# ---- design 1 ----
**Design 1: sequential cells grouped by signal name**

The bar under the picture is 20 µm long.
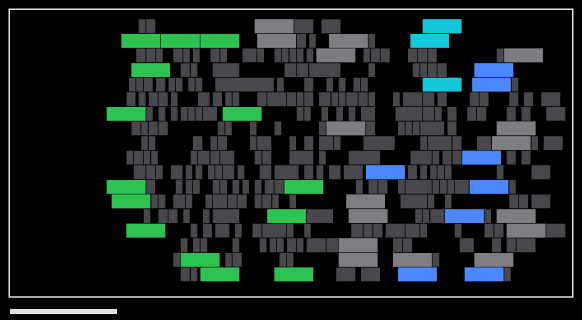

--- src/rtl/uart_receiver.sv ---
// 8N1 UART receive stage: mid-bit sampling, start-glitch rejection,
// framing-error flag and break recovery before the next frame is accepted.
module uart_receiver #(
  parameter int unsigned clks_per_bit = 51
) (
  input  logic       clk,
  input  logic       rst,
  input  logic       rx,
  output logic [7:0] dout,
  output logic       valid,
  output logic       frame_err,
  output logic       rx_busy
);

  localparam int unsigned CNT_W = 14;
  localparam logic [CNT_W-1:0] HALF = CNT_W'((clks_per_bit - 1) / 2);
  localparam logic [CNT_W-1:0] LAST = CNT_W'(clks_per_bit - 1);

  typedef enum logic [2:0] {
    IDLE,
    START,
    DATA,
    STOP,
    WAIT_HIGH
  } state_t;

  state_t           state;
  logic [1:0]       sync;
  logic             rx_s;
  logic [CNT_W-1:0] cnt;
  logic [2:0]       idx;
  logic [7:0]       sh;

  assign rx_s = sync[1];

  always_ff @(posedge clk) begin
    if (rst) begin
      state     <= IDLE;
      sync      <= 2'b11;
      cnt       <= '0;
      idx       <= '0;
      sh        <= '0;
      dout      <= '0;
      valid     <= 1'b0;
      frame_err <= 1'b0;
      rx_busy   <= 1'b0;
    end else begin
      sync      <= {sync[0], rx};
      valid     <= 1'b0;
      frame_err <= 1'b0;
      case (state)
        IDLE: begin
          cnt <= '0;
          idx <= '0;
          if (!rx_s) begin
            state   <= START;
            rx_busy <= 1'b1;
          end
        end
        START: begin
          if (cnt == HALF) begin
            cnt <= '0;
            if (!rx_s) begin
              state <= DATA;
            end else begin
              // line went high again before mid-start: a glitch, not a frame
              state   <= IDLE;
              rx_busy <= 1'b0;
            end
          end else begin
            cnt <= cnt + CNT_W'(1);
          end
        end
        DATA: begin
          if (cnt == LAST) begin
            cnt     <= '0;
            sh[idx] <= rx_s;
            if (idx == 3'd7) begin
              state <= STOP;
            end else begin
              idx <= idx + 3'd1;
            end
          end else begin
            cnt <= cnt + CNT_W'(1);
          end
        end
        STOP: begin
          if (cnt == LAST) begin
            cnt <= '0;
            if (rx_s) begin
              dout    <= sh;
              valid   <= 1'b1;
              rx_busy <= 1'b0;
              state   <= IDLE;
            end else begin
              frame_err <= 1'b1;
              state     <= WAIT_HIGH;
            end
          end else begin
            cnt <= cnt + CNT_W'(1);
          end
        end
        WAIT_HIGH: begin
          // hold off until the line recovers so a break is not read as frames
          if (rx_s) begin
            state   <= IDLE;
            rx_busy <= 1'b0;
          end
        end
        default: begin
          state   <= IDLE;
          rx_busy <= 1'b0;
        end
      endcase
    end
  end

endmodule
--- config.mk ---
export PLATFORM = sky130hd
export DESIGN_NAME = uart_receiver
export DESIGN_NICKNAME = d
export VERILOG_FILES = /design/src/rtl/uart_receiver.sv
export SDC_FILE = /design/constraint.sdc
export NUM_CORES = 1
export LEC_CHECK = 0
export ABC_AREA = 1
export CORE_ASPECT_RATIO = 0.5
export CORE_UTILIZATION = 40
export CTS_CLUSTER_SIZE = 28
export DETAILED_ROUTE_END_ITERATION = 6
export HOLD_SLACK_MARGIN = 0.08
export PLACE_DENSITY = 0.66
export SLEW_MARGIN = 25
export SYNTH_ARGS = -nofsm -noshare
export SYNTH_HDL_FRONTEND = slang
export SYNTH_SLANG_ARGS = --single-unit
--- constraint.sdc ---
create_clock -name clk -period 2.29 [get_ports clk]
set_clock_uncertainty 0.1 [all_clocks]
set_input_delay 0.229 -clock clk [delete_from_list [all_inputs] [get_ports clk]]
set_output_delay 0.229 -clock clk [all_outputs]
set_load 0.05 [all_outputs]
# ---- design 2 ----
[config.mk]
export PLATFORM = sky130hd
export DESIGN_NAME = raster_stream_gen
export DESIGN_NICKNAME = d
export VERILOG_FILES = /design/src/rtl/raster_pkg.sv /design/src/rtl/raster_lfsr.sv /design/src/rtl/raster_stream_gen.sv
export SDC_FILE = /design/constraint.sdc
export NUM_CORES = 1
export LEC_CHECK = 0
export ABC_AREA = 1
export CAP_MARGIN = 10
export CORE_MARGIN = 3
export CORE_UTILIZATION = 45
export CTS_BUF_LIST = sky130_fd_sc_hd__clkbuf_4 sky130_fd_sc_hd__clkbuf_8
export CTS_CLUSTER_SIZE = 40
export DETAILED_ROUTE_END_ITERATION = 8
export GPL_TIMING_DRIVEN = 1
export PLACE_DENSITY = 0.69
export RECOVER_POWER = 25
export SLEW_MARGIN = 20
export SYNTH_ARGS = -nofsm -noshare
export SYNTH_HDL_FRONTEND = slang
export SYNTH_SLANG_ARGS = --single-unit
[constraint.sdc]
create_clock -name clk -period 2.6 [get_ports clk]
set_input_delay 0.52 -clock clk [delete_from_list [all_inputs] [get_ports clk]]
set_output_delay 0.52 -clock clk [all_outputs]
set_load 0.03 [all_outputs]
[src/rtl/raster_pkg.sv]
// Shared types and constants for the raster pattern source.
// Contents: FSM state enum, pattern mode enum, LFSR seed and tap mask.
package raster_pkg;

    typedef enum logic [1:0] {
        ST_IDLE   = 2'd0,
        ST_ACTIVE = 2'd1,
        ST_VBLK   = 2'd2
    } raster_state_t;

    typedef enum logic [1:0] {
        MODE_HRAMP   = 2'd0,
        MODE_VRAMP   = 2'd1,
        MODE_CHECKER = 2'd2,
        MODE_LFSR    = 2'd3
    } raster_mode_t;

    localparam int unsigned LFSR_W = 16;

    localparam logic [LFSR_W-1:0] LFSR_SEED = 16'hACE1;

    // Taps 16,14,13,11 of a right-shifting Fibonacci register map to bits 0,2,3,5.
    localparam logic [LFSR_W-1:0] LFSR_TAPS = 16'h002D;

endpackage

[src/rtl/raster_lfsr.sv]
// 16-bit Fibonacci LFSR used as the pseudo-random pixel source.
// Ports:
//   clk, rst_b : clock, synchronous active-low reset (state reloads the seed)
//   load_i     : restart the sequence from the seed this cycle
//   adv_i      : consume the current value and step to the next one
//   pix_c      : value consumed this cycle (combinational, low DW bits)
module raster_lfsr
    import raster_pkg::*;
#(
    parameter int unsigned DW = 8
) (
    input  logic          clk,
    input  logic          rst_b,
    input  logic          load_i,
    input  logic          adv_i,
    output logic [DW-1:0] pix_c
);

    logic [LFSR_W-1:0] lfsr_q;
    logic [LFSR_W-1:0] lfsr_d;
    logic [LFSR_W-1:0] cur_c;
    logic [LFSR_W-1:0] step_c;

    // A load presents the seed in the same cycle so the first frame pixel sees it.
    always_comb begin
        cur_c  = load_i ? LFSR_SEED : lfsr_q;
        step_c = {^(cur_c & LFSR_TAPS), cur_c[LFSR_W-1:1]};
        lfsr_d = adv_i ? step_c : cur_c;
        pix_c  = DW'(cur_c);
    end

    // State register.
    always_ff @(posedge clk) begin
        if (!rst_b) begin
            lfsr_q <= LFSR_SEED;
        end else begin
            lfsr_q <= lfsr_d;
        end
    end

endmodule

[src/rtl/raster_stream_gen.sv]
// Raster video test-pattern source with programmable active/blanking geometry.
// Ports:
//   clk, rst_b  : pixel clock, synchronous active-low reset
//   en          : frame request, honoured in IDLE and on the last blanking cycle
//   mode        : pattern select (H-ramp, V-ramp, checker, LFSR), latched per frame
//   vvalid      : high through every active line including its horizontal blanking
//   hvalid      : high on active pixels
//   dout        : pixel data, zero outside active pixels
//   busy        : high while a frame is in progress
//   frame_done  : one-cycle pulse on the last blanking cycle of a frame
module raster_stream_gen
    import raster_pkg::*;
#(
    parameter int unsigned DW       = 8,
    parameter int unsigned HACT     = 1920,
    parameter int unsigned HBLANK   = 280,
    parameter int unsigned VACT     = 1080,
    parameter int unsigned VBLANK   = 45,
    parameter int unsigned CW       = 12,
    parameter int unsigned CHK_LOG2 = 5
) (
    input  logic          clk,
    input  logic          rst_b,
    input  logic          en,
    input  logic [1:0]    mode,
    output logic          vvalid,
    output logic          hvalid,
    output logic [DW-1:0] dout,
    output logic          busy,
    output logic          frame_done
);

    localparam int unsigned HTOT = HACT + HBLANK;
    localparam int unsigned VTOT = VACT + VBLANK;

    localparam logic [CW-1:0] X_LAST     = CW'(HTOT - 1);
    localparam logic [CW-1:0] X_ACT      = CW'(HACT);
    localparam logic [CW-1:0] Y_ACT_LAST = CW'(VACT - 1);
    localparam logic [CW-1:0] Y_LAST     = CW'(VTOT - 1);

    raster_state_t state_q, state_d;
    raster_mode_t  mode_q, mode_d;
    logic [CW-1:0] x_q, x_d;
    logic [CW-1:0] y_q, y_d;
    logic          start_c;

    logic          vvalid_q, vvalid_d;
    logic          hvalid_q, hvalid_d;
    logic          busy_q, busy_d;
    logic          frame_done_q, frame_done_d;
    logic [DW-1:0] dout_q, dout_d;
    logic [DW-1:0] lfsr_pix_c;

    raster_lfsr #(
        .DW (DW)
    ) u_lfsr (
        .clk    (clk),
        .rst_b  (rst_b),
        .load_i (start_c),
        .adv_i  (hvalid_d),
        .pix_c  (lfsr_pix_c)
    );

    // Next position and the registered outputs that describe it; x/y/state
    // always hold the position currently presented on the outputs.
    always_comb begin
        state_d = state_q;
        mode_d  = mode_q;
        x_d     = x_q;
        y_d     = y_q;
        start_c = 1'b0;

        case (state_q)
            ST_IDLE: begin
                x_d = '0;
                y_d = '0;
                if (en) begin
                    state_d = ST_ACTIVE;
                    mode_d  = raster_mode_t'(mode);
                    start_c = 1'b1;
                end
            end
            ST_ACTIVE, ST_VBLK: begin
                if (x_q != X_LAST) begin
                    x_d = x_q + CW'(1);
                end else begin
                    x_d = '0;
                    y_d = y_q + CW'(1);
                    if (state_q == ST_ACTIVE && y_q == Y_ACT_LAST) begin
                        state_d = ST_VBLK;
                    end else if (state_q == ST_VBLK && y_q == Y_LAST) begin
                        y_d = '0;
                        if (en) begin
                            state_d = ST_ACTIVE;
                            mode_d  = raster_mode_t'(mode);
                            start_c = 1'b1;
                        end else begin
                            state_d = ST_IDLE;
                        end
                    end
                end
            end
            default: begin
                state_d = ST_IDLE;
                x_d     = '0;
                y_d     = '0;
            end
        endcase

        vvalid_d     = (state_d == ST_ACTIVE);
        hvalid_d     = vvalid_d && (x_d < X_ACT);
        busy_d       = (state_d != ST_IDLE);
        frame_done_d = (state_d == ST_VBLK) && (x_d == X_LAST) && (y_d == Y_LAST);

        dout_d = '0;
        if (hvalid_d) begin
            case (mode_d)
                MODE_HRAMP:   dout_d = DW'(x_d);
                MODE_VRAMP:   dout_d = DW'(y_d);
                MODE_CHECKER: dout_d = {DW{x_d[CHK_LOG2] ^ y_d[CHK_LOG2]}};
                MODE_LFSR:    dout_d = lfsr_pix_c;
            endcase
        end
    end

    // State, counters and output registers.
    always_ff @(posedge clk) begin
        if (!rst_b) begin
            state_q      <= ST_IDLE;
            mode_q       <= MODE_HRAMP;
            x_q          <= '0;
            y_q          <= '0;
            vvalid_q     <= 1'b0;
            hvalid_q     <= 1'b0;
            busy_q       <= 1'b0;
            frame_done_q <= 1'b0;
            dout_q       <= '0;
        end else begin
            state_q      <= state_d;
            mode_q       <= mode_d;
            x_q          <= x_d;
            y_q          <= y_d;
            vvalid_q     <= vvalid_d;
            hvalid_q     <= hvalid_d;
            busy_q       <= busy_d;
            frame_done_q <= frame_done_d;
            dout_q       <= dout_d;
        end
    end

    assign vvalid     = vvalid_q;
    assign hvalid     = hvalid_q;
    assign busy       = busy_q;
    assign frame_done = frame_done_q;
    assign dout       = dout_q;

endmodule
# ---- design 3 ----
<file path="src/rtl/adc_deviation_meter.sv">
// rtl/adc_deviation_meter.sv - windowed ADC average, deviation from centre, LED magnitude/bar display
// Optional peak hold on the magnitude display: define PEAK_HOLD_EN.
module adc_deviation_meter #(
  parameter int DATA_W       = 12,
  parameter int LED_W        = 8,
  parameter int AVG_LOG2     = 2,
  parameter int CENTER       = 2048,
  parameter int DEADBAND     = 16,
  parameter int HOLD_UPDATES = 16
) (
  input  logic              CLOCK,
  input  logic              RESET,
  input  logic [DATA_W-1:0] SAMPLE_IN,
  input  logic              SAMPLE_VALID,
  input  logic              MODE,
  output logic [LED_W-1:0]  LED,
  output logic [1:0]        DIR,
  output logic              UPDATE,
  output logic              OVERRUN
);

  localparam int ACC_W      = DATA_W + AVG_LOG2;
  localparam int CNT_W      = (AVG_LOG2 > 0) ? AVG_LOG2 : 1;
  localparam int MAG_W      = DATA_W + 1;
  localparam int LIT_W      = $clog2(LED_W + 1);
  localparam int PROD_W     = MAG_W + LIT_W;
  localparam int LVL_SHIFT  = DATA_W - 1 - LED_W;
  localparam int BAR_SHIFT  = DATA_W - 1;

  localparam logic [CNT_W-1:0]  CNT_LAST   = CNT_W'((1 << AVG_LOG2) - 1);
  localparam logic [MAG_W-1:0]  CENTER_X   = MAG_W'(CENTER);
  localparam logic [MAG_W-1:0]  DEADBAND_X = MAG_W'(DEADBAND);
  localparam logic [MAG_W-1:0]  LED_MAX_X  = MAG_W'((1 << LED_W) - 1);
  localparam logic [PROD_W-1:0] LED_W_X    = PROD_W'(LED_W);
  localparam logic [LIT_W-1:0]  LIT_MAX    = LIT_W'(LED_W);
  localparam logic [LED_W-1:0]  ALL_ONES   = {LED_W{1'b1}};

  localparam logic [1:0] ST_ACCUM = 2'd0;
  localparam logic [1:0] ST_CALC  = 2'd1;
  localparam logic [1:0] ST_OUT   = 2'd2;

  localparam logic [1:0] DIR_NONE  = 2'b00;
  localparam logic [1:0] DIR_ABOVE = 2'b01;
  localparam logic [1:0] DIR_BELOW = 2'b10;

  logic [1:0]        state;
  logic [ACC_W-1:0]  acc;
  logic [CNT_W-1:0]  cnt;
  logic [MAG_W-1:0]  mag_r;
  logic [1:0]        dir_r;

  logic [DATA_W-1:0] avg;
  logic [MAG_W-1:0]  dev;
  logic [MAG_W-1:0]  abs_dev;
  logic [MAG_W-1:0]  calc_mag;
  logic [1:0]        calc_dir;

  logic [MAG_W-1:0]  lvl_shifted;
  logic [LED_W-1:0]  level;
  logic [PROD_W-1:0] prod;
  logic [PROD_W-1:0] lit_raw;
  logic [LIT_W-1:0]  lit;
  logic [LED_W-1:0]  bar;
  logic [LED_W-1:0]  shown;

  // Deviation is formed in DATA_W+1 bit two's complement so both sides of centre fit.
  always_comb begin
    avg      = acc[ACC_W-1:AVG_LOG2];
    dev      = {1'b0, avg} - CENTER_X;
    abs_dev  = dev[MAG_W-1] ? (MAG_W'(0) - dev) : dev;
    calc_mag = abs_dev;
    calc_dir = dev[MAG_W-1] ? DIR_BELOW : DIR_ABOVE;
    if (abs_dev <= DEADBAND_X) begin
      calc_mag = '0;
      calc_dir = DIR_NONE;
    end
  end

  always_comb begin
    lvl_shifted = mag_r >> LVL_SHIFT;
    level       = (lvl_shifted > LED_MAX_X) ? LED_MAX_X[LED_W-1:0] : lvl_shifted[LED_W-1:0];
    prod        = PROD_W'(mag_r) * LED_W_X;
    lit_raw     = prod >> BAR_SHIFT;
    lit         = (lit_raw > LED_W_X) ? LIT_MAX : lit_raw[LIT_W-1:0];
    // Above-centre bars grow from bit 0, below-centre bars grow from the MSB.
    bar = '0;
    if (dir_r == DIR_ABOVE)
      bar = ~(ALL_ONES << lit);
    else if (dir_r == DIR_BELOW)
      bar = ~(ALL_ONES >> lit);
  end

`ifdef PEAK_HOLD_EN
  localparam int HOLD_W = (HOLD_UPDATES > 1) ? $clog2(HOLD_UPDATES + 1) : 1;
  localparam logic [HOLD_W-1:0] HOLD_LAST = HOLD_W'(HOLD_UPDATES - 1);

  logic [LED_W-1:0]  peak;
  logic [HOLD_W-1:0] hold_cnt;

  assign shown = (level > peak) ? level : peak;

  // The displayed value uses the peak from before this update; the decay takes effect next time.
  always_ff @(posedge CLOCK or posedge RESET) begin
    if (RESET) begin
      peak     <= '0;
      hold_cnt <= '0;
    end else if (state == ST_OUT) begin
      if (level > peak) begin
        peak     <= level;
        hold_cnt <= '0;
      end else if (hold_cnt == HOLD_LAST) begin
        peak     <= level;
        hold_cnt <= '0;
      end else begin
        hold_cnt <= hold_cnt + HOLD_W'(1);
      end
    end
  end
`else
  assign shown = level;
`endif

  always_ff @(posedge CLOCK or posedge RESET) begin
    if (RESET) begin
      state   <= ST_ACCUM;
      acc     <= '0;
      cnt     <= '0;
      mag_r   <= '0;
      dir_r   <= DIR_NONE;
      LED     <= '0;
      DIR     <= DIR_NONE;
      UPDATE  <= 1'b0;
      OVERRUN <= 1'b0;
    end else begin
      UPDATE <= 1'b0;
      if (state != ST_ACCUM && SAMPLE_VALID)
        OVERRUN <= 1'b1;
      case (state)
        ST_ACCUM: begin
          if (SAMPLE_VALID) begin
            acc <= acc + ACC_W'(SAMPLE_IN);
            if (cnt == CNT_LAST)
              state <= ST_CALC;
            else
              cnt <= cnt + CNT_W'(1);
          end
        end
        ST_CALC: begin
          mag_r <= calc_mag;
          dir_r <= calc_dir;
          acc   <= '0;
          cnt   <= '0;
          state <= ST_OUT;
        end
        ST_OUT: begin
          LED    <= MODE ? bar : shown;
          DIR    <= dir_r;
          UPDATE <= 1'b1;
          state  <= ST_ACCUM;
        end
        default: state <= ST_ACCUM;
      endcase
    end
  end

endmodule

</file>
<file path="config.mk">
export PLATFORM = sky130hd
export DESIGN_NAME = adc_deviation_meter
export DESIGN_NICKNAME = d
export VERILOG_FILES = /design/src/rtl/adc_deviation_meter.sv
export SDC_FILE = /design/constraint.sdc
export NUM_CORES = 1
export LEC_CHECK = 0
export CORE_UTILIZATION = 50
export DETAILED_ROUTE_END_ITERATION = 7
export GPL_TIMING_DRIVEN = 0
export PLACE_DENSITY = 0.72
export SETUP_SLACK_MARGIN = 0.02
export SYNTH_ARGS = -nofsm -noshare
export SYNTH_HDL_FRONTEND = slang
export SYNTH_SLANG_ARGS = --single-unit
</file>
<file path="constraint.sdc">
create_clock -name CLOCK -period 2.7 [get_ports CLOCK]
set_clock_uncertainty 0.2 [all_clocks]
set_input_delay 0.81 -clock CLOCK [delete_from_list [all_inputs] [get_ports CLOCK]]
set_output_delay 0.81 -clock CLOCK [all_outputs]
set_load 0.05 [all_outputs]
</file>
**Design 2: wiring by layer**

The bar under the picture is 20 µm long. Only two layers are drawn.
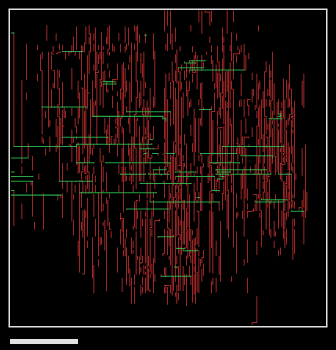
Key: met2 = red [wire length 4,340 µm]; met3 = green [wire length 467 µm]
Via Count: 3,622
GRT Util Overall: 0.215
routed len/inst: 12.9 µm
Routed Wire Length: 9.16 mm

==> impl_metrics.csv, design 2 <==
group,metric,value,unit
cells_and_area,fin_nets,622,
hold_path,holdPathStages,4,
final_timing,finalCritPeriodShare,0.895,
critical_path,critPathLaunch,"state_q[1]",
job,drv_cap,0,
cells_and_area,top_regs,"u_lfsr.lfsr_q: 16 flops, x_q: 12 flops, y_q: 12 flops",
power,p_per_area,474,nW/µm²
clock_network,cts_root_buf,"clkbuf_8",
cells_and_area,lay_top_cells,"nand2_1 (154), nor2_1 (116), nand3_1 (83), inv_1 (64), dfxtp_1 (56)",
cells_and_area,seq-cell-share,0.280,
cells_and_area,n_clock_buffer,5,
critical_path,end_kind,"flop",
cells_and_area,area_growth,18.1,%
status,status,"finished, final reports clean",
critical_path,worstPathArrival,2.55,ns
global_routing,grt_max_degree,26,
final_timing,final-setup-viol-count,0,
die,die_area,8610,µm²
clock_network,cts_max_level,2,
==> design 2: logic make-up after synthesis <==
logic type	Yosys count	synth area share
buf+inv	82	0.0982
compound gates	15	0.0229
simple gates	398	0.512
xor+xnor	4	0.0103
flops	56	0.331
fa+ha+maj	7	0.0258
==> design 2: power breakdown <==
group,internal [mW],leakage [nW],switching [mW]
clock network,0.199,0.0463,0.311
registers,0.913,0.457,0.0175
logic,0.173,1.32,0.284
total,1.28,1.82,0.612
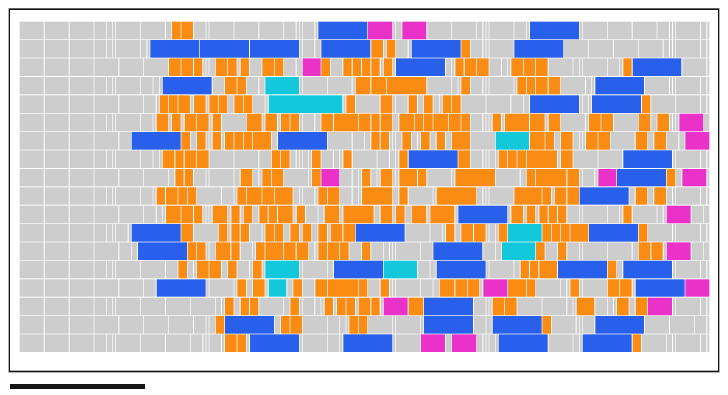
**Above:** design 1 (placed cells, one colour a class).
The bar under the picture is 20 µm long. Fill, decap, tap and diode cells in grey.
Key: other buffers and delay cells = magenta [cells 16, share of their area 6.6%]; flops = blue [cells 41, share of their area 35%]; clock drivers and dummy loads = cyan [cells 8, share of their area 5.2%]; all other logic = orange [cells 254, share of their area 53%]

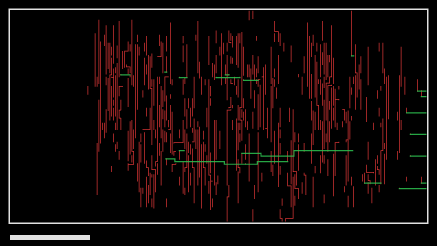
**Above:** design 1 (wiring by layer).
The bar under the picture is 20 µm long. Only two layers are drawn.
Key: met3 = green [wire length 107 µm]; met2 = red [wire length 2,160 µm]

About 'sequential cells grouped by signal name' of design 1:
Key: cnt = green [placed flops 14]; idx = cyan [placed flops 3]; sh = blue [placed flops 8]

==> impl_metrics.csv, design 1 <==
group,metric,value,unit
status,status,"finished, final reports clean",
die,die_area,5590,µm²
critical_path,end_kind,"flop",
logic_synthesis,top_cell,"nand2_1",
hold_path,hold_class,"reg2reg",
logic_synthesis,synth_area_per_cell,6.94,µm²
logic_synthesis,async_reset_ff_frac,0,
logic_synthesis,synth.cell_area,2110,µm²
die,io_pins,14,
global_routing,met3_usage,0.0333,
place,pre_cts_slack,0.360,ns
logic_synthesis,ys_chip_area,2110,µm²
clock_network,clock_sink_count,41,
job,openroad.warnings,28,
critical_path,critPathTopFamily,"simple AND/OR/NAND/NOR gates",
detailed_routing,routed-via-count,1946,
logic_synthesis,ys_sh_xor,0,
final_timing,post-route-min-period,1.93,ns
critical_path,critPathKind,"reg2reg",
power,switching_power,810,µW
final_timing,final_hold_viol_count,0,
cells_and_area,layout_top_cell,"nand2_1",
die,taps,70,
logic_synthesis,simple_gate_share,0.321,
cells_and_area,final_core_util,0.483,
die,row_count,18,
logic_synthesis,ys_sh_adder,0.0297,
die,initCoreUtil,0.422,
place,dp_hpwl,3.28,mm
detailed_routing,drtIter0Drc,86,
final_timing,max_freq,518,MHz
cells_and_area,comb_area,1060,µm²
logic_synthesis,compound_area_frac,0.152,
cells_and_area,drive_gt1_frac,0.0878,
detailed_routing,dr_wl_met2,2.16,mm
critical_path,critPathMaxFanout,8,
detailed_routing,met3RoutedLength,106,µm
power,combPwrFrac,0.334,
cells_and_area,seq-cell-share,0.340,
## design 1: sequential cells by signal, indices dropped and copies added (netlist names)
name       count
cnt           14
dout           8
sh             8
idx            3
state          3
sync           2
frame_err      1
rx_busy        1
valid          1
## design 1: stage by stage
step           area, µm²  instances
4_1_cts             2410        389
2_1_floorplan       2110        304
3_3_place_gp        2290        381
6_report            2410        389
5_1_grt             2410        389
3_5_place_dp        2290        381
## design 1: final timing paths
path,endpoint,slack [ns],depth (start not counted)
min,sync[1],0.33,1
max,dout[0],0.36,8
min reg2reg,sync[1],0.33,1
max reg2reg,dout[0],0.36,8
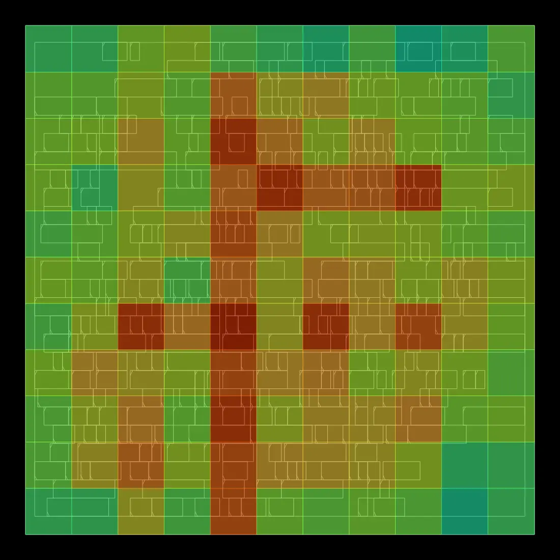
**Above:** design 3 (congestion heat map).
met1 Usage GRT: 0.310
met2 Usage GRT: 0.370

==> impl_metrics.csv, design 3 <==
group,metric,value,unit
logic_synthesis,ys.flops,42,
global_routing,grt_usage,0.227,
power,pg_seq,1.17,mW
cells_and_area,sh_comb_area,0.508,
clock_network,clock_latency,0.30,ns
logic_synthesis,ys_sh_adder,0.0714,
logic_synthesis,ys_warn_count,0,
critical_path,r2r-start,"acc[2]",
status,status,"finished, final reports clean",
clock_network,cts_root_buf,"clkbuf_8",
die,die_w,76.0,µm
final_timing,finalCritPeriodShare,0.991,
critical_path,cpPeakStageDelay,0.52,ns
detailed_routing,met3RoutedLength,257,µm
cells_and_area,seqCellArea,1050,µm²
clock_network,cts_setup_buffers,2,
die,die_area,5770,µm²
cells_and_area,fin_nets,388,
power,p_clk,504,µW
final_timing,final_hold_viol_count,0,
## design 3: metrics by stage
stage / setup WS [ns] / cells
finish: 0.0230 / 428
global placement: -0.716 / 414
global route: -0.0410 / 428
detailed placement: -0.730 / 414
CTS: 0.0195 / 424
floorplan: -0.00353 / 317
## design 3: flip-flops by register name, indices dropped and copies added (netlist names)
| register | count |
|---|---|
| acc | 14 |
| mag_r | 10 |
| LED | 8 |
| DIR | 2 |
| cnt | 2 |
| dir_r | 2 |
| state | 2 |
| OVERRUN | 1 |
| UPDATE | 1 |

==> notes/layouts.md <==
Pictures saved along the way, in no particular order.

Placement density heat map.
picture 1
The die is cut into 9 by 9 equal tiles; black is low, pale yellow is high, 0 to 100% covered.
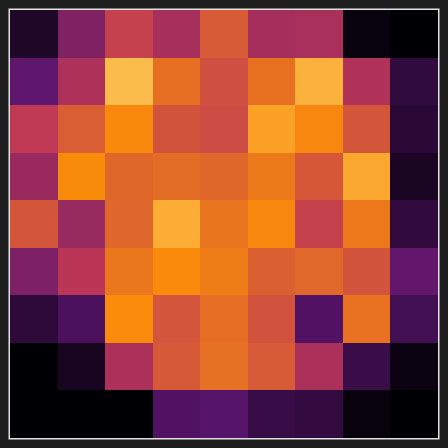
picture 2
The die is cut into 8 by 8 equal tiles; black is low, pale yellow is high, 0 to 100% covered.
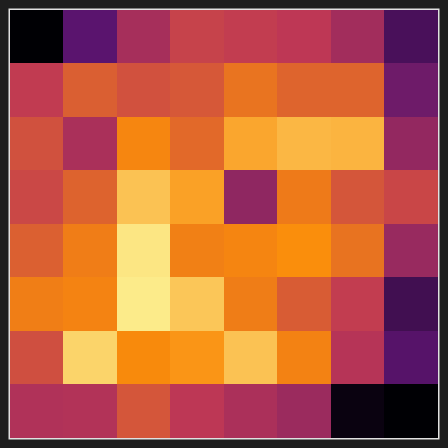
picture 3
The die is cut into 10 by 5 equal tiles; black is low, pale yellow is high, 0 to 100% covered.
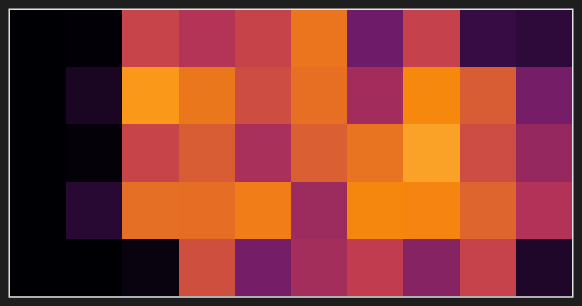
picture 3 -> design 1
picture 2 -> design 3
picture 1 -> design 2

Key to picture 3:
16% of the tiles are nearly empty. The emptiest ninth of the die: lower left. The mean over all tiles is 42%. The fullest tile reaches 80%.


# ---- design 4 ----
[src/rtl/hazard_scoreboard.sv]
// Two-slot (EX/MEM) destination scoreboard for an in-order pipeline: detects RAW
// hazards at decode, requests a stall/bubble, and counts stall cycles.
module hazard_scoreboard (
  input  logic        clk,
  input  logic        rst_n,
  input  logic        id_valid,
  input  logic [2:0]  id_Rs,
  input  logic [2:0]  id_Rt,
  input  logic        id_Rs_valid,
  input  logic        id_Rt_valid,
  input  logic [2:0]  id_Rd,
  input  logic        id_Rd_valid,
  input  logic        flush,
  input  logic        mem_stall,
  input  logic        cnt_clr,
  output logic        stall,
  output logic [2:0]  ex_dest,
  output logic        ex_dest_valid,
  output logic [2:0]  mem_dest,
  output logic        mem_dest_valid,
  output logic [15:0] stall_count
);

  logic [2:0]  ex_dest_q, ex_dest_d;
  logic        ex_valid_q, ex_valid_d;
  logic [2:0]  mem_dest_q, mem_dest_d;
  logic        mem_valid_q, mem_valid_d;
  logic [15:0] count_q, count_d;
  logic        rs_hit, rt_hit;

  // WB is not tracked: the register file forwards same-cycle writes to reads.
  always_comb begin
    rs_hit = id_Rs_valid & ((ex_valid_q & (id_Rs == ex_dest_q)) |
                            (mem_valid_q & (id_Rs == mem_dest_q)));
    rt_hit = id_Rt_valid & ((ex_valid_q & (id_Rt == ex_dest_q)) |
                            (mem_valid_q & (id_Rt == mem_dest_q)));
    stall  = id_valid & ~flush & (rs_hit | rt_hit);
  end

  always_comb begin
    ex_dest_d   = ex_dest_q;
    ex_valid_d  = ex_valid_q;
    mem_dest_d  = mem_dest_q;
    mem_valid_d = mem_valid_q;
    if (!mem_stall) begin
      mem_dest_d  = ex_dest_q;
      mem_valid_d = ex_valid_q;
      if (id_valid && !flush && !stall) begin
        ex_dest_d  = id_Rd;
        ex_valid_d = id_Rd_valid;
      end else begin
        ex_dest_d  = 3'b000;
        ex_valid_d = 1'b0;
      end
    end
  end

  always_comb begin
    count_d = count_q;
    if (cnt_clr) begin
      count_d = 16'h0000;
    end else if (stall && !mem_stall && (count_q != 16'hFFFF)) begin
      count_d = count_q + 16'd1;
    end
  end

  always_ff @(posedge clk or negedge rst_n) begin
    if (!rst_n) begin
      ex_dest_q   <= 3'b000;
      ex_valid_q  <= 1'b0;
      mem_dest_q  <= 3'b000;
      mem_valid_q <= 1'b0;
      count_q     <= 16'h0000;
    end else begin
      ex_dest_q   <= ex_dest_d;
      ex_valid_q  <= ex_valid_d;
      mem_dest_q  <= mem_dest_d;
      mem_valid_q <= mem_valid_d;
      count_q     <= count_d;
    end
  end

  assign ex_dest        = ex_dest_q;
  assign ex_dest_valid  = ex_valid_q;
  assign mem_dest       = mem_dest_q;
  assign mem_dest_valid = mem_valid_q;
  assign stall_count    = count_q;

endmodule

[config.mk]
export PLATFORM = sky130hd
export DESIGN_NAME = hazard_scoreboard
export DESIGN_NICKNAME = d
export VERILOG_FILES = /design/src/rtl/hazard_scoreboard.sv
export SDC_FILE = /design/constraint.sdc
export NUM_CORES = 1
export LEC_CHECK = 0
export CAP_MARGIN = 20
export CORE_ASPECT_RATIO = 0.5
export CORE_UTILIZATION = 45
export CTS_BUF_LIST = sky130_fd_sc_hd__clkbuf_2 sky130_fd_sc_hd__clkbuf_4 sky130_fd_sc_hd__clkbuf_8
export CTS_CLUSTER_DIAMETER = 100
export DETAILED_ROUTE_END_ITERATION = 10
export GPL_TIMING_DRIVEN = 1
export PLACE_DENSITY_LB_ADDON = 0.3
export SYNTH_ARGS = -nofsm -noshare
export SYNTH_HDL_FRONTEND = slang
export SYNTH_SLANG_ARGS = --single-unit
[constraint.sdc]
create_clock -name clk -period 2.8 [get_ports clk]
set_input_delay 0.28 -clock clk [delete_from_list [all_inputs] [get_ports clk]]
set_output_delay 0.28 -clock clk [all_outputs]
set_load 0.02 [all_outputs]
# ---- design 5 ----
### config.mk
export PLATFORM = sky130hd
export DESIGN_NAME = facto_bus_master
export DESIGN_NICKNAME = d
export VERILOG_FILES = /design/src/rtl/facto_bus_master.sv
export SDC_FILE = /design/constraint.sdc
export NUM_CORES = 1
export LEC_CHECK = 0
export CAP_MARGIN = 20
export CORE_ASPECT_RATIO = 0.75
export CORE_MARGIN = 1.5
export CORE_UTILIZATION = 40
export CTS_BUF_LIST = sky130_fd_sc_hd__clkbuf_8
export DETAILED_ROUTE_END_ITERATION = 12
export PLACE_DENSITY_LB_ADDON = 0.12
export SLEW_MARGIN = 20
export SYNTH_ARGS = -nofsm -noshare
export SYNTH_HDL_FRONTEND = slang
export SYNTH_SLANG_ARGS = --single-unit
### constraint.sdc
create_clock -name clk -period 2.9 [get_ports clk]
set_input_delay 0.58 -clock clk [delete_from_list [all_inputs] [get_ports clk]]
set_output_delay 0.58 -clock clk [all_outputs]
set_load 0.03 [all_outputs]
### src/rtl/facto_bus_master.sv
// Bus initiator that runs one FactoCore factorial job and stores the 128-bit result in RAM as two 64-bit words.
// Latency: REQ + 3 writes + WAIT + 4 read cycles + 2 writes + opclear + FIN; each grant-low cycle in a bus state adds one.
// Backpressure: cmd_ready is high only in IDLE; bus states hold while m_grant=0 (m_wr forced low, address/data held).
//
// Ports: clk/reset (synchronous, active-high); cmd_valid/cmd_ready/cmd_n/cmd_dst job input;
//        m_req/m_grant/m_wr/m_addr/m_dout/m_din shared bus; interrupt from FactoCore;
//        busy/done/err status; result_h/result_l last captured result (zero after a timeout).
// Build option: define FACTO_POLL_EN to poll opdone instead of waiting on the interrupt pin.
module facto_bus_master #(
    parameter logic [15:0] FC_BASE        = 16'h7000,
    parameter int          TIMEOUT_CYCLES = 4096
) (
    input  logic        clk,
    input  logic        reset,
    input  logic        cmd_valid,
    output logic        cmd_ready,
    input  logic [63:0] cmd_n,
    input  logic [15:0] cmd_dst,
    output logic        m_req,
    input  logic        m_grant,
    output logic        m_wr,
    output logic [15:0] m_addr,
    output logic [63:0] m_dout,
    input  logic [63:0] m_din,
    input  logic        interrupt,
    output logic        busy,
    output logic        done,
    output logic        err,
    output logic [63:0] result_h,
    output logic [63:0] result_l
);

    localparam logic [15:0] OFS_START = 16'h0000;
    localparam logic [15:0] OFS_CLEAR = 16'h0008;
    localparam logic [15:0] OFS_IEN   = 16'h0018;
    localparam logic [15:0] OFS_OPND  = 16'h0020;
    localparam logic [15:0] OFS_RES_H = 16'h0028;
    localparam logic [15:0] OFS_RES_L = 16'h0030;
    localparam logic [12:0] CNT_LAST  = 13'(TIMEOUT_CYCLES - 1);

`ifdef FACTO_POLL_EN
    localparam logic [15:0] OFS_DONE  = 16'h0010;
    localparam logic [63:0] IEN_VAL   = 64'd0;
`else
    localparam logic [63:0] IEN_VAL   = 64'd1;
`endif

    typedef enum logic [3:0] {
        ST_IDLE, ST_REQ, ST_W_IEN, ST_W_OPND, ST_W_START, ST_WAIT, ST_P_RD, ST_P_CAP,
        ST_R_H, ST_C_H, ST_R_L, ST_C_L, ST_W_MH, ST_W_ML, ST_W_CLR, ST_FIN
    } state_t;

    state_t      state;
    state_t      state_nxt;
    logic [63:0] n_q;
    logic [12:0] dst_q;
    logic [12:0] cnt;
    logic        err_q;
    logic [63:0] res_h;
    logic [63:0] res_l;
    logic        wr_state;
    logic        in_wait;
    logic        complete;
    logic        timeout;
    logic        accept;
    logic [15:0] ram_addr_h;
    logic [15:0] ram_addr_l;

    assign accept     = (state == ST_IDLE) && cmd_valid;
    assign ram_addr_h = {dst_q, 3'b000};
    assign ram_addr_l = ram_addr_h + 16'd8;   // 0xFFF8 + 8 wraps to 0x0000

`ifdef FACTO_POLL_EN
    // P_CAP sees the opdone value returned by the read issued in P_RD.
    assign in_wait  = (state == ST_P_RD) || (state == ST_P_CAP);
    assign complete = (state == ST_P_CAP) && m_din[0];
`else
    assign in_wait  = (state == ST_WAIT);
    assign complete = interrupt;
`endif
    // Completion in the same cycle as the last count still wins.
    assign timeout = in_wait && !complete && (cnt == CNT_LAST);

    // State register
    always_ff @(posedge clk) begin
        if (reset) state <= ST_IDLE;
        else       state <= state_nxt;
    end

    // Next-state logic
    always_comb begin
        state_nxt = state;
        case (state)
            ST_IDLE:    if (cmd_valid) state_nxt = ST_REQ;
            ST_REQ:     if (m_grant)   state_nxt = ST_W_IEN;
            ST_W_IEN:   if (m_grant)   state_nxt = ST_W_OPND;
            ST_W_OPND:  if (m_grant)   state_nxt = ST_W_START;
`ifdef FACTO_POLL_EN
            ST_W_START: if (m_grant)   state_nxt = ST_P_RD;
            ST_P_RD: begin
                if (timeout)      state_nxt = ST_W_CLR;
                else if (m_grant) state_nxt = ST_P_CAP;
            end
            ST_P_CAP: begin
                if (complete)     state_nxt = ST_R_H;
                else if (timeout) state_nxt = ST_W_CLR;
                else              state_nxt = ST_P_RD;
            end
`else
            ST_W_START: if (m_grant)   state_nxt = ST_WAIT;
            ST_WAIT: begin
                if (complete)     state_nxt = ST_R_H;
                else if (timeout) state_nxt = ST_W_CLR;
            end
`endif
            ST_R_H:     if (m_grant)   state_nxt = ST_C_H;
            ST_C_H:                    state_nxt = ST_R_L;
            ST_R_L:     if (m_grant)   state_nxt = ST_C_L;
            ST_C_L:                    state_nxt = ST_W_MH;
            ST_W_MH:    if (m_grant)   state_nxt = ST_W_ML;
            ST_W_ML:    if (m_grant)   state_nxt = ST_W_CLR;
            ST_W_CLR:   if (m_grant)   state_nxt = ST_FIN;
            ST_FIN:                    state_nxt = ST_IDLE;
            default:                   state_nxt = ST_IDLE;
        endcase
    end

    // Bus outputs: address/data are a pure function of state, so they stay put while grant is low.
    always_comb begin
        m_req    = 1'b0;
        wr_state = 1'b0;
        m_addr   = 16'd0;
        m_dout   = 64'd0;
        case (state)
            ST_REQ, ST_WAIT, ST_P_CAP, ST_C_H, ST_C_L: m_req = 1'b1;
            ST_W_IEN:   begin m_req = 1'b1; wr_state = 1'b1; m_addr = FC_BASE + OFS_IEN;   m_dout = IEN_VAL; end
            ST_W_OPND:  begin m_req = 1'b1; wr_state = 1'b1; m_addr = FC_BASE + OFS_OPND;  m_dout = n_q;     end
            ST_W_START: begin m_req = 1'b1; wr_state = 1'b1; m_addr = FC_BASE + OFS_START; m_dout = 64'd1;   end
`ifdef FACTO_POLL_EN
            ST_P_RD:    begin m_req = 1'b1; m_addr = FC_BASE + OFS_DONE; end
`endif
            ST_R_H:     begin m_req = 1'b1; m_addr = FC_BASE + OFS_RES_H; end
            ST_R_L:     begin m_req = 1'b1; m_addr = FC_BASE + OFS_RES_L; end
            ST_W_MH:    begin m_req = 1'b1; wr_state = 1'b1; m_addr = ram_addr_h;          m_dout = res_h;   end
            ST_W_ML:    begin m_req = 1'b1; wr_state = 1'b1; m_addr = ram_addr_l;          m_dout = res_l;   end
            ST_W_CLR:   begin m_req = 1'b1; wr_state = 1'b1; m_addr = FC_BASE + OFS_CLEAR; m_dout = 64'd1;   end
            default: ;
        endcase
    end

    assign m_wr      = wr_state & m_grant;
    assign busy      = (state != ST_IDLE);
    assign cmd_ready = (state == ST_IDLE);
    assign done      = (state == ST_FIN);
    assign err       = err_q;
    assign result_h  = res_h;
    assign result_l  = res_l;

    // Job datapath: latched command, wait counter, captured result.
    always_ff @(posedge clk) begin
        if (reset) begin
            n_q   <= 64'd0;
            dst_q <= 13'd0;
            cnt   <= 13'd0;
            err_q <= 1'b0;
            res_h <= 64'd0;
            res_l <= 64'd0;
        end else begin
            // Zero outside the wait states, so it starts from 0 on every wait entry.
            cnt <= in_wait ? cnt + 13'd1 : 13'd0;
            if (accept) begin
                n_q   <= cmd_n;
                dst_q <= cmd_dst[15:3];
                err_q <= 1'b0;
            end
            if (state == ST_C_H) res_h <= m_din;
            if (state == ST_C_L) res_l <= m_din;
            if (timeout) begin
                err_q <= 1'b1;
                res_h <= 64'd0;
                res_l <= 64'd0;
            end
        end
    end

endmodule

# ---- design 6 ----
[config.mk]
export PLATFORM = sky130hd
export DESIGN_NAME = depth_sweep_ctrl
export DESIGN_NICKNAME = d
export VERILOG_FILES = /design/src/rtl/depth_sweep_ctrl.sv
export SDC_FILE = /design/constraint.sdc
export NUM_CORES = 1
export LEC_CHECK = 0
export CORE_MARGIN = 10
export CORE_UTILIZATION = 45
export CTS_CLUSTER_SIZE = 14
export DETAILED_ROUTE_END_ITERATION = 8
export DONT_BUFFER_PORTS = 1
export GPL_ROUTABILITY_DRIVEN = 0
export PLACE_DENSITY_LB_ADDON = 0.12
export SYNTH_ARGS = -nofsm -noshare
export SYNTH_HDL_FRONTEND = slang
export SYNTH_SLANG_ARGS = --single-unit
export TNS_END_PERCENT = 1
[constraint.sdc]
create_clock -name clk -period 3.3 [get_ports clk]
set_clock_uncertainty 0.05 [all_clocks]
set_input_delay 0.66 -clock clk [delete_from_list [all_inputs] [get_ports clk]]
set_output_delay 0.66 -clock clk [all_outputs]
set_load 0.05 [all_outputs]
[src/rtl/depth_sweep_ctrl.sv]
// depth_sweep_ctrl: streams gate feature tuples into a combinational depth
// predictor one gate at a time. It returns each predicted depth as a
// handshaked result and accumulates the run maximum and run sum.
module depth_sweep_ctrl #(
  parameter int CNT_W = 8
) (
  input  logic               clk,
  input  logic               rst,
  input  logic               start,
  input  logic [CNT_W-1:0]   gate_count,
  input  logic               in_valid,
  output logic               in_ready,
  input  logic [3:0]         in_fan_in,
  input  logic [3:0]         in_fan_out,
  input  logic [1:0]         in_gate_type,
  output logic [3:0]         pred_fan_in,
  output logic [3:0]         pred_fan_out,
  output logic [1:0]         pred_gate_type,
  input  logic [3:0]         pred_depth,
  output logic               out_valid,
  input  logic               out_ready,
  output logic [3:0]         out_depth,
  output logic [CNT_W-1:0]   out_index,
  output logic [3:0]         max_depth,
  output logic [CNT_W+3:0]   depth_sum,
  output logic               busy,
  output logic               done
);

  localparam int SUM_W = CNT_W + 4;

  localparam logic [2:0] S_IDLE  = 3'd0;
  localparam logic [2:0] S_FETCH = 3'd1;
  localparam logic [2:0] S_EVAL  = 3'd2;
  localparam logic [2:0] S_EMIT  = 3'd3;
  localparam logic [2:0] S_DONE  = 3'd4;

  logic [2:0]       state;
  logic [CNT_W-1:0] count;

  // Larger of two unsigned depths.
  function automatic logic [3:0] depth_max(input logic [3:0] a, input logic [3:0] b);
    return (a > b) ? a : b;
  endfunction

  // Accumulate one depth into the run sum. The width is sized so that the
  // largest possible run cannot overflow.
  function automatic logic [SUM_W-1:0] depth_acc(input logic [SUM_W-1:0] acc,
                                                 input logic [3:0]       d);
    return acc + SUM_W'(d);
  endfunction

  // Handshake and status flags are decoded from the state alone.
  assign in_ready  = (state == S_FETCH);
  assign out_valid = (state == S_EMIT);
  assign busy      = (state != S_IDLE);
  assign done      = (state == S_DONE);

  // Sequencer: drives the predictor, captures each result and maintains the run totals.
  always_ff @(posedge clk) begin
    if (rst) begin
      state          <= S_IDLE;
      count          <= '0;
      out_index      <= '0;
      pred_fan_in    <= '0;
      pred_fan_out   <= '0;
      pred_gate_type <= '0;
      out_depth      <= '0;
      max_depth      <= '0;
      depth_sum      <= '0;
    end else begin
      case (state)
        S_IDLE: begin
          if (start) begin
            count     <= gate_count;
            out_index <= '0;
            max_depth <= '0;
            depth_sum <= '0;
            state     <= (gate_count == '0) ? S_DONE : S_FETCH;
          end
        end
        // fetch -> eval: present the accepted tuple to the predictor
        S_FETCH: begin
          if (in_valid) begin
            pred_fan_in    <= in_fan_in;
            pred_fan_out   <= in_fan_out;
            pred_gate_type <= in_gate_type;
            state          <= S_EVAL;
          end
        end
        // eval -> emit: predictor output has settled for a full cycle
        S_EVAL: begin
          out_depth <= pred_depth;
          max_depth <= depth_max(max_depth, pred_depth);
          depth_sum <= depth_acc(depth_sum, pred_depth);
          state     <= S_EMIT;
        end
        S_EMIT: begin
          if (out_ready) begin
            if (out_index == count - CNT_W'(1)) begin
              state <= S_DONE;
            end else begin
              out_index <= out_index + CNT_W'(1);
              state     <= S_FETCH;
            end
          end
        end
        S_DONE: begin
          state <= S_IDLE;
        end
        default: begin
          state <= S_IDLE;
        end
      endcase
    end
  end

endmodule

**Design 5: congestion heat map**

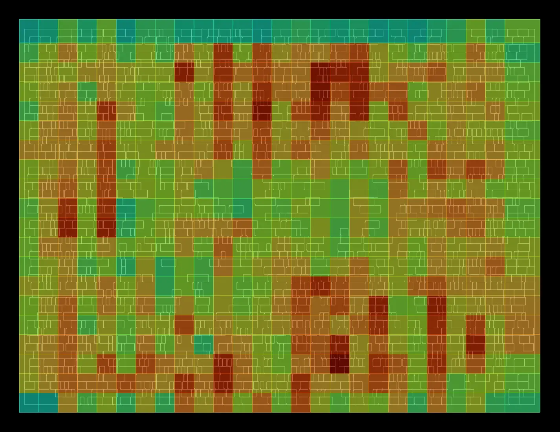
final core utilization: 0.620
met3 Use GR: 0.0856

==> impl_metrics.csv, design 5 <==
group,metric,value,unit
status,status,"finished, final reports clean",
die,io_pins,363,
critical_path,crit_path_start_kind,"flop",
critical_path,critPathLaunch,"state[2]",
critical_path,r2r_cells,7,
logic_synthesis,ff_type,"dfxtp_1",
job,openroad.warnings,31,
global_routing,grt.met1_usage,0.364,
final_timing,post-route-min-period,2.86,ns
detailed_routing,antenna_left,0,
place,pre_cts_slack,0.254,ns
logic_synthesis,synth_stat.cells,1245,
critical_path,worst-path-buf-inv,6,
hold_path,holdPathEnd,"cnt[0]",
final_timing,tns,0,ns
logic_synthesis,yosysTopAreaCell,"dfxtp_1",
logic_synthesis,netlist_top_cells_area,"dfxtp_1 (45%), nand2_1 (16%), a21oi_2 (8.8%)",
critical_path,worstPathCellList,"buf_8 > nor2b_4 > nand2_2 > buf_6 > nor2_4 > buf_12 > clkbuf_16 > a222oi_1 > inv_1 > buf_6",
global_routing,busiest_layer,"met2",
final_timing,final_hold_viol_count,0,
power,combPwrFrac,0.303,
final_timing,finalCritPeriodShare,0.988,
detailed_routing,route.top_layer_used,"met4",
job,drv_cap,0,
logic_synthesis,compound_area_frac,0.236,
die,row_count,49,
cells_and_area,num_antenna_cells,0,
place,dpl.cell_count,1881,
design 5: area by class of cell:
type,count,share of cell area
inverters,70,0.0175
well taps,331,0.0277
multi-input cells,857,0.314
flip-flops and latches,223,0.298
clock inverters,20,0.00969
repair buffers,421,0.288
clock buffers,49,0.0450
design 5: power by group through the flow:
stage / Clock (mW) / Sequential, mW / Combinational, mW
6_report: 3.03 / 3.53 / 2.86
5_1_grt: 3.25 / 3.56 / 3.08
3_3_place_gp: 0 / 3.57 / 2.63
2_1_floorplan: 0 / 3.58 / 1.56
4_1_cts: 3.10 / 3.52 / 2.78
3_5_place_dp: 0 / 3.58 / 2.68
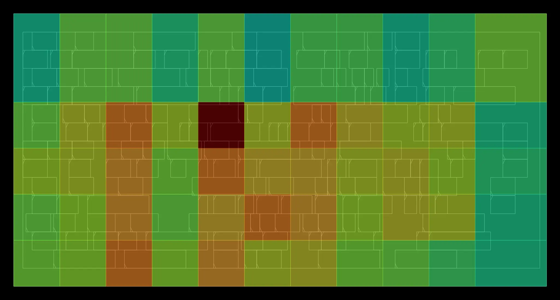
**Above:** design 4 (congestion heat map).
met3 Use GR: 0.0667
busiest grt layer: met2
met2 Usage GRT: 0.348
routed len/inst: 14.3 µm

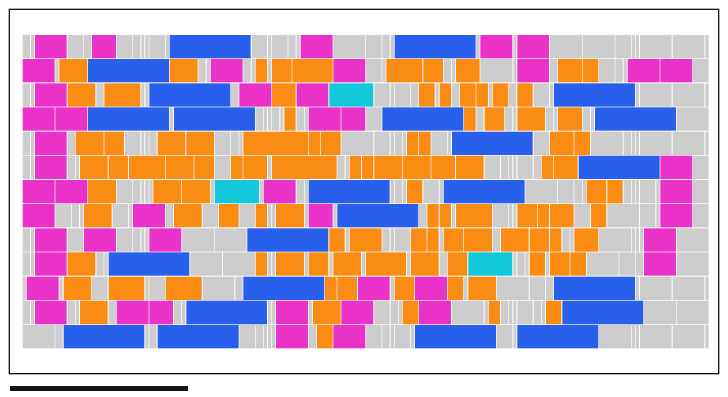
**Above:** design 4 (placed cells, one colour a class).
The bar under the picture is 20 µm long. Fill, decap, tap and diode cells in grey.
Key: all other logic = orange [cells 104, share of their area 40%]; cells driving clock nets = cyan [cells 3, share of their area 2.3%]; other buffers and delay cells = magenta [cells 46, share of their area 25%]; flops = blue [cells 24, share of their area 33%]
Core Area: 2730 µm²
fin area: 1870 µm²
FP Rows: 13
final core utilization: 0.685

==> impl_metrics.csv, design 4 <==
group,metric,value,unit
logic_synthesis,async_reset_ff_frac,1.00,
logic_synthesis,synth_stat.cells,132,
detailed_routing,routed-via-count,1168,
place,pre_cts_slack,0.251,ns
global_routing,grt_max_degree,25,
power,power,676,µW
logic_synthesis,syn_inst,132,
power,pg_seq,366,µW
status,status,"finished, final reports clean",
power,p_comb,103,µW
clock_network,cts_max_level,1,
critical_path,critPathMaxFanout,2,
clock_network,cts_made_buffers,3,
power,p_clk_frac,0.307,
cells_and_area,instances_no_fill,214,
cells_and_area,largest_register_ffs,16,
logic_synthesis,ys_sh_xor,0.129,
cells_and_area,drive_gt1_frac,0.0960,
clock_network,cts_setup_buffers,0,
## design 4: layout make-up
cell class / instances / area [µm²]
tap: 37 / 46.3
sequential: 24 / 601
multi-input combinational: 103 / 729
clock buffer: 3 / 41.3
inverter: 1 / 3.75
timing repair buffer: 46 / 450
fill: 237 / 861
## design 4: final timing paths
kind | from | to | slack (ns)
max reg2reg | stall_count[0] | stall_count[8] | 0.62
min in group clk | stall_count[4] | stall_count[4] | 0.57
max in group asynchronous | rst_n | ex_dest[1] | 2.21
min reg2reg | stall_count[4] | stall_count[4] | 0.57
max | id_Rt[2] | stall | 0.23
min | rst_n | mem_dest[2] | 0.36
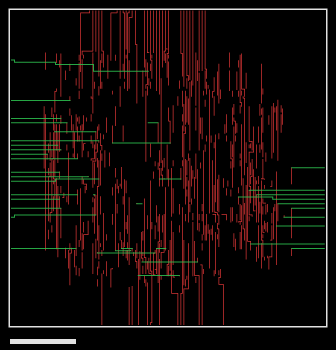
**Above:** design 6 (wiring by layer).
The bar under the picture is 20 µm long. Only two layers are drawn.
Key: met2 = red [wire length 3,420 µm]; met3 = green [wire length 602 µm]
Routed Wire Length: 6.59 mm
routed len/inst: 16.6 µm

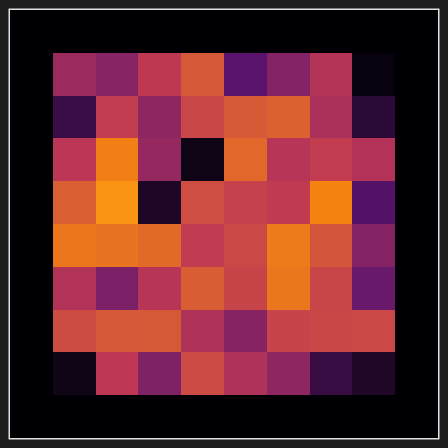
**Above:** design 6 (placement density heat map).
The die is cut into 10 by 10 equal tiles; black is low, pale yellow is high, 0 to 100% covered.
The densest ninth of the die: centre. The fullest tile reaches 77%. 1.0% of the tiles are over 75% full. 36% of the tiles are nearly empty.

==> impl_metrics.csv, design 6 <==
group,metric,value,unit
final_timing,final-setup-viol-count,0,
final_timing,hold_slack,0.373,ns
logic_synthesis,synth.top_cell.area_share,0.380,
detailed_routing,drc_errors,0,
power,seq_power_share,0.470,
critical_path,r2r_cells,7,
global_routing,grt.met1_usage,0.162,
clock_network,cts_setup_buffers,0,
die,row_count,27,
critical_path,worstPathCellList,"xnor2_1 > and4bb_2 > a311oi_2 > a221oi_2 > buf_4 > or4_1 > a21oi_1",
critical_path,end_kind,"flop",
cells_and_area,n_all_inverters,13,
critical_path,critPathKind,"reg2reg",
hold_path,hold_class,"in2reg",
logic_synthesis,ys_seq_share,0.380,
final_timing,finalCritPeriodShare,0.776,
final_timing,max_freq,391,MHz
detailed_routing,antenna_left,0,
die,taps,72,
clock_network,clk_pin_slew,0.09,ns
hold_path,holdPathStages,1,
cells_and_area,fin_nets,361,
job,drv_cap,0,
logic_synthesis,ys.flops,49,
cells_and_area,layout.area.top_class,"logic gates",
power,pg_seq,825,µW
job,openroad.warnings,26,
power,p_per_area,628,nW/µm²
die,die_area,9170,µm²
power,p_comb,481,µW
hold_path,holdPathEnd,"depth_sum[5]",
critical_path,cp.required,3.49,ns
status,status,"finished, final reports clean",
detailed_routing,drtIter0Drc,84,
critical_path,r2r-start,"out_index[7]",
final_timing,timing.final.ws_setup,0.740,ns
critical_path,r2r_setup_slack,0.74,ns
cells_and_area,n_clock_buffer,6,
logic_synthesis,synth_area_per_cell,7.97,µm²
final_timing,final_max_slew_viol_count,0,
global_routing,met3_usage,0.0646,
logic_synthesis,common_cells,"nand2_1 (64), dfxtp_1 (49), a21oi_1 (41)",
==> design 6: layout by cell type, fill, tap and decap left out, types with 3 or more instances in the layout <==
master / count
nor2_1: 15
and2_1: 4
o21a_1: 4
nand3_1: 17
o21ai_0: 4
a21oi_1: 41
nor3b_2: 3
xnor2_1: 7
inv_1: 13
o211ai_1: 6
or4_1: 6
nand4_1: 7
xor2_1: 4
o31ai_1: 5
ha_1: 10
clkbuf_8: 6
dfxtp_1: 49
nand2_1: 64
buf_4: 8
nor3_1: 8

# ---- design 7 ----
$ cat src/rtl/scan_timing_gen.sv
// Raster scan timing generator: pixel/line counters with registered sync, visible and strobe outputs.
// Every output describes the scan position presented in the same cycle.
module scan_timing_gen #(
  parameter int unsigned h_visible     = 640,
  parameter int unsigned h_front       = 16,
  parameter int unsigned h_sync        = 96,
  parameter int unsigned h_back        = 48,
  parameter int unsigned v_visible     = 480,
  parameter int unsigned v_front       = 10,
  parameter int unsigned v_sync        = 2,
  parameter int unsigned v_back        = 33,
  parameter int unsigned counter_width = 10
) (
  input  logic                     clock,
  input  logic                     reset,
  input  logic                     enable,
  output logic [counter_width-1:0] h_count,
  output logic [counter_width-1:0] v_count,
  output logic                     hsync,
  output logic                     vsync,
  output logic                     visible,
  output logic                     line_start,
  output logic                     frame_start
);

  localparam int unsigned H_TOTAL = h_visible + h_front + h_sync + h_back;
  localparam int unsigned V_TOTAL = v_visible + v_front + v_sync + v_back;

  localparam logic [counter_width-1:0] H_LAST     = counter_width'(H_TOTAL - 1);
  localparam logic [counter_width-1:0] V_LAST     = counter_width'(V_TOTAL - 1);
  localparam logic [counter_width-1:0] H_VIS      = counter_width'(h_visible);
  localparam logic [counter_width-1:0] V_VIS      = counter_width'(v_visible);
  localparam logic [counter_width-1:0] HS_FIRST   = counter_width'(h_visible + h_front);
  localparam logic [counter_width-1:0] HS_LAST    = counter_width'(h_visible + h_front + h_sync - 1);
  localparam logic [counter_width-1:0] VS_FIRST   = counter_width'(v_visible + v_front);
  localparam logic [counter_width-1:0] VS_LAST    = counter_width'(v_visible + v_front + v_sync - 1);

  // Totals must be representable in the counters.
  if (64'(H_TOTAL) > (64'(1) << counter_width)) begin : g_h_total_check
    $error("scan_timing_gen: h_total does not fit in counter_width bits");
  end
  if (64'(V_TOTAL) > (64'(1) << counter_width)) begin : g_v_total_check
    $error("scan_timing_gen: v_total does not fit in counter_width bits");
  end

  typedef enum logic {
    ST_IDLE,
    ST_RUN
  } state_t;

  state_t                     r_state;
  state_t                     w_state_nxt;
  logic [counter_width-1:0]   r_h_count;
  logic [counter_width-1:0]   r_v_count;
  logic                       r_hsync;
  logic                       r_vsync;
  logic                       r_visible;
  logic                       r_line_start;
  logic                       r_frame_start;

  logic [counter_width-1:0]   w_h_nxt;
  logic [counter_width-1:0]   w_v_nxt;
  logic                       w_hsync_nxt;
  logic                       w_vsync_nxt;
  logic                       w_visible_nxt;
  logic                       w_line_nxt;
  logic                       w_frame_nxt;

  // Next scan position and the outputs that describe it.
  always_comb begin
    w_state_nxt = r_state;
    w_h_nxt     = r_h_count;
    w_v_nxt     = r_v_count;
    w_line_nxt  = 1'b0;
    w_frame_nxt = 1'b0;

    case (r_state)
      ST_IDLE: begin
        // First cycle out of reset presents (0,0) with both strobes.
        w_state_nxt = ST_RUN;
        w_h_nxt     = '0;
        w_v_nxt     = '0;
        w_line_nxt  = 1'b1;
        w_frame_nxt = 1'b1;
      end
      ST_RUN: begin
        if (enable) begin
          if (r_h_count == H_LAST) begin
            w_h_nxt    = '0;
            w_line_nxt = 1'b1;
            if (r_v_count == V_LAST) begin
              w_v_nxt     = '0;
              w_frame_nxt = 1'b1;
            end else begin
              w_v_nxt = r_v_count + counter_width'(1);
            end
          end else begin
            w_h_nxt = r_h_count + counter_width'(1);
          end
        end
      end
      default: begin
        w_state_nxt = ST_IDLE;
      end
    endcase

    w_hsync_nxt   = !((w_h_nxt >= HS_FIRST) && (w_h_nxt <= HS_LAST));
    w_vsync_nxt   = !((w_v_nxt >= VS_FIRST) && (w_v_nxt <= VS_LAST));
    w_visible_nxt = (w_h_nxt < H_VIS) && (w_v_nxt < V_VIS);
  end

  always_ff @(posedge clock) begin
    if (reset) begin
      r_state       <= ST_IDLE;
      r_h_count     <= '0;
      r_v_count     <= '0;
      r_hsync       <= 1'b1;
      r_vsync       <= 1'b1;
      r_visible     <= 1'b0;
      r_line_start  <= 1'b0;
      r_frame_start <= 1'b0;
    end else begin
      r_state       <= w_state_nxt;
      r_h_count     <= w_h_nxt;
      r_v_count     <= w_v_nxt;
      r_hsync       <= w_hsync_nxt;
      r_vsync       <= w_vsync_nxt;
      r_visible     <= w_visible_nxt;
      r_line_start  <= w_line_nxt;
      r_frame_start <= w_frame_nxt;
    end
  end

  assign h_count     = r_h_count;
  assign v_count     = r_v_count;
  assign hsync       = r_hsync;
  assign vsync       = r_vsync;
  assign visible     = r_visible;
  assign line_start  = r_line_start;
  assign frame_start = r_frame_start;

endmodule

$ cat config.mk
export PLATFORM = sky130hd
export DESIGN_NAME = scan_timing_gen
export DESIGN_NICKNAME = d
export VERILOG_FILES = /design/src/rtl/scan_timing_gen.sv
export SDC_FILE = /design/constraint.sdc
export NUM_CORES = 1
export LEC_CHECK = 0
export CAP_MARGIN = 40
export CORE_ASPECT_RATIO = 1.75
export CORE_MARGIN = 2
export CORE_UTILIZATION = 25
export DETAILED_ROUTE_END_ITERATION = 8
export SYNTH_ARGS = -nofsm -noshare
export SYNTH_HDL_FRONTEND = slang
export SYNTH_SLANG_ARGS = --single-unit
$ cat constraint.sdc
create_clock -name clock -period 6 [get_ports clock]
set_input_delay 1.2 -clock clock [delete_from_list [all_inputs] [get_ports clock]]
set_output_delay 1.2 -clock clock [all_outputs]
set_load 0.03 [all_outputs]
# ---- design 8 ----
<file path="config.mk">
export PLATFORM = sky130hd
export DESIGN_NAME = alu_access_arbiter_flat
export DESIGN_NICKNAME = d
export VERILOG_FILES = /design/src/rtl/alu_access_arbiter_if.sv /design/src/rtl/alu_access_arbiter.sv /design/src/flat_wrapper.sv
export SDC_FILE = /design/constraint.sdc
export NUM_CORES = 1
export LEC_CHECK = 0
export CORE_ASPECT_RATIO = 0.7
export CORE_UTILIZATION = 41
export DETAILED_ROUTE_END_ITERATION = 12
export GPL_TIMING_DRIVEN = 0
export PLACE_DENSITY_LB_ADDON = 0.2
export SLEW_MARGIN = 40
export SYNTH_ARGS = -nofsm -noshare
export SYNTH_HDL_FRONTEND = slang
export SYNTH_SLANG_ARGS = --single-unit
</file>
<file path="constraint.sdc">
create_clock -name clk -period 3.58 [get_ports clk]
set_input_delay 0.537 -clock clk [delete_from_list [all_inputs] [get_ports clk]]
set_output_delay 0.537 -clock clk [all_outputs]
set_load 0.03 [all_outputs]
</file>
<file path="src/rtl/alu_access_arbiter_if.sv">
`default_nettype none
// ============================================================================
// Module      : alu_access_arbiter_if
// Description : Bundles the requester, response and ALU-side signals of the
//               ALU access arbiter. The slave modport is the arbiter's view.
//               The master modport is the surrounding system's view.
// Revision    : 1.0 - initial release
// ============================================================================
interface alu_access_arbiter_if #(
    parameter int WIDTH = 4
);
    // Requester 0
    logic             req0_valid;
    logic             req0_ready;
    logic [1:0]       req0_op;
    logic [WIDTH-1:0] req0_x;
    logic [WIDTH-1:0] req0_y;
    // Requester 1
    logic             req1_valid;
    logic             req1_ready;
    logic [1:0]       req1_op;
    logic [WIDTH-1:0] req1_x;
    logic [WIDTH-1:0] req1_y;
    // Response channel
    logic             rsp_valid;
    logic             rsp_ready;
    logic             rsp_id;
    logic [WIDTH-1:0] rsp_result;
    // ALU side
    logic [WIDTH-1:0] alu_x;
    logic [WIDTH-1:0] alu_y;
    logic [1:0]       alu_ctrl;
    logic [WIDTH-1:0] alu_result;

    modport slave (
        input  req0_valid, req0_op, req0_x, req0_y,
        input  req1_valid, req1_op, req1_x, req1_y,
        input  rsp_ready, alu_result,
        output req0_ready, req1_ready,
        output rsp_valid, rsp_id, rsp_result,
        output alu_x, alu_y, alu_ctrl
    );

    modport master (
        output req0_valid, req0_op, req0_x, req0_y,
        output req1_valid, req1_op, req1_x, req1_y,
        output rsp_ready, alu_result,
        input  req0_ready, req1_ready,
        input  rsp_valid, rsp_id, rsp_result,
        input  alu_x, alu_y, alu_ctrl
    );
endinterface
`default_nettype wire

</file>
<file path="src/rtl/alu_access_arbiter.sv">
`default_nettype none
// ============================================================================
// Module      : alu_access_arbiter
// Description : Round-robin arbiter that lets two requesters share one
//               registered ALU. It accepts one operation at a time and holds
//               the ALU inputs for the ALU latency. It then returns the
//               captured result, tagged with the requester ID.
// Revision    : 1.0 - initial release
// ============================================================================
module alu_access_arbiter #(
    parameter int WIDTH       = 4,
    parameter int ALU_LATENCY = 1
) (
    input  wire                  clk,
    input  wire                  rst_n,
    alu_access_arbiter_if.slave  bus
);
    localparam int c_CNT_W = (ALU_LATENCY < 1) ? 1 : $clog2(ALU_LATENCY + 1);

    typedef enum logic [1:0] {
        IDLE = 2'd0,
        EXEC = 2'd1,
        RESP = 2'd2
    } state_t;

    state_t             r_state;
    logic [c_CNT_W-1:0] r_cnt;
    logic               r_last_grant;
    logic               r_rsp_valid;
    logic               r_rsp_id;
    logic [WIDTH-1:0]   r_rsp_result;
    logic [WIDTH-1:0]   r_alu_x;
    logic [WIDTH-1:0]   r_alu_y;
    logic [1:0]         r_alu_ctrl;

    logic               w_grant0;
    logic               w_grant1;
    logic [1:0]         w_win_op;
    logic [WIDTH-1:0]   w_win_x;
    logic [WIDTH-1:0]   w_win_y;

    // Round-robin grant: a lone requester always wins; on a tie the requester
    // that was not granted last time wins.
    always_comb begin
        w_grant0 = bus.req0_valid && (!bus.req1_valid || r_last_grant);
        w_grant1 = bus.req1_valid && (!bus.req0_valid || !r_last_grant);
        w_win_op = w_grant1 ? bus.req1_op : bus.req0_op;
        w_win_x  = w_grant1 ? bus.req1_x  : bus.req0_x;
        w_win_y  = w_grant1 ? bus.req1_y  : bus.req0_y;
    end

    // The ready signals are gated with rst_n so they stay low while reset is
    // asserted, even though the state already reads IDLE.
    assign bus.req0_ready = rst_n && (r_state == IDLE) && w_grant0;
    assign bus.req1_ready = rst_n && (r_state == IDLE) && w_grant1;

    assign bus.rsp_valid  = r_rsp_valid;
    assign bus.rsp_id     = r_rsp_id;
    assign bus.rsp_result = r_rsp_result;
    assign bus.alu_x      = r_alu_x;
    assign bus.alu_y      = r_alu_y;
    assign bus.alu_ctrl   = r_alu_ctrl;

    // Transaction FSM: accept -> hold ALU inputs for the latency -> respond.
    always_ff @(posedge clk or negedge rst_n) begin
        if (!rst_n) begin
            r_state      <= IDLE;
            r_cnt        <= '0;
            r_last_grant <= 1'b1;
            r_rsp_valid  <= 1'b0;
            r_rsp_id     <= 1'b0;
            r_rsp_result <= '0;
            r_alu_x      <= '0;
            r_alu_y      <= '0;
            r_alu_ctrl   <= 2'b00;
        end else begin
            case (r_state)
                IDLE: begin
                    if (w_grant0 || w_grant1) begin
                        r_alu_ctrl   <= w_win_op;
                        r_alu_x      <= w_win_x;
                        r_alu_y      <= w_win_y;
                        r_rsp_id     <= w_grant1;
                        r_last_grant <= w_grant1;
                        r_cnt        <= c_CNT_W'(ALU_LATENCY);
                        r_state      <= EXEC;
                    end else begin
                        r_alu_ctrl   <= 2'b00;
                    end
                end
                EXEC: begin
                    if (r_cnt == '0) begin
                        r_rsp_result <= bus.alu_result;
                        r_rsp_valid  <= 1'b1;
                        r_alu_ctrl   <= 2'b00;
                        r_state      <= RESP;
                    end else begin
                        r_cnt        <= r_cnt - 1'b1;
                    end
                end
                RESP: begin
                    if (bus.rsp_ready) begin
                        r_rsp_valid  <= 1'b0;
                        r_state      <= IDLE;
                    end
                end
                default: begin
                    r_state <= IDLE;
                end
            endcase
        end
    end
endmodule
`default_nettype wire

</file>
<file path="src/flat_wrapper.sv">
// flat-port wrapper written by rule: the top's interface ports become plain ports
module alu_access_arbiter_flat 
#(
    parameter int WIDTH       = 4,
    parameter int ALU_LATENCY = 1
)
  (clk, rst_n, bus_req0_valid, bus_req0_op, bus_req0_x, bus_req0_y, bus_req1_valid, bus_req1_op, bus_req1_x, bus_req1_y, bus_rsp_ready, bus_alu_result, bus_req0_ready, bus_req1_ready, bus_rsp_valid, bus_rsp_id, bus_rsp_result, bus_alu_x, bus_alu_y, bus_alu_ctrl);
  alu_access_arbiter_if #(.WIDTH(WIDTH)) bus_i ();
  input  wire clk;
  input  wire rst_n;
  input wire logic [$bits(bus_i.req0_valid)-1:0] bus_req0_valid;
  input wire logic [$bits(bus_i.req0_op)-1:0] bus_req0_op;
  input wire logic [$bits(bus_i.req0_x)-1:0] bus_req0_x;
  input wire logic [$bits(bus_i.req0_y)-1:0] bus_req0_y;
  input wire logic [$bits(bus_i.req1_valid)-1:0] bus_req1_valid;
  input wire logic [$bits(bus_i.req1_op)-1:0] bus_req1_op;
  input wire logic [$bits(bus_i.req1_x)-1:0] bus_req1_x;
  input wire logic [$bits(bus_i.req1_y)-1:0] bus_req1_y;
  input wire logic [$bits(bus_i.rsp_ready)-1:0] bus_rsp_ready;
  input wire logic [$bits(bus_i.alu_result)-1:0] bus_alu_result;
  output wire logic [$bits(bus_i.req0_ready)-1:0] bus_req0_ready;
  output wire logic [$bits(bus_i.req1_ready)-1:0] bus_req1_ready;
  output wire logic [$bits(bus_i.rsp_valid)-1:0] bus_rsp_valid;
  output wire logic [$bits(bus_i.rsp_id)-1:0] bus_rsp_id;
  output wire logic [$bits(bus_i.rsp_result)-1:0] bus_rsp_result;
  output wire logic [$bits(bus_i.alu_x)-1:0] bus_alu_x;
  output wire logic [$bits(bus_i.alu_y)-1:0] bus_alu_y;
  output wire logic [$bits(bus_i.alu_ctrl)-1:0] bus_alu_ctrl;
  assign bus_i.req0_valid = bus_req0_valid;
  assign bus_i.req0_op = bus_req0_op;
  assign bus_i.req0_x = bus_req0_x;
  assign bus_i.req0_y = bus_req0_y;
  assign bus_i.req1_valid = bus_req1_valid;
  assign bus_i.req1_op = bus_req1_op;
  assign bus_i.req1_x = bus_req1_x;
  assign bus_i.req1_y = bus_req1_y;
  assign bus_i.rsp_ready = bus_rsp_ready;
  assign bus_i.alu_result = bus_alu_result;
  assign bus_req0_ready = bus_i.req0_ready;
  assign bus_req1_ready = bus_i.req1_ready;
  assign bus_rsp_valid = bus_i.rsp_valid;
  assign bus_rsp_id = bus_i.rsp_id;
  assign bus_rsp_result = bus_i.rsp_result;
  assign bus_alu_x = bus_i.alu_x;
  assign bus_alu_y = bus_i.alu_y;
  assign bus_alu_ctrl = bus_i.alu_ctrl;
  alu_access_arbiter #(.WIDTH(WIDTH), .ALU_LATENCY(ALU_LATENCY)) u_core (.clk(clk), .rst_n(rst_n), .bus(bus_i));
endmodule
</file>
**Design 7: wiring by layer**

The bar under the picture is 20 µm long. Only two layers are drawn.
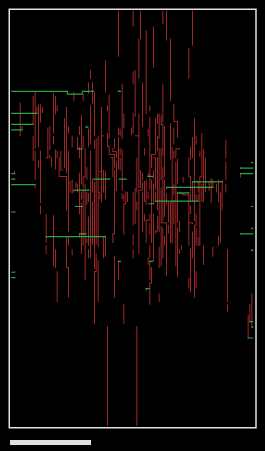
Key: met3 = green [wire length 122 µm]; met2 = red [wire length 1,730 µm]

==> impl_metrics.csv, design 7 <==
group,metric,value,unit
critical_path,end_kind,"flop",
final_timing,grt_setup_unrepaired,"false",
final_timing,tns,0,ns
die,row_count,36,
critical_path,r2r-start,"h_count[0]",
detailed_routing,drtIter0Drc,64,
logic_synthesis,netlist_top_cells_area,"dfxtp_1 (37%), nor2_1 (7.7%), xor2_1 (6.2%)",
die,initCoreUtil,0.258,
critical_path,crit_path_start_kind,"primary input",
status,status,"finished, final reports clean",
cells_and_area,fin_nets,197,
critical_path,r2r_cells,7,
power,p_comb,13.7,µW
die,die_area,6300,µm²
cells_and_area,n_fill_cell,601,
clock_network,ctsHoldBuffers,0,
clock_network,cts_made_buffers,3,
cells_and_area,area_growth,25.5,%
final_timing,hold_slack,0.540,ns
critical_path,setup.worst_path.end,"vsync",
die,die_w,60.9,µm
clock_network,cts_max_level,1,
logic_synthesis,synth_area_per_cell,8.47,µm²
logic_synthesis,syn-num-nets,173,
detailed_routing,wl_per_cell,12.9,µm
final_timing,final-setup-viol-count,0,
global_routing,grt.met1_usage,0.131,
==> design 7: state kept, by name (all words and copies together) (netlist names) <==
name / cells
frame_start: 1
h_count: 10
hsync: 1
line_start: 1
r_state: 1
v_count: 10
visible: 1
vsync: 1
==> design 7: layout make-up <==
class	count	area share
sequential	26	0.293
inverter	5	0.0106
timing repair buffer	27	0.152
multi-input combinational	128	0.467
clock buffer	3	0.0233
tap	76	0.0536
==> design 7: per-layer routing <==
layer  vias up  part of all wire
met4         0             0.043
met3        13             0.035
met2        44              0.51
li1        630                 -
met5         -                 0
met1       592              0.42
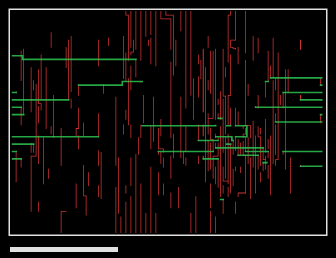
**Above:** design 8 (wiring by layer).
The bar under the picture is 20 µm long. Only two layers are drawn.
Key: met3 = green [wire length 185 µm]; met2 = red [wire length 1,080 µm]

==> impl_metrics.csv, design 8 <==
group,metric,value,unit
status,status,"finished, final reports clean",
critical_path,rr_endpoint,"u_core.bus.alu_y[2]",
global_routing,grt_max_degree,22,
final_timing,final_hold_viol_count,0,
final_timing,final_max_slew_viol_count,0,
global_routing,grt_pass1_wl,3.74,mm
cells_and_area,num_antenna_cells,0,
detailed_routing,met3RoutedLength,185,µm
critical_path,critPathMaxFanout,10,
clock_network,cts_made_buffers,3,
place,pre_cts_slack,0.753,ns
final_timing,timing.final.ws_setup,0.744,ns
critical_path,end_kind,"output pin",
final_timing,final-setup-viol-count,0,
critical_path,critPathTopFamily,"buffers and inverters",
power,p_clk,110,µW
die,die_h,41.4,µm
power,p_per_area,846,nW/µm²
job,drv_cap,0,
die,die_w,58.3,µm
job,openroad.warnings,26,
clock_network,cts_tree,"done",
logic_synthesis,common_cells,"mux2_2 (20), dfrtp_1 (19), nor2_1 (7)",
critical_path,critPathKind,"in2out",
global_routing,grt_usage,0.206,
detailed_routing,drc_errors,0,
[design 8: how the worst max path moves through the flow]
stage / from / to / slack [ns] / depth (start not counted)
3_5_place_dp: bus_req1_valid / bus_req1_ready / 0.75 / 5
2_1_floorplan: bus_req1_valid / bus_req1_ready / 1.73 / 3
6_report: bus_req1_valid / bus_req1_ready / 0.74 / 5
4_1_cts: bus_req1_valid / bus_req1_ready / 0.75 / 5
5_1_grt: bus_req1_valid / bus_req1_ready / 0.72 / 5
3_3_place_gp: rst_n / bus_req0_ready / 0.42 / 4

# ---- design 9 ----
**Design 9: congestion heat map**

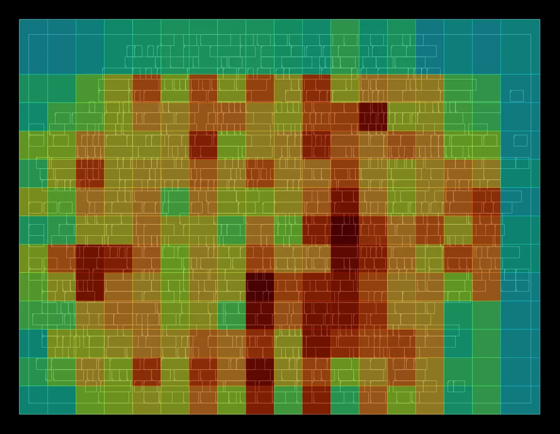

--- config.mk ---
export PLATFORM = sky130hd
export DESIGN_NAME = flash_reader_flat
export DESIGN_NICKNAME = d
export VERILOG_FILES = /design/src/rtl/flash_reader_if.sv /design/src/rtl/flash_reader.sv /design/src/flat_wrapper.sv
export SDC_FILE = /design/constraint.sdc
export NUM_CORES = 1
export LEC_CHECK = 0
export CAP_MARGIN = 20
export CORE_ASPECT_RATIO = 0.75
export CORE_MARGIN = 2
export CORE_UTILIZATION = 45
export DETAILED_ROUTE_END_ITERATION = 7
export GPL_TIMING_DRIVEN = 0
export PLACE_DENSITY = 0.75
export SLEW_MARGIN = 20
export SYNTH_ARGS = -nofsm -noshare
export SYNTH_HDL_FRONTEND = slang
export SYNTH_SLANG_ARGS = --single-unit
--- constraint.sdc ---
create_clock -name clk -period 1.81 [get_ports clk]
set_clock_uncertainty 0.1 [all_clocks]
set_input_delay 0.181 -clock clk [delete_from_list [all_inputs] [get_ports clk]]
set_output_delay 0.181 -clock clk [all_outputs]
set_load 0.05 [all_outputs]
--- src/rtl/flash_reader_if.sv ---
// flash_reader_if -- signal bundle between the boot loader, flash_reader and
// the x16 NOR flash device.
//
// Loader side : flashCs, flashAddr (requests) / flashReady, flashData (result)
// Flash side  : flashBusAddr, flashCeN, flashOeN, flashWeN, flashRpN,
//               flashByteN (controls) / flashBusDq (read data)
//
// Modports:
//   slave  -- the reader itself (takes requests, drives the flash pins)
//   master -- the environment (loader plus flash device)
interface flash_reader_if;
  logic        flashCs;
  logic [24:0] flashAddr;
  logic        flashReady;
  logic [31:0] flashData;
  logic [25:0] flashBusAddr;
  logic [15:0] flashBusDq;
  logic        flashCeN;
  logic        flashOeN;
  logic        flashWeN;
  logic        flashRpN;
  logic        flashByteN;

  modport slave (
    input  flashCs, flashAddr, flashBusDq,
    output flashReady, flashData, flashBusAddr,
           flashCeN, flashOeN, flashWeN, flashRpN, flashByteN
  );

  modport master (
    output flashCs, flashAddr, flashBusDq,
    input  flashReady, flashData, flashBusAddr,
           flashCeN, flashOeN, flashWeN, flashRpN, flashByteN
  );
endinterface

--- src/rtl/flash_reader.sv ---
// flash_reader -- reads 32-bit words from an x16 NOR flash as two half-word
// accesses (low half first, little-endian) for a boot loader.
//
// Ports:
//   clk  -- single clock, rising edge
//   rst  -- synchronous active-high reset
//   bus  -- flash_reader_if.slave: loader request/result handshake and the
//           NOR flash pins
//
// Parameter:
//   WAIT_CYCLES -- access cycles per half-word and power-up hold (2..255)
//
// After reset the flash is held in power-down for one cycle, then released,
// and the reader waits WAIT_CYCLES edges before reporting ready. A request
// is only taken when flashCs has been seen low since the previous one, so a
// loader that leaves flashCs high across completion gets a single read.
module flash_reader #(
  parameter int WAIT_CYCLES = 8
) (
  input  logic clk,
  input  logic rst,
  flash_reader_if.slave bus
);

  if (WAIT_CYCLES < 2 || WAIT_CYCLES > 255) begin : gBadWait
    $error("flash_reader: WAIT_CYCLES must be in 2..255");
  end

  localparam logic [7:0] CNT_LOAD = 8'(WAIT_CYCLES - 1);

  typedef enum logic [2:0] {
    STARTUP,
    IDLE,
    READ_LO,
    READ_HI,
    RECOVER
  } stateT;

  stateT       state,      stateNext;
  logic [7:0]  cnt,        cntNext;
  logic        armed,      armedNext;
  logic [24:0] addrLat,    addrLatNext;
  logic [31:0] shadow,     shadowNext;
  logic        readyR,     readyNext;
  logic [31:0] dataR,      dataNext;
  logic [25:0] busAddrR,   busAddrNext;
  logic        ceNR,       ceNNext;
  logic        oeNR,       oeNNext;
  logic        rpNR,       rpNNext;

  logic        accept;

  assign accept = (state == IDLE) && bus.flashCs && readyR && armed;

  // Next-state and next-output logic. Every register holds by default; the
  // case only lists what changes.
  always_comb begin
    stateNext   = state;
    cntNext     = cnt;
    armedNext   = armed;
    addrLatNext = addrLat;
    shadowNext  = shadow;
    readyNext   = readyR;
    dataNext    = dataR;
    busAddrNext = busAddrR;
    ceNNext     = ceNR;
    oeNNext     = oeNR;
    rpNNext     = rpNR;

    // Any edge that sees the request line low re-arms acceptance.
    if (!bus.flashCs) begin
      armedNext = 1'b1;
    end

    case (state)
      STARTUP: begin
        // Power-down is released on the first edge out of reset; the
        // countdown gives the device its wake-up time.
        rpNNext = 1'b1;
        if (cnt == 8'd0) begin
          stateNext = IDLE;
          readyNext = 1'b1;
        end else begin
          cntNext = cnt - 8'd1;
        end
      end

      IDLE: begin
        if (accept) begin
          // The word address is latched here so later flashAddr activity
          // cannot disturb the second half-word access.
          addrLatNext = bus.flashAddr;
          readyNext   = 1'b0;
          armedNext   = 1'b0;
          busAddrNext = {bus.flashAddr, 1'b0};
          ceNNext     = 1'b0;
          oeNNext     = 1'b0;
          cntNext     = CNT_LOAD;
          stateNext   = READ_LO;
        end
      end

      READ_LO: begin
        if (cnt == 8'd0) begin
          shadowNext[15:0] = bus.flashBusDq;
          busAddrNext      = {addrLat, 1'b1};
          cntNext          = CNT_LOAD;
          stateNext        = READ_HI;
        end else begin
          cntNext = cnt - 8'd1;
        end
      end

      READ_HI: begin
        if (cnt == 8'd0) begin
          shadowNext[31:16] = bus.flashBusDq;
          ceNNext           = 1'b1;
          oeNNext           = 1'b1;
          stateNext         = RECOVER;
        end else begin
          cntNext = cnt - 8'd1;
        end
      end

      RECOVER: begin
        // One bus-idle cycle before the word is published, so the device
        // sees CE/OE high between back-to-back reads.
        dataNext  = shadow;
        readyNext = 1'b1;
        stateNext = IDLE;
      end

      default: begin
        stateNext = STARTUP;
        cntNext   = CNT_LOAD;
        readyNext = 1'b0;
        ceNNext   = 1'b1;
        oeNNext   = 1'b1;
      end
    endcase
  end

  always_ff @(posedge clk) begin
    if (rst) begin
      state    <= STARTUP;
      cnt      <= CNT_LOAD;
      armed    <= 1'b0;
      addrLat  <= '0;
      shadow   <= '0;
      readyR   <= 1'b0;
      dataR    <= '0;
      busAddrR <= '0;
      ceNR     <= 1'b1;
      oeNR     <= 1'b1;
      rpNR     <= 1'b0;
    end else begin
      state    <= stateNext;
      cnt      <= cntNext;
      armed    <= armedNext;
      addrLat  <= addrLatNext;
      shadow   <= shadowNext;
      readyR   <= readyNext;
      dataR    <= dataNext;
      busAddrR <= busAddrNext;
      ceNR     <= ceNNext;
      oeNR     <= oeNNext;
      rpNR     <= rpNNext;
    end
  end

  assign bus.flashReady   = readyR;
  assign bus.flashData    = dataR;
  assign bus.flashBusAddr = busAddrR;
  assign bus.flashCeN     = ceNR;
  assign bus.flashOeN     = oeNR;
  assign bus.flashRpN     = rpNR;
  // Read-only, x16 device: write strobe and byte mode are tied inactive.
  assign bus.flashWeN     = 1'b1;
  assign bus.flashByteN   = 1'b1;

endmodule

--- src/flat_wrapper.sv ---
// flat-port wrapper written by rule: the top's interface ports become plain ports
module flash_reader_flat 
#(
  parameter int WAIT_CYCLES = 8
)
  (clk, rst, bus_flashCs, bus_flashAddr, bus_flashBusDq, bus_flashReady, bus_flashData, bus_flashBusAddr, bus_flashCeN, bus_flashOeN, bus_flashWeN, bus_flashRpN, bus_flashByteN);
  flash_reader_if bus_i ();
  input  logic clk;
  input  logic rst;
  input wire logic [$bits(bus_i.flashCs)-1:0] bus_flashCs;
  input wire logic [$bits(bus_i.flashAddr)-1:0] bus_flashAddr;
  input wire logic [$bits(bus_i.flashBusDq)-1:0] bus_flashBusDq;
  output wire logic [$bits(bus_i.flashReady)-1:0] bus_flashReady;
  output wire logic [$bits(bus_i.flashData)-1:0] bus_flashData;
  output wire logic [$bits(bus_i.flashBusAddr)-1:0] bus_flashBusAddr;
  output wire logic [$bits(bus_i.flashCeN)-1:0] bus_flashCeN;
  output wire logic [$bits(bus_i.flashOeN)-1:0] bus_flashOeN;
  output wire logic [$bits(bus_i.flashWeN)-1:0] bus_flashWeN;
  output wire logic [$bits(bus_i.flashRpN)-1:0] bus_flashRpN;
  output wire logic [$bits(bus_i.flashByteN)-1:0] bus_flashByteN;
  assign bus_i.flashCs = bus_flashCs;
  assign bus_i.flashAddr = bus_flashAddr;
  assign bus_i.flashBusDq = bus_flashBusDq;
  assign bus_flashReady = bus_i.flashReady;
  assign bus_flashData = bus_i.flashData;
  assign bus_flashBusAddr = bus_i.flashBusAddr;
  assign bus_flashCeN = bus_i.flashCeN;
  assign bus_flashOeN = bus_i.flashOeN;
  assign bus_flashWeN = bus_i.flashWeN;
  assign bus_flashRpN = bus_i.flashRpN;
  assign bus_flashByteN = bus_i.flashByteN;
  flash_reader #(.WAIT_CYCLES(WAIT_CYCLES)) u_core (.clk(clk), .rst(rst), .bus(bus_i));
endmodule
# ---- design 10 ----
[src/rtl/memory_access_beta.sv]
// Memory stage of the beta pipe: one execute op per handshake, drives the data bus
// for loads/stores, formats load data and raises address-error exceptions.
module memory_access_beta (
  input  logic        clk,
  input  logic        rst,
  input  logic        flush,
  input  logic        in_valid,
  output logic        in_ready,
  input  logic [31:0] alu_result,
  input  logic [31:0] store_data,
  input  logic [3:0]  mem_op,
  input  logic [4:0]  in_reg_dest,
  input  logic        in_write_en,
  output logic        dbus_req,
  output logic        dbus_we,
  output logic [3:0]  dbus_wstrb,
  output logic [31:0] dbus_addr,
  output logic [31:0] dbus_wdata,
  input  logic        dbus_ack,
  input  logic [31:0] dbus_rdata,
  output logic        out_valid,
  output logic [31:0] result,
  output logic [4:0]  reg_dest,
  output logic        write_en,
  output logic        exc_adel,
  output logic        exc_ades,
  output logic [31:0] bad_vaddr
);

  typedef enum logic [3:0] {
    OP_NONE = 4'd0, OP_LB = 4'd1, OP_LBU = 4'd2, OP_LH = 4'd3, OP_LHU = 4'd4,
    OP_LW   = 4'd5, OP_SB = 4'd6, OP_SH  = 4'd7, OP_SW = 4'd8
  } mem_op_e;

  typedef enum logic {IDLE, WAIT_ACK} state_e;

  state_e      state;
  logic [3:0]  pend_op;
  logic [4:0]  pend_dest;
  logic        pend_we;
  logic        pend_flushed;

  logic        accept;
  logic        is_load;
  logic        is_store;
  logic        misaligned;
  logic [3:0]  wstrb_c;
  logic [31:0] wdata_c;
  logic [7:0]  ld_byte;
  logic [15:0] ld_half;
  logic [31:0] load_data;

  assign in_ready = (state == IDLE);
  assign accept   = in_valid & in_ready & ~flush;

  // Decode of the incoming op: access class, alignment and store lane placement.
  // NOTE: every always_comb output gets a default first so no path can infer a latch.
  always_comb begin
    is_load    = 1'b0;
    is_store   = 1'b0;
    misaligned = 1'b0;
    wstrb_c    = 4'b0000;
    wdata_c    = store_data;
    case (mem_op)
      OP_LB, OP_LBU: is_load = 1'b1;
      OP_LH, OP_LHU: begin
        is_load    = 1'b1;
        misaligned = alu_result[0];
      end
      OP_LW: begin
        is_load    = 1'b1;
        misaligned = |alu_result[1:0];
      end
      OP_SB: begin
        is_store = 1'b1;
        wstrb_c  = 4'b0001 << alu_result[1:0];
        wdata_c  = {4{store_data[7:0]}};
      end
      OP_SH: begin
        is_store   = 1'b1;
        misaligned = alu_result[0];
        wstrb_c    = alu_result[1] ? 4'b1100 : 4'b0011;
        wdata_c    = {2{store_data[15:0]}};
      end
      OP_SW: begin
        is_store   = 1'b1;
        misaligned = |alu_result[1:0];
        wstrb_c    = 4'b1111;
      end
      default: ;
    endcase
  end

  // Little-endian lane pick from the held bus address, then sign/zero extension.
  always_comb begin
    case (dbus_addr[1:0])
      2'd0:    ld_byte = dbus_rdata[7:0];
      2'd1:    ld_byte = dbus_rdata[15:8];
      2'd2:    ld_byte = dbus_rdata[23:16];
      default: ld_byte = dbus_rdata[31:24];
    endcase
    ld_half = dbus_addr[1] ? dbus_rdata[31:16] : dbus_rdata[15:0];
    case (pend_op)
      OP_LB:   load_data = {{24{ld_byte[7]}}, ld_byte};
      OP_LBU:  load_data = {24'd0, ld_byte};
      OP_LH:   load_data = {{16{ld_half[15]}}, ld_half};
      OP_LHU:  load_data = {16'd0, ld_half};
      default: load_data = dbus_rdata;
    endcase
  end

  // NOTE: sequential state uses non-blocking assignments only, so every register
  // samples pre-edge values regardless of statement order.
  always_ff @(posedge clk or negedge rst) begin
    if (!rst) begin
      state        <= IDLE;
      pend_op      <= 4'd0;
      pend_dest    <= 5'd0;
      pend_we      <= 1'b0;
      pend_flushed <= 1'b0;
      dbus_req     <= 1'b0;
      dbus_we      <= 1'b0;
      dbus_wstrb   <= 4'b0000;
      dbus_addr    <= 32'd0;
      dbus_wdata   <= 32'd0;
      out_valid    <= 1'b0;
      result       <= 32'd0;
      reg_dest     <= 5'd0;
      write_en     <= 1'b0;
      exc_adel     <= 1'b0;
      exc_ades     <= 1'b0;
      bad_vaddr    <= 32'd0;
    end else begin
      out_valid <= 1'b0;
      write_en  <= 1'b0;
      exc_adel  <= 1'b0;
      exc_ades  <= 1'b0;
      case (state)
        IDLE: begin
          if (accept) begin
            if ((is_load | is_store) & misaligned) begin
              out_valid <= 1'b1;
              exc_adel  <= is_load;
              exc_ades  <= is_store;
              bad_vaddr <= alu_result;
            end else if (is_load | is_store) begin
              dbus_req     <= 1'b1;
              dbus_we      <= is_store;
              dbus_wstrb   <= is_store ? wstrb_c : 4'b0000;
              dbus_addr    <= alu_result;
              dbus_wdata   <= is_store ? wdata_c : 32'd0;
              pend_op      <= mem_op;
              pend_dest    <= in_reg_dest;
              pend_we      <= is_load & in_write_en & (in_reg_dest != 5'd0);
              pend_flushed <= 1'b0;
              state        <= WAIT_ACK;
            end else begin
              out_valid <= 1'b1;
              result    <= alu_result;
              reg_dest  <= in_reg_dest;
              write_en  <= in_write_en & (in_reg_dest != 5'd0);
            end
          end
        end
        WAIT_ACK: begin
          // A squash never aborts the bus transfer; it only suppresses the completion.
          if (dbus_ack) begin
            state     <= IDLE;
            dbus_req  <= 1'b0;
            dbus_we   <= 1'b0;
            out_valid <= ~(pend_flushed | flush);
            write_en  <= pend_we & ~(pend_flushed | flush);
            reg_dest  <= pend_dest;
            if (!dbus_we) result <= load_data;
          end else if (flush) begin
            pend_flushed <= 1'b1;
          end
        end
        default: state <= IDLE;
      endcase
    end
  end

endmodule

[config.mk]
export PLATFORM = sky130hd
export DESIGN_NAME = memory_access_beta
export DESIGN_NICKNAME = d
export VERILOG_FILES = /design/src/rtl/memory_access_beta.sv
export SDC_FILE = /design/constraint.sdc
export NUM_CORES = 1
export LEC_CHECK = 0
export ABC_CLOCK_PERIOD_IN_PS = 2400
export CORE_ASPECT_RATIO = 2
export CORE_MARGIN = 3
export CORE_UTILIZATION = 45
export CTS_CLUSTER_DIAMETER = 80
export DETAILED_ROUTE_END_ITERATION = 7
export MAX_ROUTING_LAYER = met4
export PLACE_DENSITY = 0.79
export SLEW_MARGIN = 20
export SYNTH_ARGS = -nofsm -noshare
export SYNTH_HDL_FRONTEND = slang
export SYNTH_SLANG_ARGS = --single-unit
[constraint.sdc]
create_clock -name clk -period 2.4 [get_ports clk]
set_input_delay 0.48 -clock clk [delete_from_list [all_inputs] [get_ports clk]]
set_output_delay 0.48 -clock clk [all_outputs]
set_load 0.05 [all_outputs]
**Design 10: sequential cells grouped by signal name**

The bar under the picture is 20 µm long.
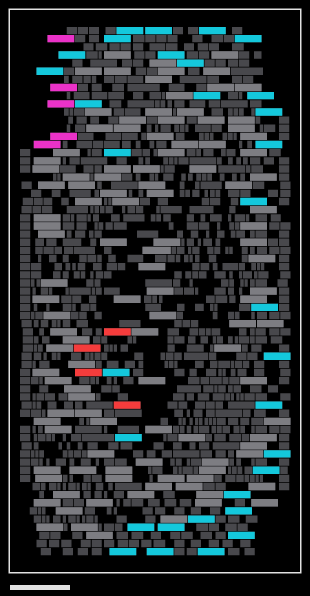
Key: dbus_wstrb = red [placed flops 4]; reg_dest = magenta [placed flops 5, where upper left]; bad_vaddr = cyan [placed flops 32]

==> impl_metrics.csv, design 10 <==
group,metric,value,unit
status,status,"finished, violations left",
status,violations,"hold timing",
logic_synthesis,yosysTopAreaCell,"dfrtp_1",
place,gp_congestion,0.897,
final_timing,tns,0,ns
clock_network,clockBufferDepth,2,
final_timing,hold_slack,-0.00820,ns
logic_synthesis,simple_gate_share,0.107,
critical_path,crit_path_start_kind,"flop",
clock_network,clk_pin_slew,0.07,ns
power,leakage,4.84,nW
logic_synthesis,synth-edff-count,0,
cells_and_area,final_core_util,0.702,
die,die_area,18200,µm²
detailed_routing,drc_errors,0,
critical_path,r2r_setup_slack,0.13,ns
final_timing,final-setup-viol-count,0,
cells_and_area,lay_top_cells,"clkdlybuf4s50_1 (250), dfrtp_1 (154), nand2_1 (91), mux2_2 (66), o21ai_0 (63)",
final_timing,post-route-min-period,2.27,ns
critical_path,critPathKind,"reg2reg",
critical_path,worstPathCellList,"or4bb_1 > o32ai_2 > nor2b_1 > a2111oi_0 > buf_4 > o21ai_0",
final_timing,final_hold_viol_count,13,
global_routing,met3_usage,0.0413,
global_routing,grt_pass1_wl,39.3,mm
critical_path,worstPathArrival,2.58,ns
critical_path,critPathLaunch,"dbus_addr[1]",
final_timing,worst_pin_slew,0.706,ns
clock_network,clock_latency,0.43,ns
detailed_routing,routed-via-count,6751,
logic_synthesis,ys_sh_adder,0,
logic_synthesis,mux_area_frac,0.155,
power,pg_seq,3.67,mW
place,pre_cts_slack,-0.246,ns
[design 10: stage by stage]
| step | instance area (µm²) | hold slack, ns |
|---|---|---|
| after global placement | 10600 | 0.461 |
| final | 11200 | -0.00820 |
| after CTS | 11200 | 0.00562 |
| after global routing | 11200 | 0.0212 |
| after detailed placement | 10600 | 0.466 |
| after floorplan | 7430 | 0.184 |
[design 10: what timing repair did]
item / in CTS / in global routing
endpoints found under the hold margin: 0 / 0
resized: 1 / 2
setup endpoints to repair: 1 / 1
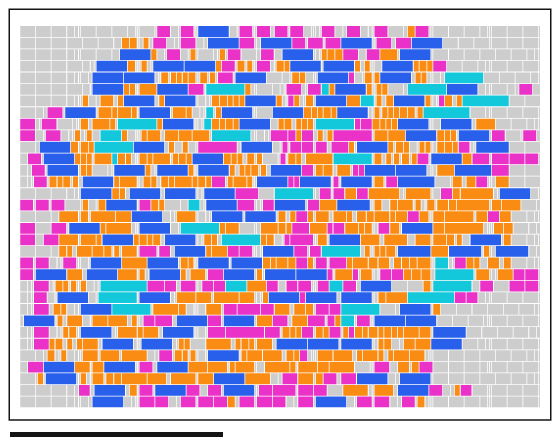
**Above:** design 9 (placed cells, one colour a class).
The bar under the picture is 50 µm long. Fill, decap, tap and diode cells in grey.
Key: clock drivers and dummy loads = cyan [cells 32, share of their area 8.3%]; all other logic = orange [cells 433, share of their area 36%]; flops = blue [cells 130, share of their area 34%]; other buffers and delay cells = magenta [cells 189, share of their area 22%]

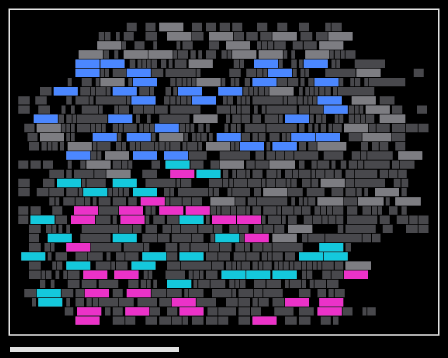
**Above:** design 9 (sequential cells grouped by signal name).
The bar under the picture is 50 µm long.
Key: u_core.bus.flashBusAddr = magenta [placed flops 26]; u_core.addrLat = cyan [placed flops 25]; u_core.shadow = blue [placed flops 32]

Notes on 'congestion heat map' of design 9 above:
routed len/inst: 17.7 µm
GRT Util Overall: 0.246
met3 Use GR: 0.0539

==> impl_metrics.csv, design 9 <==
group,metric,value,unit
status,status,"finished, violations left",
status,violations,"setup timing",
logic_synthesis,synth-edff-count,0,
detailed_routing,antenna_left,0,
critical_path,crit_slowest_cell,"dfxtp_1",
die,core,11000,µm²
logic_synthesis,synth_area_per_cell,8.30,µm²
detailed_routing,dr.pass1.iters,5,
logic_synthesis,synth.top_cell.area_share,0.511,
critical_path,rr_endpoint,"u_core.bus.flashBusAddr[20]",
final_timing,max_freq,512,MHz
detailed_routing,viasPerCell,5.59,
die,io_pins,108,
clock_network,cts_max_level,4,
logic_synthesis,ys_sh_adder,0.00245,
final_timing,timing.final.ws_setup,-0.143,ns
critical_path,setup.worst_path.end,"u_core.bus.flashBusAddr[20]",
clock_network,cts_made_buffers,17,
critical_path,crit_path_start_kind,"flop",
logic_synthesis,netlist_top_cells_area,"dfxtp_1 (51%), nand2_1 (13%), a21oi_1 (9.6%)",
final_timing,final-setup-viol-count,48,
cells_and_area,drive_gt1_frac,0.241,
place,dpl.cell_count,859,
logic_synthesis,top_cell,"nand2_1",
cells_and_area,n_all_inverters,5,
final_timing,grt_setup_unrepaired,"true",
detailed_routing,wirelength,16.4,mm
final_timing,tns,-3.64,ns
place,pre_cts_slack,-0.587,ns
power,vdd_drop_max,0.658,mV
place,dp_hpwl,10.1,mm
die,row_count,33,
design 9: metal layers:
layer | global-route usage | part of all wire | vias up
met3 | 0.0539 | 0.054 | 37
met4 | 0.108 | 0.029 | 0
met2 | 0.403 | 0.48 | 219
li1 | - | - | 2421
met5 | 0 | 0 | -
met1 | 0.316 | 0.43 | 2486
design 9: where the power goes:
part           leakage (nW)  switching (mW)  total [mW]  internal [mW]
clock                 0.311            1.29        3.68           2.38
combinational          1.71           0.163       0.301          0.138
sequential             1.05          0.0130        2.88           2.87

## Gallery

Placement density heat map.
(a)
The die is cut into 10 by 19 equal tiles; black is low, pale yellow is high, 0 to 100% covered.
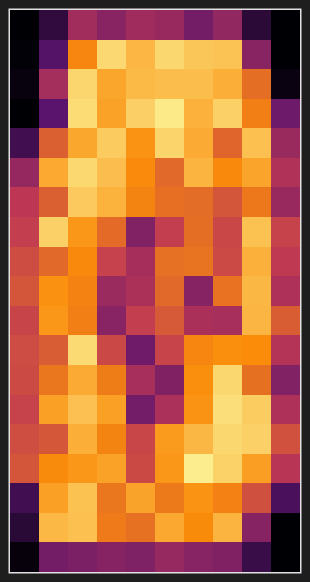
(b)
The die is cut into 13 by 10 equal tiles; black is low, pale yellow is high, 0 to 100% covered.
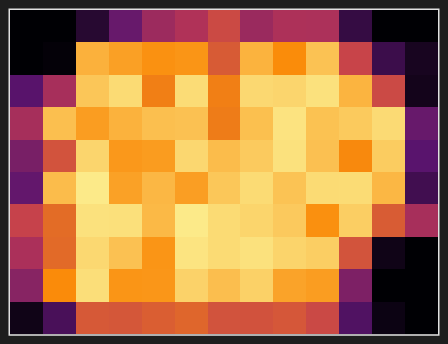
(a) comes from design 10.
(b) comes from design 9.

Key to (b):
53% of the tiles are over 75% full. The mean over all tiles is 63%. 7.7% of the tiles are nearly empty. The fullest tile reaches 96%. The densest ninth of the die: centre. The emptiest ninth of the die: lower right.


# ---- design 11 ----
**Design 11: sequential cells grouped by signal name**

The bar under the picture is 50 µm long.
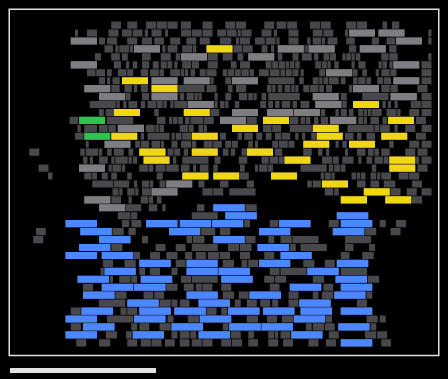

===== src/rtl/rv32_pkg.sv =====
`default_nettype none
// ============================================================================
// Package : rv32_pkg
// Brief   : Shared RV32 front-end constants and fetch FSM state encoding.
// Rev     : 1.0  initial release
// ============================================================================
package rv32_pkg;

  // addi x0, x0, 0 -- presented whenever the fetch buffer has nothing to offer
  localparam logic [31:0] c_nop_instr = 32'h0000_0013;

  typedef enum logic [0:0] {
    ST_IDLE  = 1'b0,
    ST_FETCH = 1'b1
  } fetch_state_e;

endpackage
`default_nettype wire


===== src/rtl/fetch_fifo.sv =====
`default_nettype none
// ============================================================================
// Module : fetch_fifo
// Brief  : Small circular instruction buffer with push/pop/clear and count.
// Rev    : 1.0  initial release
// ============================================================================
module fetch_fifo
  import rv32_pkg::*;
#(
  parameter int DEPTH = 2,
  parameter int WIDTH = 32
) (
  input  logic                       clk,
  input  logic                       resetn,
  input  logic                       i_push,
  input  logic [WIDTH-1:0]           i_push_data,
  input  logic                       i_pop,
  input  logic                       i_clear,
  output logic [WIDTH-1:0]           o_head,
  output logic [$clog2(DEPTH+1)-1:0] o_count,
  output logic                       o_full,
  output logic                       o_empty
);

  localparam int                   c_PTR_W     = (DEPTH > 1) ? $clog2(DEPTH) : 1;
  localparam int                   c_CNT_W     = $clog2(DEPTH + 1);
  localparam logic [c_PTR_W-1:0]   c_LAST_PTR  = c_PTR_W'(DEPTH - 1);
  localparam logic [c_CNT_W-1:0]   c_DEPTH_CNT = c_CNT_W'(DEPTH);

  logic [WIDTH-1:0]   r_mem [DEPTH];
  logic [c_PTR_W-1:0] r_wr_ptr;
  logic [c_PTR_W-1:0] r_rd_ptr;
  logic [c_CNT_W-1:0] r_count;
  logic               w_do_pop;
  logic               w_do_push;

  // Pointers wrap at DEPTH so non-power-of-two depths work too
  function automatic logic [c_PTR_W-1:0] ptr_inc(input logic [c_PTR_W-1:0] p);
    return (p == c_LAST_PTR) ? '0 : p + 1'b1;
  endfunction

  assign o_empty   = (r_count == '0);
  assign o_full    = (r_count == c_DEPTH_CNT);
  assign o_count   = r_count;
  assign o_head    = r_mem[r_rd_ptr];
  assign w_do_pop  = i_pop && !o_empty;
  assign w_do_push = i_push && (!o_full || w_do_pop);

  always_ff @(posedge clk or negedge resetn) begin
    if (!resetn) begin
      r_wr_ptr <= '0;
      r_rd_ptr <= '0;
      r_count  <= '0;
    end else if (i_clear) begin
      r_wr_ptr <= '0;
      r_rd_ptr <= '0;
      r_count  <= '0;
    end else begin
      if (w_do_push) r_wr_ptr <= ptr_inc(r_wr_ptr);
      if (w_do_pop)  r_rd_ptr <= ptr_inc(r_rd_ptr);
      case ({w_do_push, w_do_pop})
        2'b10:   r_count <= r_count + 1'b1;
        2'b01:   r_count <= r_count - 1'b1;
        default: r_count <= r_count;
      endcase
    end
  end

  always_ff @(posedge clk) begin
    if (w_do_push && !i_clear) r_mem[r_wr_ptr] <= i_push_data;
  end

endmodule
`default_nettype wire


===== src/rtl/fetch_unit.sv =====
`default_nettype none
// ============================================================================
// Module : fetch_unit
// Brief  : Credit-limited instruction fetch with in-order imem responses,
//          redirect flush and stale-response dropping.
// Rev    : 1.0  initial release
// ============================================================================
module fetch_unit
  import rv32_pkg::*;
#(
  parameter logic [31:0] RESET_PC = 32'h0000_0000,
  parameter int          DEPTH    = 2
) (
  input  logic        clk,
  input  logic        resetn,
  input  logic        fetch_en,
  input  logic        ifIdWrite,
  input  logic        redirect_valid,
  input  logic [31:0] redirect_pc,
  output logic        imem_req_valid,
  input  logic        imem_req_ready,
  output logic [31:0] imem_req_addr,
  input  logic        imem_rsp_valid,
  input  logic [31:0] imem_rsp_data,
  output logic        if_valid,
  output logic [31:0] if_pc,
  output logic [31:0] if_instruction
);

  localparam int               c_CNT_W      = $clog2(DEPTH + 1);
  localparam logic [c_CNT_W:0] c_CREDIT_MAX = (c_CNT_W + 1)'(DEPTH);

  fetch_state_e       r_state;
  fetch_state_e       w_state_next;
  logic [31:0]        r_fetch_pc;
  logic [31:0]        r_deq_pc;
  logic [c_CNT_W-1:0] r_outstanding;
  logic [c_CNT_W-1:0] r_drop_cnt;

  logic [c_CNT_W-1:0] w_buf_count;
  logic               w_buf_full;
  logic               w_buf_empty;
  logic [31:0]        w_buf_head;
  logic [c_CNT_W:0]   w_in_use;
  logic [31:0]        w_redirect_pc;
  logic               w_req_fire;
  logic               w_rsp_accepted;
  logic               w_rsp_keep;
  logic               w_consume;

  // Credit covers both in-flight requests and words already buffered
  assign w_in_use       = {1'b0, r_outstanding} + {1'b0, w_buf_count};
  assign w_redirect_pc  = redirect_pc & ~32'h0000_0003;
  assign w_req_fire     = imem_req_valid && imem_req_ready;
  assign w_rsp_accepted = imem_rsp_valid && (r_outstanding != '0);
  assign w_rsp_keep     = w_rsp_accepted && (r_drop_cnt == '0) && !redirect_valid;
  assign w_consume      = if_valid && ifIdWrite && !redirect_valid;

  always_ff @(posedge clk or negedge resetn) begin
    if (!resetn) r_state <= ST_IDLE;
    else         r_state <= w_state_next;
  end

  always_comb begin
    w_state_next   = r_state;
    imem_req_valid = 1'b0;
    case (r_state)
      ST_IDLE: begin
        w_state_next = ST_FETCH;
      end
      ST_FETCH: begin
        imem_req_valid = fetch_en && !redirect_valid && (w_in_use < c_CREDIT_MAX);
      end
      default: begin
        w_state_next = ST_IDLE;
      end
    endcase
  end

  always_ff @(posedge clk or negedge resetn) begin
    if (!resetn) begin
      r_fetch_pc    <= RESET_PC;
      r_deq_pc      <= RESET_PC;
      r_outstanding <= '0;
      r_drop_cnt    <= '0;
    end else begin
      case ({w_req_fire, w_rsp_accepted})
        2'b10:   r_outstanding <= r_outstanding + 1'b1;
        2'b01:   r_outstanding <= r_outstanding - 1'b1;
        default: r_outstanding <= r_outstanding;
      endcase
      // Everything still in flight at a redirect belongs to the old path
      if (redirect_valid) begin
        r_fetch_pc <= w_redirect_pc;
        r_deq_pc   <= w_redirect_pc;
        r_drop_cnt <= r_outstanding - c_CNT_W'(w_rsp_accepted);
      end else begin
        if (w_req_fire) r_fetch_pc <= r_fetch_pc + 32'd4;
        if (w_consume)  r_deq_pc   <= r_deq_pc + 32'd4;
        if (w_rsp_accepted && (r_drop_cnt != '0)) r_drop_cnt <= r_drop_cnt - 1'b1;
      end
    end
  end

  fetch_fifo #(
    .DEPTH (DEPTH),
    .WIDTH (32)
  ) u_fetch_fifo (
    .clk         (clk),
    .resetn      (resetn),
    .i_push      (w_rsp_keep),
    .i_push_data (imem_rsp_data),
    .i_pop       (w_consume),
    .i_clear     (redirect_valid),
    .o_head      (w_buf_head),
    .o_count     (w_buf_count),
    .o_full      (w_buf_full),
    .o_empty     (w_buf_empty)
  );

  assign imem_req_addr  = r_fetch_pc;
  assign if_valid       = !w_buf_empty;
  assign if_pc          = r_deq_pc;
  assign if_instruction = w_buf_empty ? c_nop_instr : w_buf_head;

`ifndef SYNTHESIS
  always @(posedge clk) begin
    if (resetn) begin
      assert (!(imem_rsp_valid && (r_outstanding == '0)))
        else $error("fetch_unit: imem response with no request outstanding");
      assert (!(w_rsp_keep && w_buf_full && !w_consume))
        else $error("fetch_unit: response pushed into a full buffer");
    end
  end
`endif

endmodule
`default_nettype wire


===== config.mk =====
export PLATFORM = sky130hd
export DESIGN_NAME = fetch_unit
export DESIGN_NICKNAME = d
export VERILOG_FILES = /design/src/rtl/rv32_pkg.sv /design/src/rtl/fetch_fifo.sv /design/src/rtl/fetch_unit.sv
export SDC_FILE = /design/constraint.sdc
export NUM_CORES = 1
export LEC_CHECK = 0
export CORE_ASPECT_RATIO = 0.8
export CORE_MARGIN = 2
export CORE_UTILIZATION = 40
export DETAILED_ROUTE_END_ITERATION = 8
export PLACE_DENSITY = 0.78
export SLEW_MARGIN = 20
export SYNTH_ARGS = -nofsm -noshare
export SYNTH_HDL_FRONTEND = slang
export SYNTH_HIERARCHICAL = 1
export SYNTH_SLANG_ARGS = --single-unit

===== constraint.sdc =====
create_clock -name clk -period 6 [get_ports clk]
set_clock_uncertainty 0.15 [all_clocks]
set_input_delay 1.2 -clock clk [delete_from_list [all_inputs] [get_ports clk]]
set_output_delay 1.2 -clock clk [all_outputs]
set_load 0.02 [all_outputs]

# ---- design 12 ----
### config.mk
export PLATFORM = sky130hd
export DESIGN_NAME = alu16_result_fifo_flat
export DESIGN_NICKNAME = d
export VERILOG_FILES = /design/src/rtl/alu16_result_fifo_if.sv /design/src/rtl/alu16_result_fifo.sv /design/src/flat_wrapper.sv
export SDC_FILE = /design/constraint.sdc
export NUM_CORES = 1
export LEC_CHECK = 0
export ABC_CLOCK_PERIOD_IN_PS = 2550
export CORE_MARGIN = 8
export CORE_UTILIZATION = 39
export CTS_CLUSTER_DIAMETER = 150
export DETAILED_ROUTE_END_ITERATION = 16
export DONT_BUFFER_PORTS = 1
export PLACE_DENSITY_LB_ADDON = 0.1
export SLEW_MARGIN = 20
export SYNTH_ARGS = -nofsm -noshare
export SYNTH_HDL_FRONTEND = slang
export SYNTH_SLANG_ARGS = --single-unit
export TNS_END_PERCENT = 50
### constraint.sdc
create_clock -name clk -period 2.55 [get_ports clk]
set_input_delay 0.51 -clock clk [delete_from_list [all_inputs] [get_ports clk]]
set_output_delay 0.51 -clock clk [all_outputs]
set_load 0.03 [all_outputs]
### src/rtl/alu16_result_fifo_if.sv
// Handshake bundle between an ALU front end, the result FIFO, and its consumer.
// The slave modport is the FIFO's view; the master modport is the producer/consumer side.
interface alu16_result_fifo_if;
    logic        in_valid;
    logic        in_ready;
    logic [15:0] result;
    logic        carry_out;
    logic        nBo;
    logic        nGo;
    logic [3:0]  opcode;
    logic        mode;
    logic        out_valid;
    logic        out_ready;
    logic [15:0] out_result;
    logic [4:0]  out_flags;
    logic [4:0]  out_tag;

    modport slave (
        input  in_valid, result, carry_out, nBo, nGo, opcode, mode, out_ready,
        output in_ready, out_valid, out_result, out_flags, out_tag
    );

    modport master (
        output in_valid, result, carry_out, nBo, nGo, opcode, mode, out_ready,
        input  in_ready, out_valid, out_result, out_flags, out_tag
    );
endinterface

### src/rtl/alu16_result_fifo.sv
// Buffers ALU results with derived flags and the issuing {mode, opcode} tag.
// Strict FIFO, no pass-through when full, saturating count of refused pushes.
module alu16_result_fifo #(
    parameter int DEPTH = 4
) (
    input  logic                clk,
    input  logic                rst_n,
    alu16_result_fifo_if.slave  bus,
    output logic [4:0]          level,
    output logic [7:0]          drop_count
);
    localparam int AW = (DEPTH > 1) ? $clog2(DEPTH) : 1;

    typedef struct packed {
        logic [15:0] result;
        logic [4:0]  flags;   // {carry, zero, neg, nBo, nGo}
        logic [4:0]  tag;     // {mode, opcode}
    } entry_t;

    entry_t          mem [DEPTH];
    entry_t          wr_entry;
    entry_t          head;
    logic [AW-1:0]   wr_ptr;
    logic [AW-1:0]   rd_ptr;
    logic            push;
    logic            pop;

    assign bus.in_ready  = (level != 5'(DEPTH));
    assign bus.out_valid = (level != 5'd0);
    assign push          = bus.in_valid & bus.in_ready;
    assign pop           = bus.out_valid & bus.out_ready;

    always_comb begin
        wr_entry.result = bus.result;
        wr_entry.flags  = {bus.carry_out, (bus.result == 16'h0000), bus.result[15], bus.nBo, bus.nGo};
        wr_entry.tag    = {bus.mode, bus.opcode};
    end

    // Storage is deliberately left out of reset; only pointers define what is live.
    always_ff @(posedge clk) begin
        if (rst_n && push)
            mem[wr_ptr] <= wr_entry;
    end

    always_ff @(posedge clk) begin
        if (!rst_n) begin
            wr_ptr     <= '0;
            rd_ptr     <= '0;
            level      <= '0;
            drop_count <= '0;
        end else begin
            if (push)
                wr_ptr <= wr_ptr + AW'(1);
            if (pop)
                rd_ptr <= rd_ptr + AW'(1);
            case ({push, pop})
                2'b10:   level <= level + 5'd1;
                2'b01:   level <= level - 5'd1;
                default: ;
            endcase
            if (bus.in_valid && !bus.in_ready && drop_count != 8'hFF)
                drop_count <= drop_count + 8'd1;
        end
    end

    assign head           = mem[rd_ptr];
    assign bus.out_result = bus.out_valid ? head.result : 16'h0000;
    assign bus.out_flags  = bus.out_valid ? head.flags  : 5'h00;
    assign bus.out_tag    = bus.out_valid ? head.tag    : 5'h00;
endmodule

### src/flat_wrapper.sv
// flat-port wrapper written by rule: the top's interface ports become plain ports
module alu16_result_fifo_flat 
#(
    parameter int DEPTH = 4
)
  (clk, rst_n, level, drop_count, bus_in_valid, bus_result, bus_carry_out, bus_nBo, bus_nGo, bus_opcode, bus_mode, bus_out_ready, bus_in_ready, bus_out_valid, bus_out_result, bus_out_flags, bus_out_tag);
  alu16_result_fifo_if bus_i ();
  input  logic clk;
  input  logic rst_n;
  output logic [4:0] level;
  output logic [7:0] drop_count;
  input wire logic [$bits(bus_i.in_valid)-1:0] bus_in_valid;
  input wire logic [$bits(bus_i.result)-1:0] bus_result;
  input wire logic [$bits(bus_i.carry_out)-1:0] bus_carry_out;
  input wire logic [$bits(bus_i.nBo)-1:0] bus_nBo;
  input wire logic [$bits(bus_i.nGo)-1:0] bus_nGo;
  input wire logic [$bits(bus_i.opcode)-1:0] bus_opcode;
  input wire logic [$bits(bus_i.mode)-1:0] bus_mode;
  input wire logic [$bits(bus_i.out_ready)-1:0] bus_out_ready;
  output wire logic [$bits(bus_i.in_ready)-1:0] bus_in_ready;
  output wire logic [$bits(bus_i.out_valid)-1:0] bus_out_valid;
  output wire logic [$bits(bus_i.out_result)-1:0] bus_out_result;
  output wire logic [$bits(bus_i.out_flags)-1:0] bus_out_flags;
  output wire logic [$bits(bus_i.out_tag)-1:0] bus_out_tag;
  assign bus_i.in_valid = bus_in_valid;
  assign bus_i.result = bus_result;
  assign bus_i.carry_out = bus_carry_out;
  assign bus_i.nBo = bus_nBo;
  assign bus_i.nGo = bus_nGo;
  assign bus_i.opcode = bus_opcode;
  assign bus_i.mode = bus_mode;
  assign bus_i.out_ready = bus_out_ready;
  assign bus_in_ready = bus_i.in_ready;
  assign bus_out_valid = bus_i.out_valid;
  assign bus_out_result = bus_i.out_result;
  assign bus_out_flags = bus_i.out_flags;
  assign bus_out_tag = bus_i.out_tag;
  alu16_result_fifo #(.DEPTH(DEPTH)) u_core (.clk(clk), .rst_n(rst_n), .bus(bus_i), .level(level), .drop_count(drop_count));
endmodule
**Design 12: wiring by layer**

The bar under the picture is 50 µm long. Only two layers are drawn.
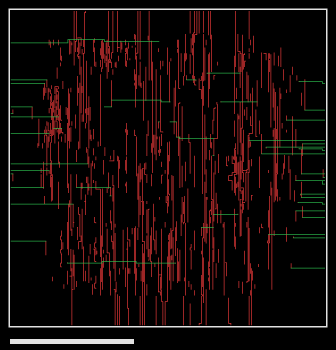
Key: met2 = red [wire length 5,010 µm]; met3 = green [wire length 647 µm]
GRT Util Overall: 0.132
routed len/inst: 19.1 µm

==> impl_metrics.csv, design 12 <==
group,metric,value,unit
critical_path,r2r_setup_slack,0.13,ns
final_timing,final_hold_viol_count,0,
critical_path,cpPeakStageDelay,0.55,ns
logic_synthesis,netlist_top_cells_area,"edfxtp_1 (61%), mux4_2 (12%), dfxtp_1 (7.8%)",
logic_synthesis,compound_area_frac,0.0348,
die,die_h,128,µm
cells_and_area,drive_gt1_frac,0.339,
logic_synthesis,syn_inst,289,
clock_network,clk_pin_slew,0.06,ns
place,dp_hpwl,6.57,mm
critical_path,setup.worst_path.end,"bus_out_tag[1]",
logic_synthesis,mux_area_frac,0.128,
critical_path,critPathKind,"reg2out",
logic_synthesis,ys_seq_share,0.692,
power,vdd_drop_max,0.573,mV
logic_synthesis,ys_chip_area,4890,µm²
detailed_routing,routed-via-count,2698,
clock_network,clock_latency,0.41,ns
logic_synthesis,ys.flops,119,
logic_synthesis,simple_gate_share,0.0907,
critical_path,worstPathArrival,1.93,ns
cells_and_area,seq-cell-share,0.557,
cells_and_area,instances_no_fill,529,
place,pre_cts_slack,0.0893,ns
global_routing,grt_pass1_vias,2798,
logic_synthesis,ys_sh_adder,0.0205,
detailed_routing,antenna_left,0,
clock_network,cts_setup_buffers,0,
cells_and_area,fin_nets,380,
final_timing,tns,0,ns
die,initCoreUtil,0.394,
global_routing,grt_pass1_wl,15.9,mm
place,portBuffers,0,
cells_and_area,area_growth,24.7,%
global_routing,busiest_layer,"met2",
detailed_routing,wl_met1,4.31,mm
cells_and_area,final_core_util,0.491,
global_routing,grt.met1_usage,0.156,
detailed_routing,drtIter0Drc,195,
status,status,"finished, final reports clean",
cells_and_area,fin_area,6090,µm²
die,die_w,128,µm
die,die_area,16400,µm²
global_routing,use_met2,0.206,
logic_synthesis,async_reset_ff_frac,0,
-- design 12: state kept, by name, summed over array words and instances (netlist names), named ones only --
name / flops
u_core.drop_count: 8
u_core.level: 5
u_core.mem: 100
u_core.rd_ptr: 2
u_core.wr_ptr: 2
-- design 12: power by group --
group | leakage (nW) | total [mW] | switching [mW] | internal, mW
clock network | 0.294 | 2.42 | 0.832 | 1.59
logic | 0.744 | 2.69 | 1.58 | 1.11
registers | 1.06 | 2.35 | 0.0757 | 2.27
total | 2.10 | 7.46 | 2.48 | 4.97
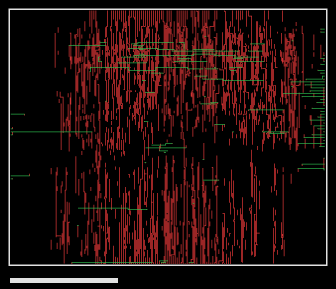
**Above:** design 11 (wiring by layer).
The bar under the picture is 50 µm long. Only two layers are drawn.
Key: met3 = green [wire length 775 µm]; met2 = red [wire length 8,070 µm]
GRT Util Overall: 0.197
Via Count: 5,119

Notes on 'sequential cells grouped by signal name' of design 11 above:
Key: r_outstanding = green [placed flops 2]; u_fetch_fifo/r_mem = blue [placed flops 64]; if_pc = yellow [placed flops 30]
Another 37 sequential cells are not coloured.

==> impl_metrics.csv, design 11 <==
group,metric,value,unit
power,seq_power_share,0.427,
global_routing,grt_pass1_vias,4799,
global_routing,grt_max_degree,70,
critical_path,critPathKind,"reg2out",
cells_and_area,n_fill_cell,1328,
place,gp_congestion,0.909,
power,power,2.58,mW
logic_synthesis,ff_type,"dfrtp_1",
status,status,"finished, final reports clean",
detailed_routing,dr_wl_met2,8.07,mm
final_timing,tns,0,ns
cells_and_area,num_antenna_cells,1,
logic_synthesis,logic_family,"simple AND/OR/NAND/NOR gates",
detailed_routing,dr.pass1.iters,5,
power,power_leader,"sequential cells",
critical_path,crit_path_start_kind,"flop",
die,die_h,118,µm
detailed_routing,met3RoutedLength,775,µm
-- design 11: critical path: stages, from the launching register on --
cell             delay (ns)
dfrtp_1                0.90
buf_4                  0.37
mux2_2                 0.36
or2_2                  0.27
clkdlybuf4s50_1        0.54
-- design 11: registers in the layout, summed over array words and instances, names as in the netlist --
register	cells
if_pc	30
imem_req_addr	30
r_drop_cnt	2
r_outstanding	2
r_state	1
u_fetch_fifo/o_count	2
u_fetch_fifo/r_mem	64
u_fetch_fifo/r_rd_ptr	1
u_fetch_fifo/r_wr_ptr	1

==> screenshots <==
Placement density heat map.
panel A
The die is cut into 15 by 12 equal tiles; black is low, pale yellow is high, 0 to 100% covered.
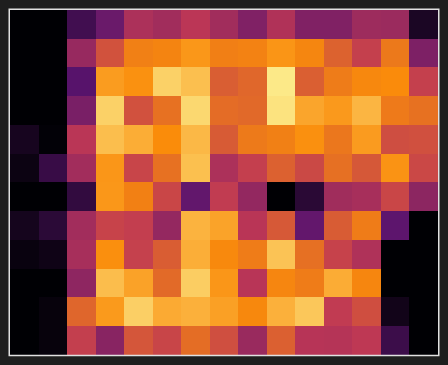
panel B
The die is cut into 13 by 13 equal tiles; black is low, pale yellow is high, 0 to 100% covered.
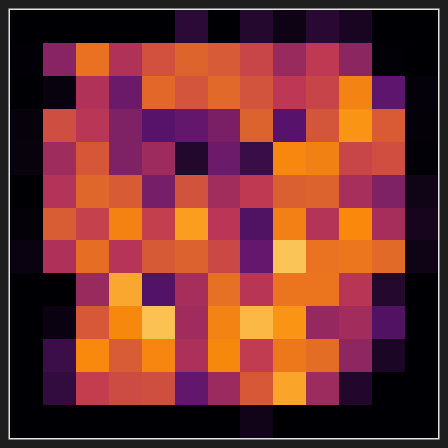
- design 12 = panel B
- design 11 = panel A



==> gallery <==
Congestion heat map.
Plate I
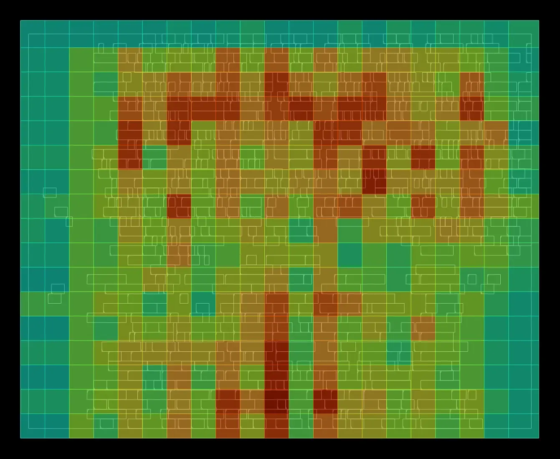
Plate II
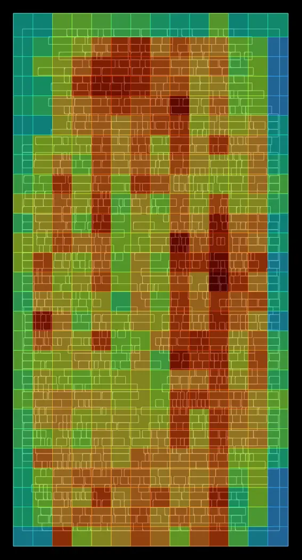
Plate III
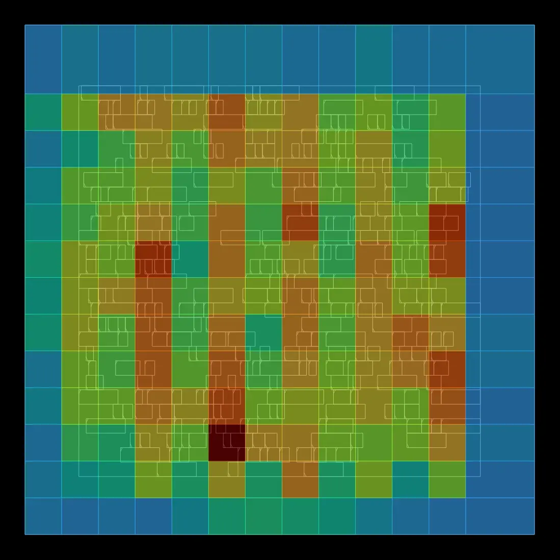
Plate IV
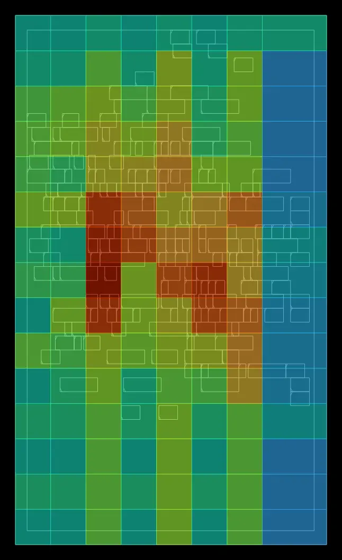
Plate V
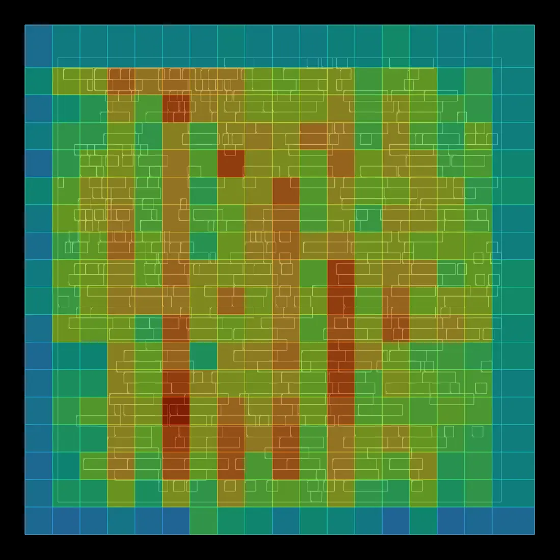
Plate VI
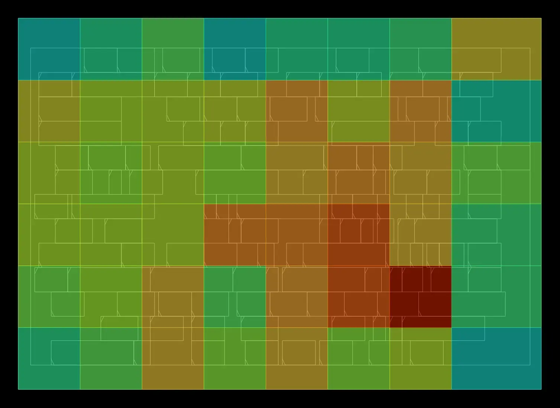
Plate V comes from design 12.
Plate III comes from design 6.
Plate II comes from design 10.
Plate I comes from design 11.
Plate IV comes from design 7.
Plate VI comes from design 8.


==> layout pictures side by side <==
Placement density heat map.
image #1
The die is cut into 12 by 8 equal tiles; black is low, pale yellow is high, 0 to 100% covered.
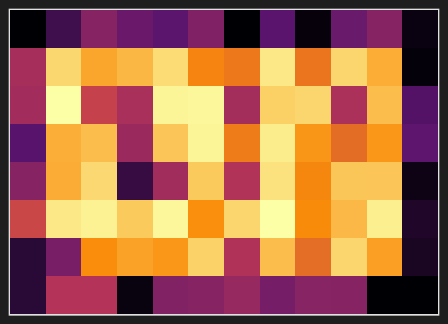
image #2
The die is cut into 18 by 14 equal tiles; black is low, pale yellow is high, 0 to 100% covered.
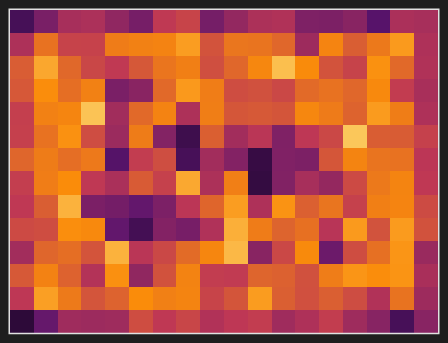
image #3
The die is cut into 6 by 10 equal tiles; black is low, pale yellow is high, 0 to 100% covered.
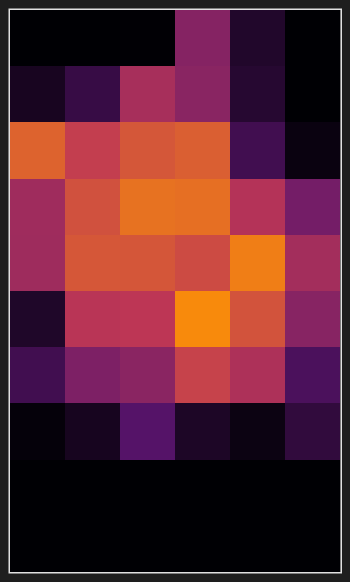
- image #2 = design 5
- image #1 = design 8
- image #3 = design 7
- highest utilization: image #1
- lowest utilization: image #3

Key to image #1:
6.2% of the tiles are nearly empty. The fullest tile reaches 100%. The mean over all tiles is 58%. The densest ninth of the die: centre.

Power and IR drop assume default switching activity.
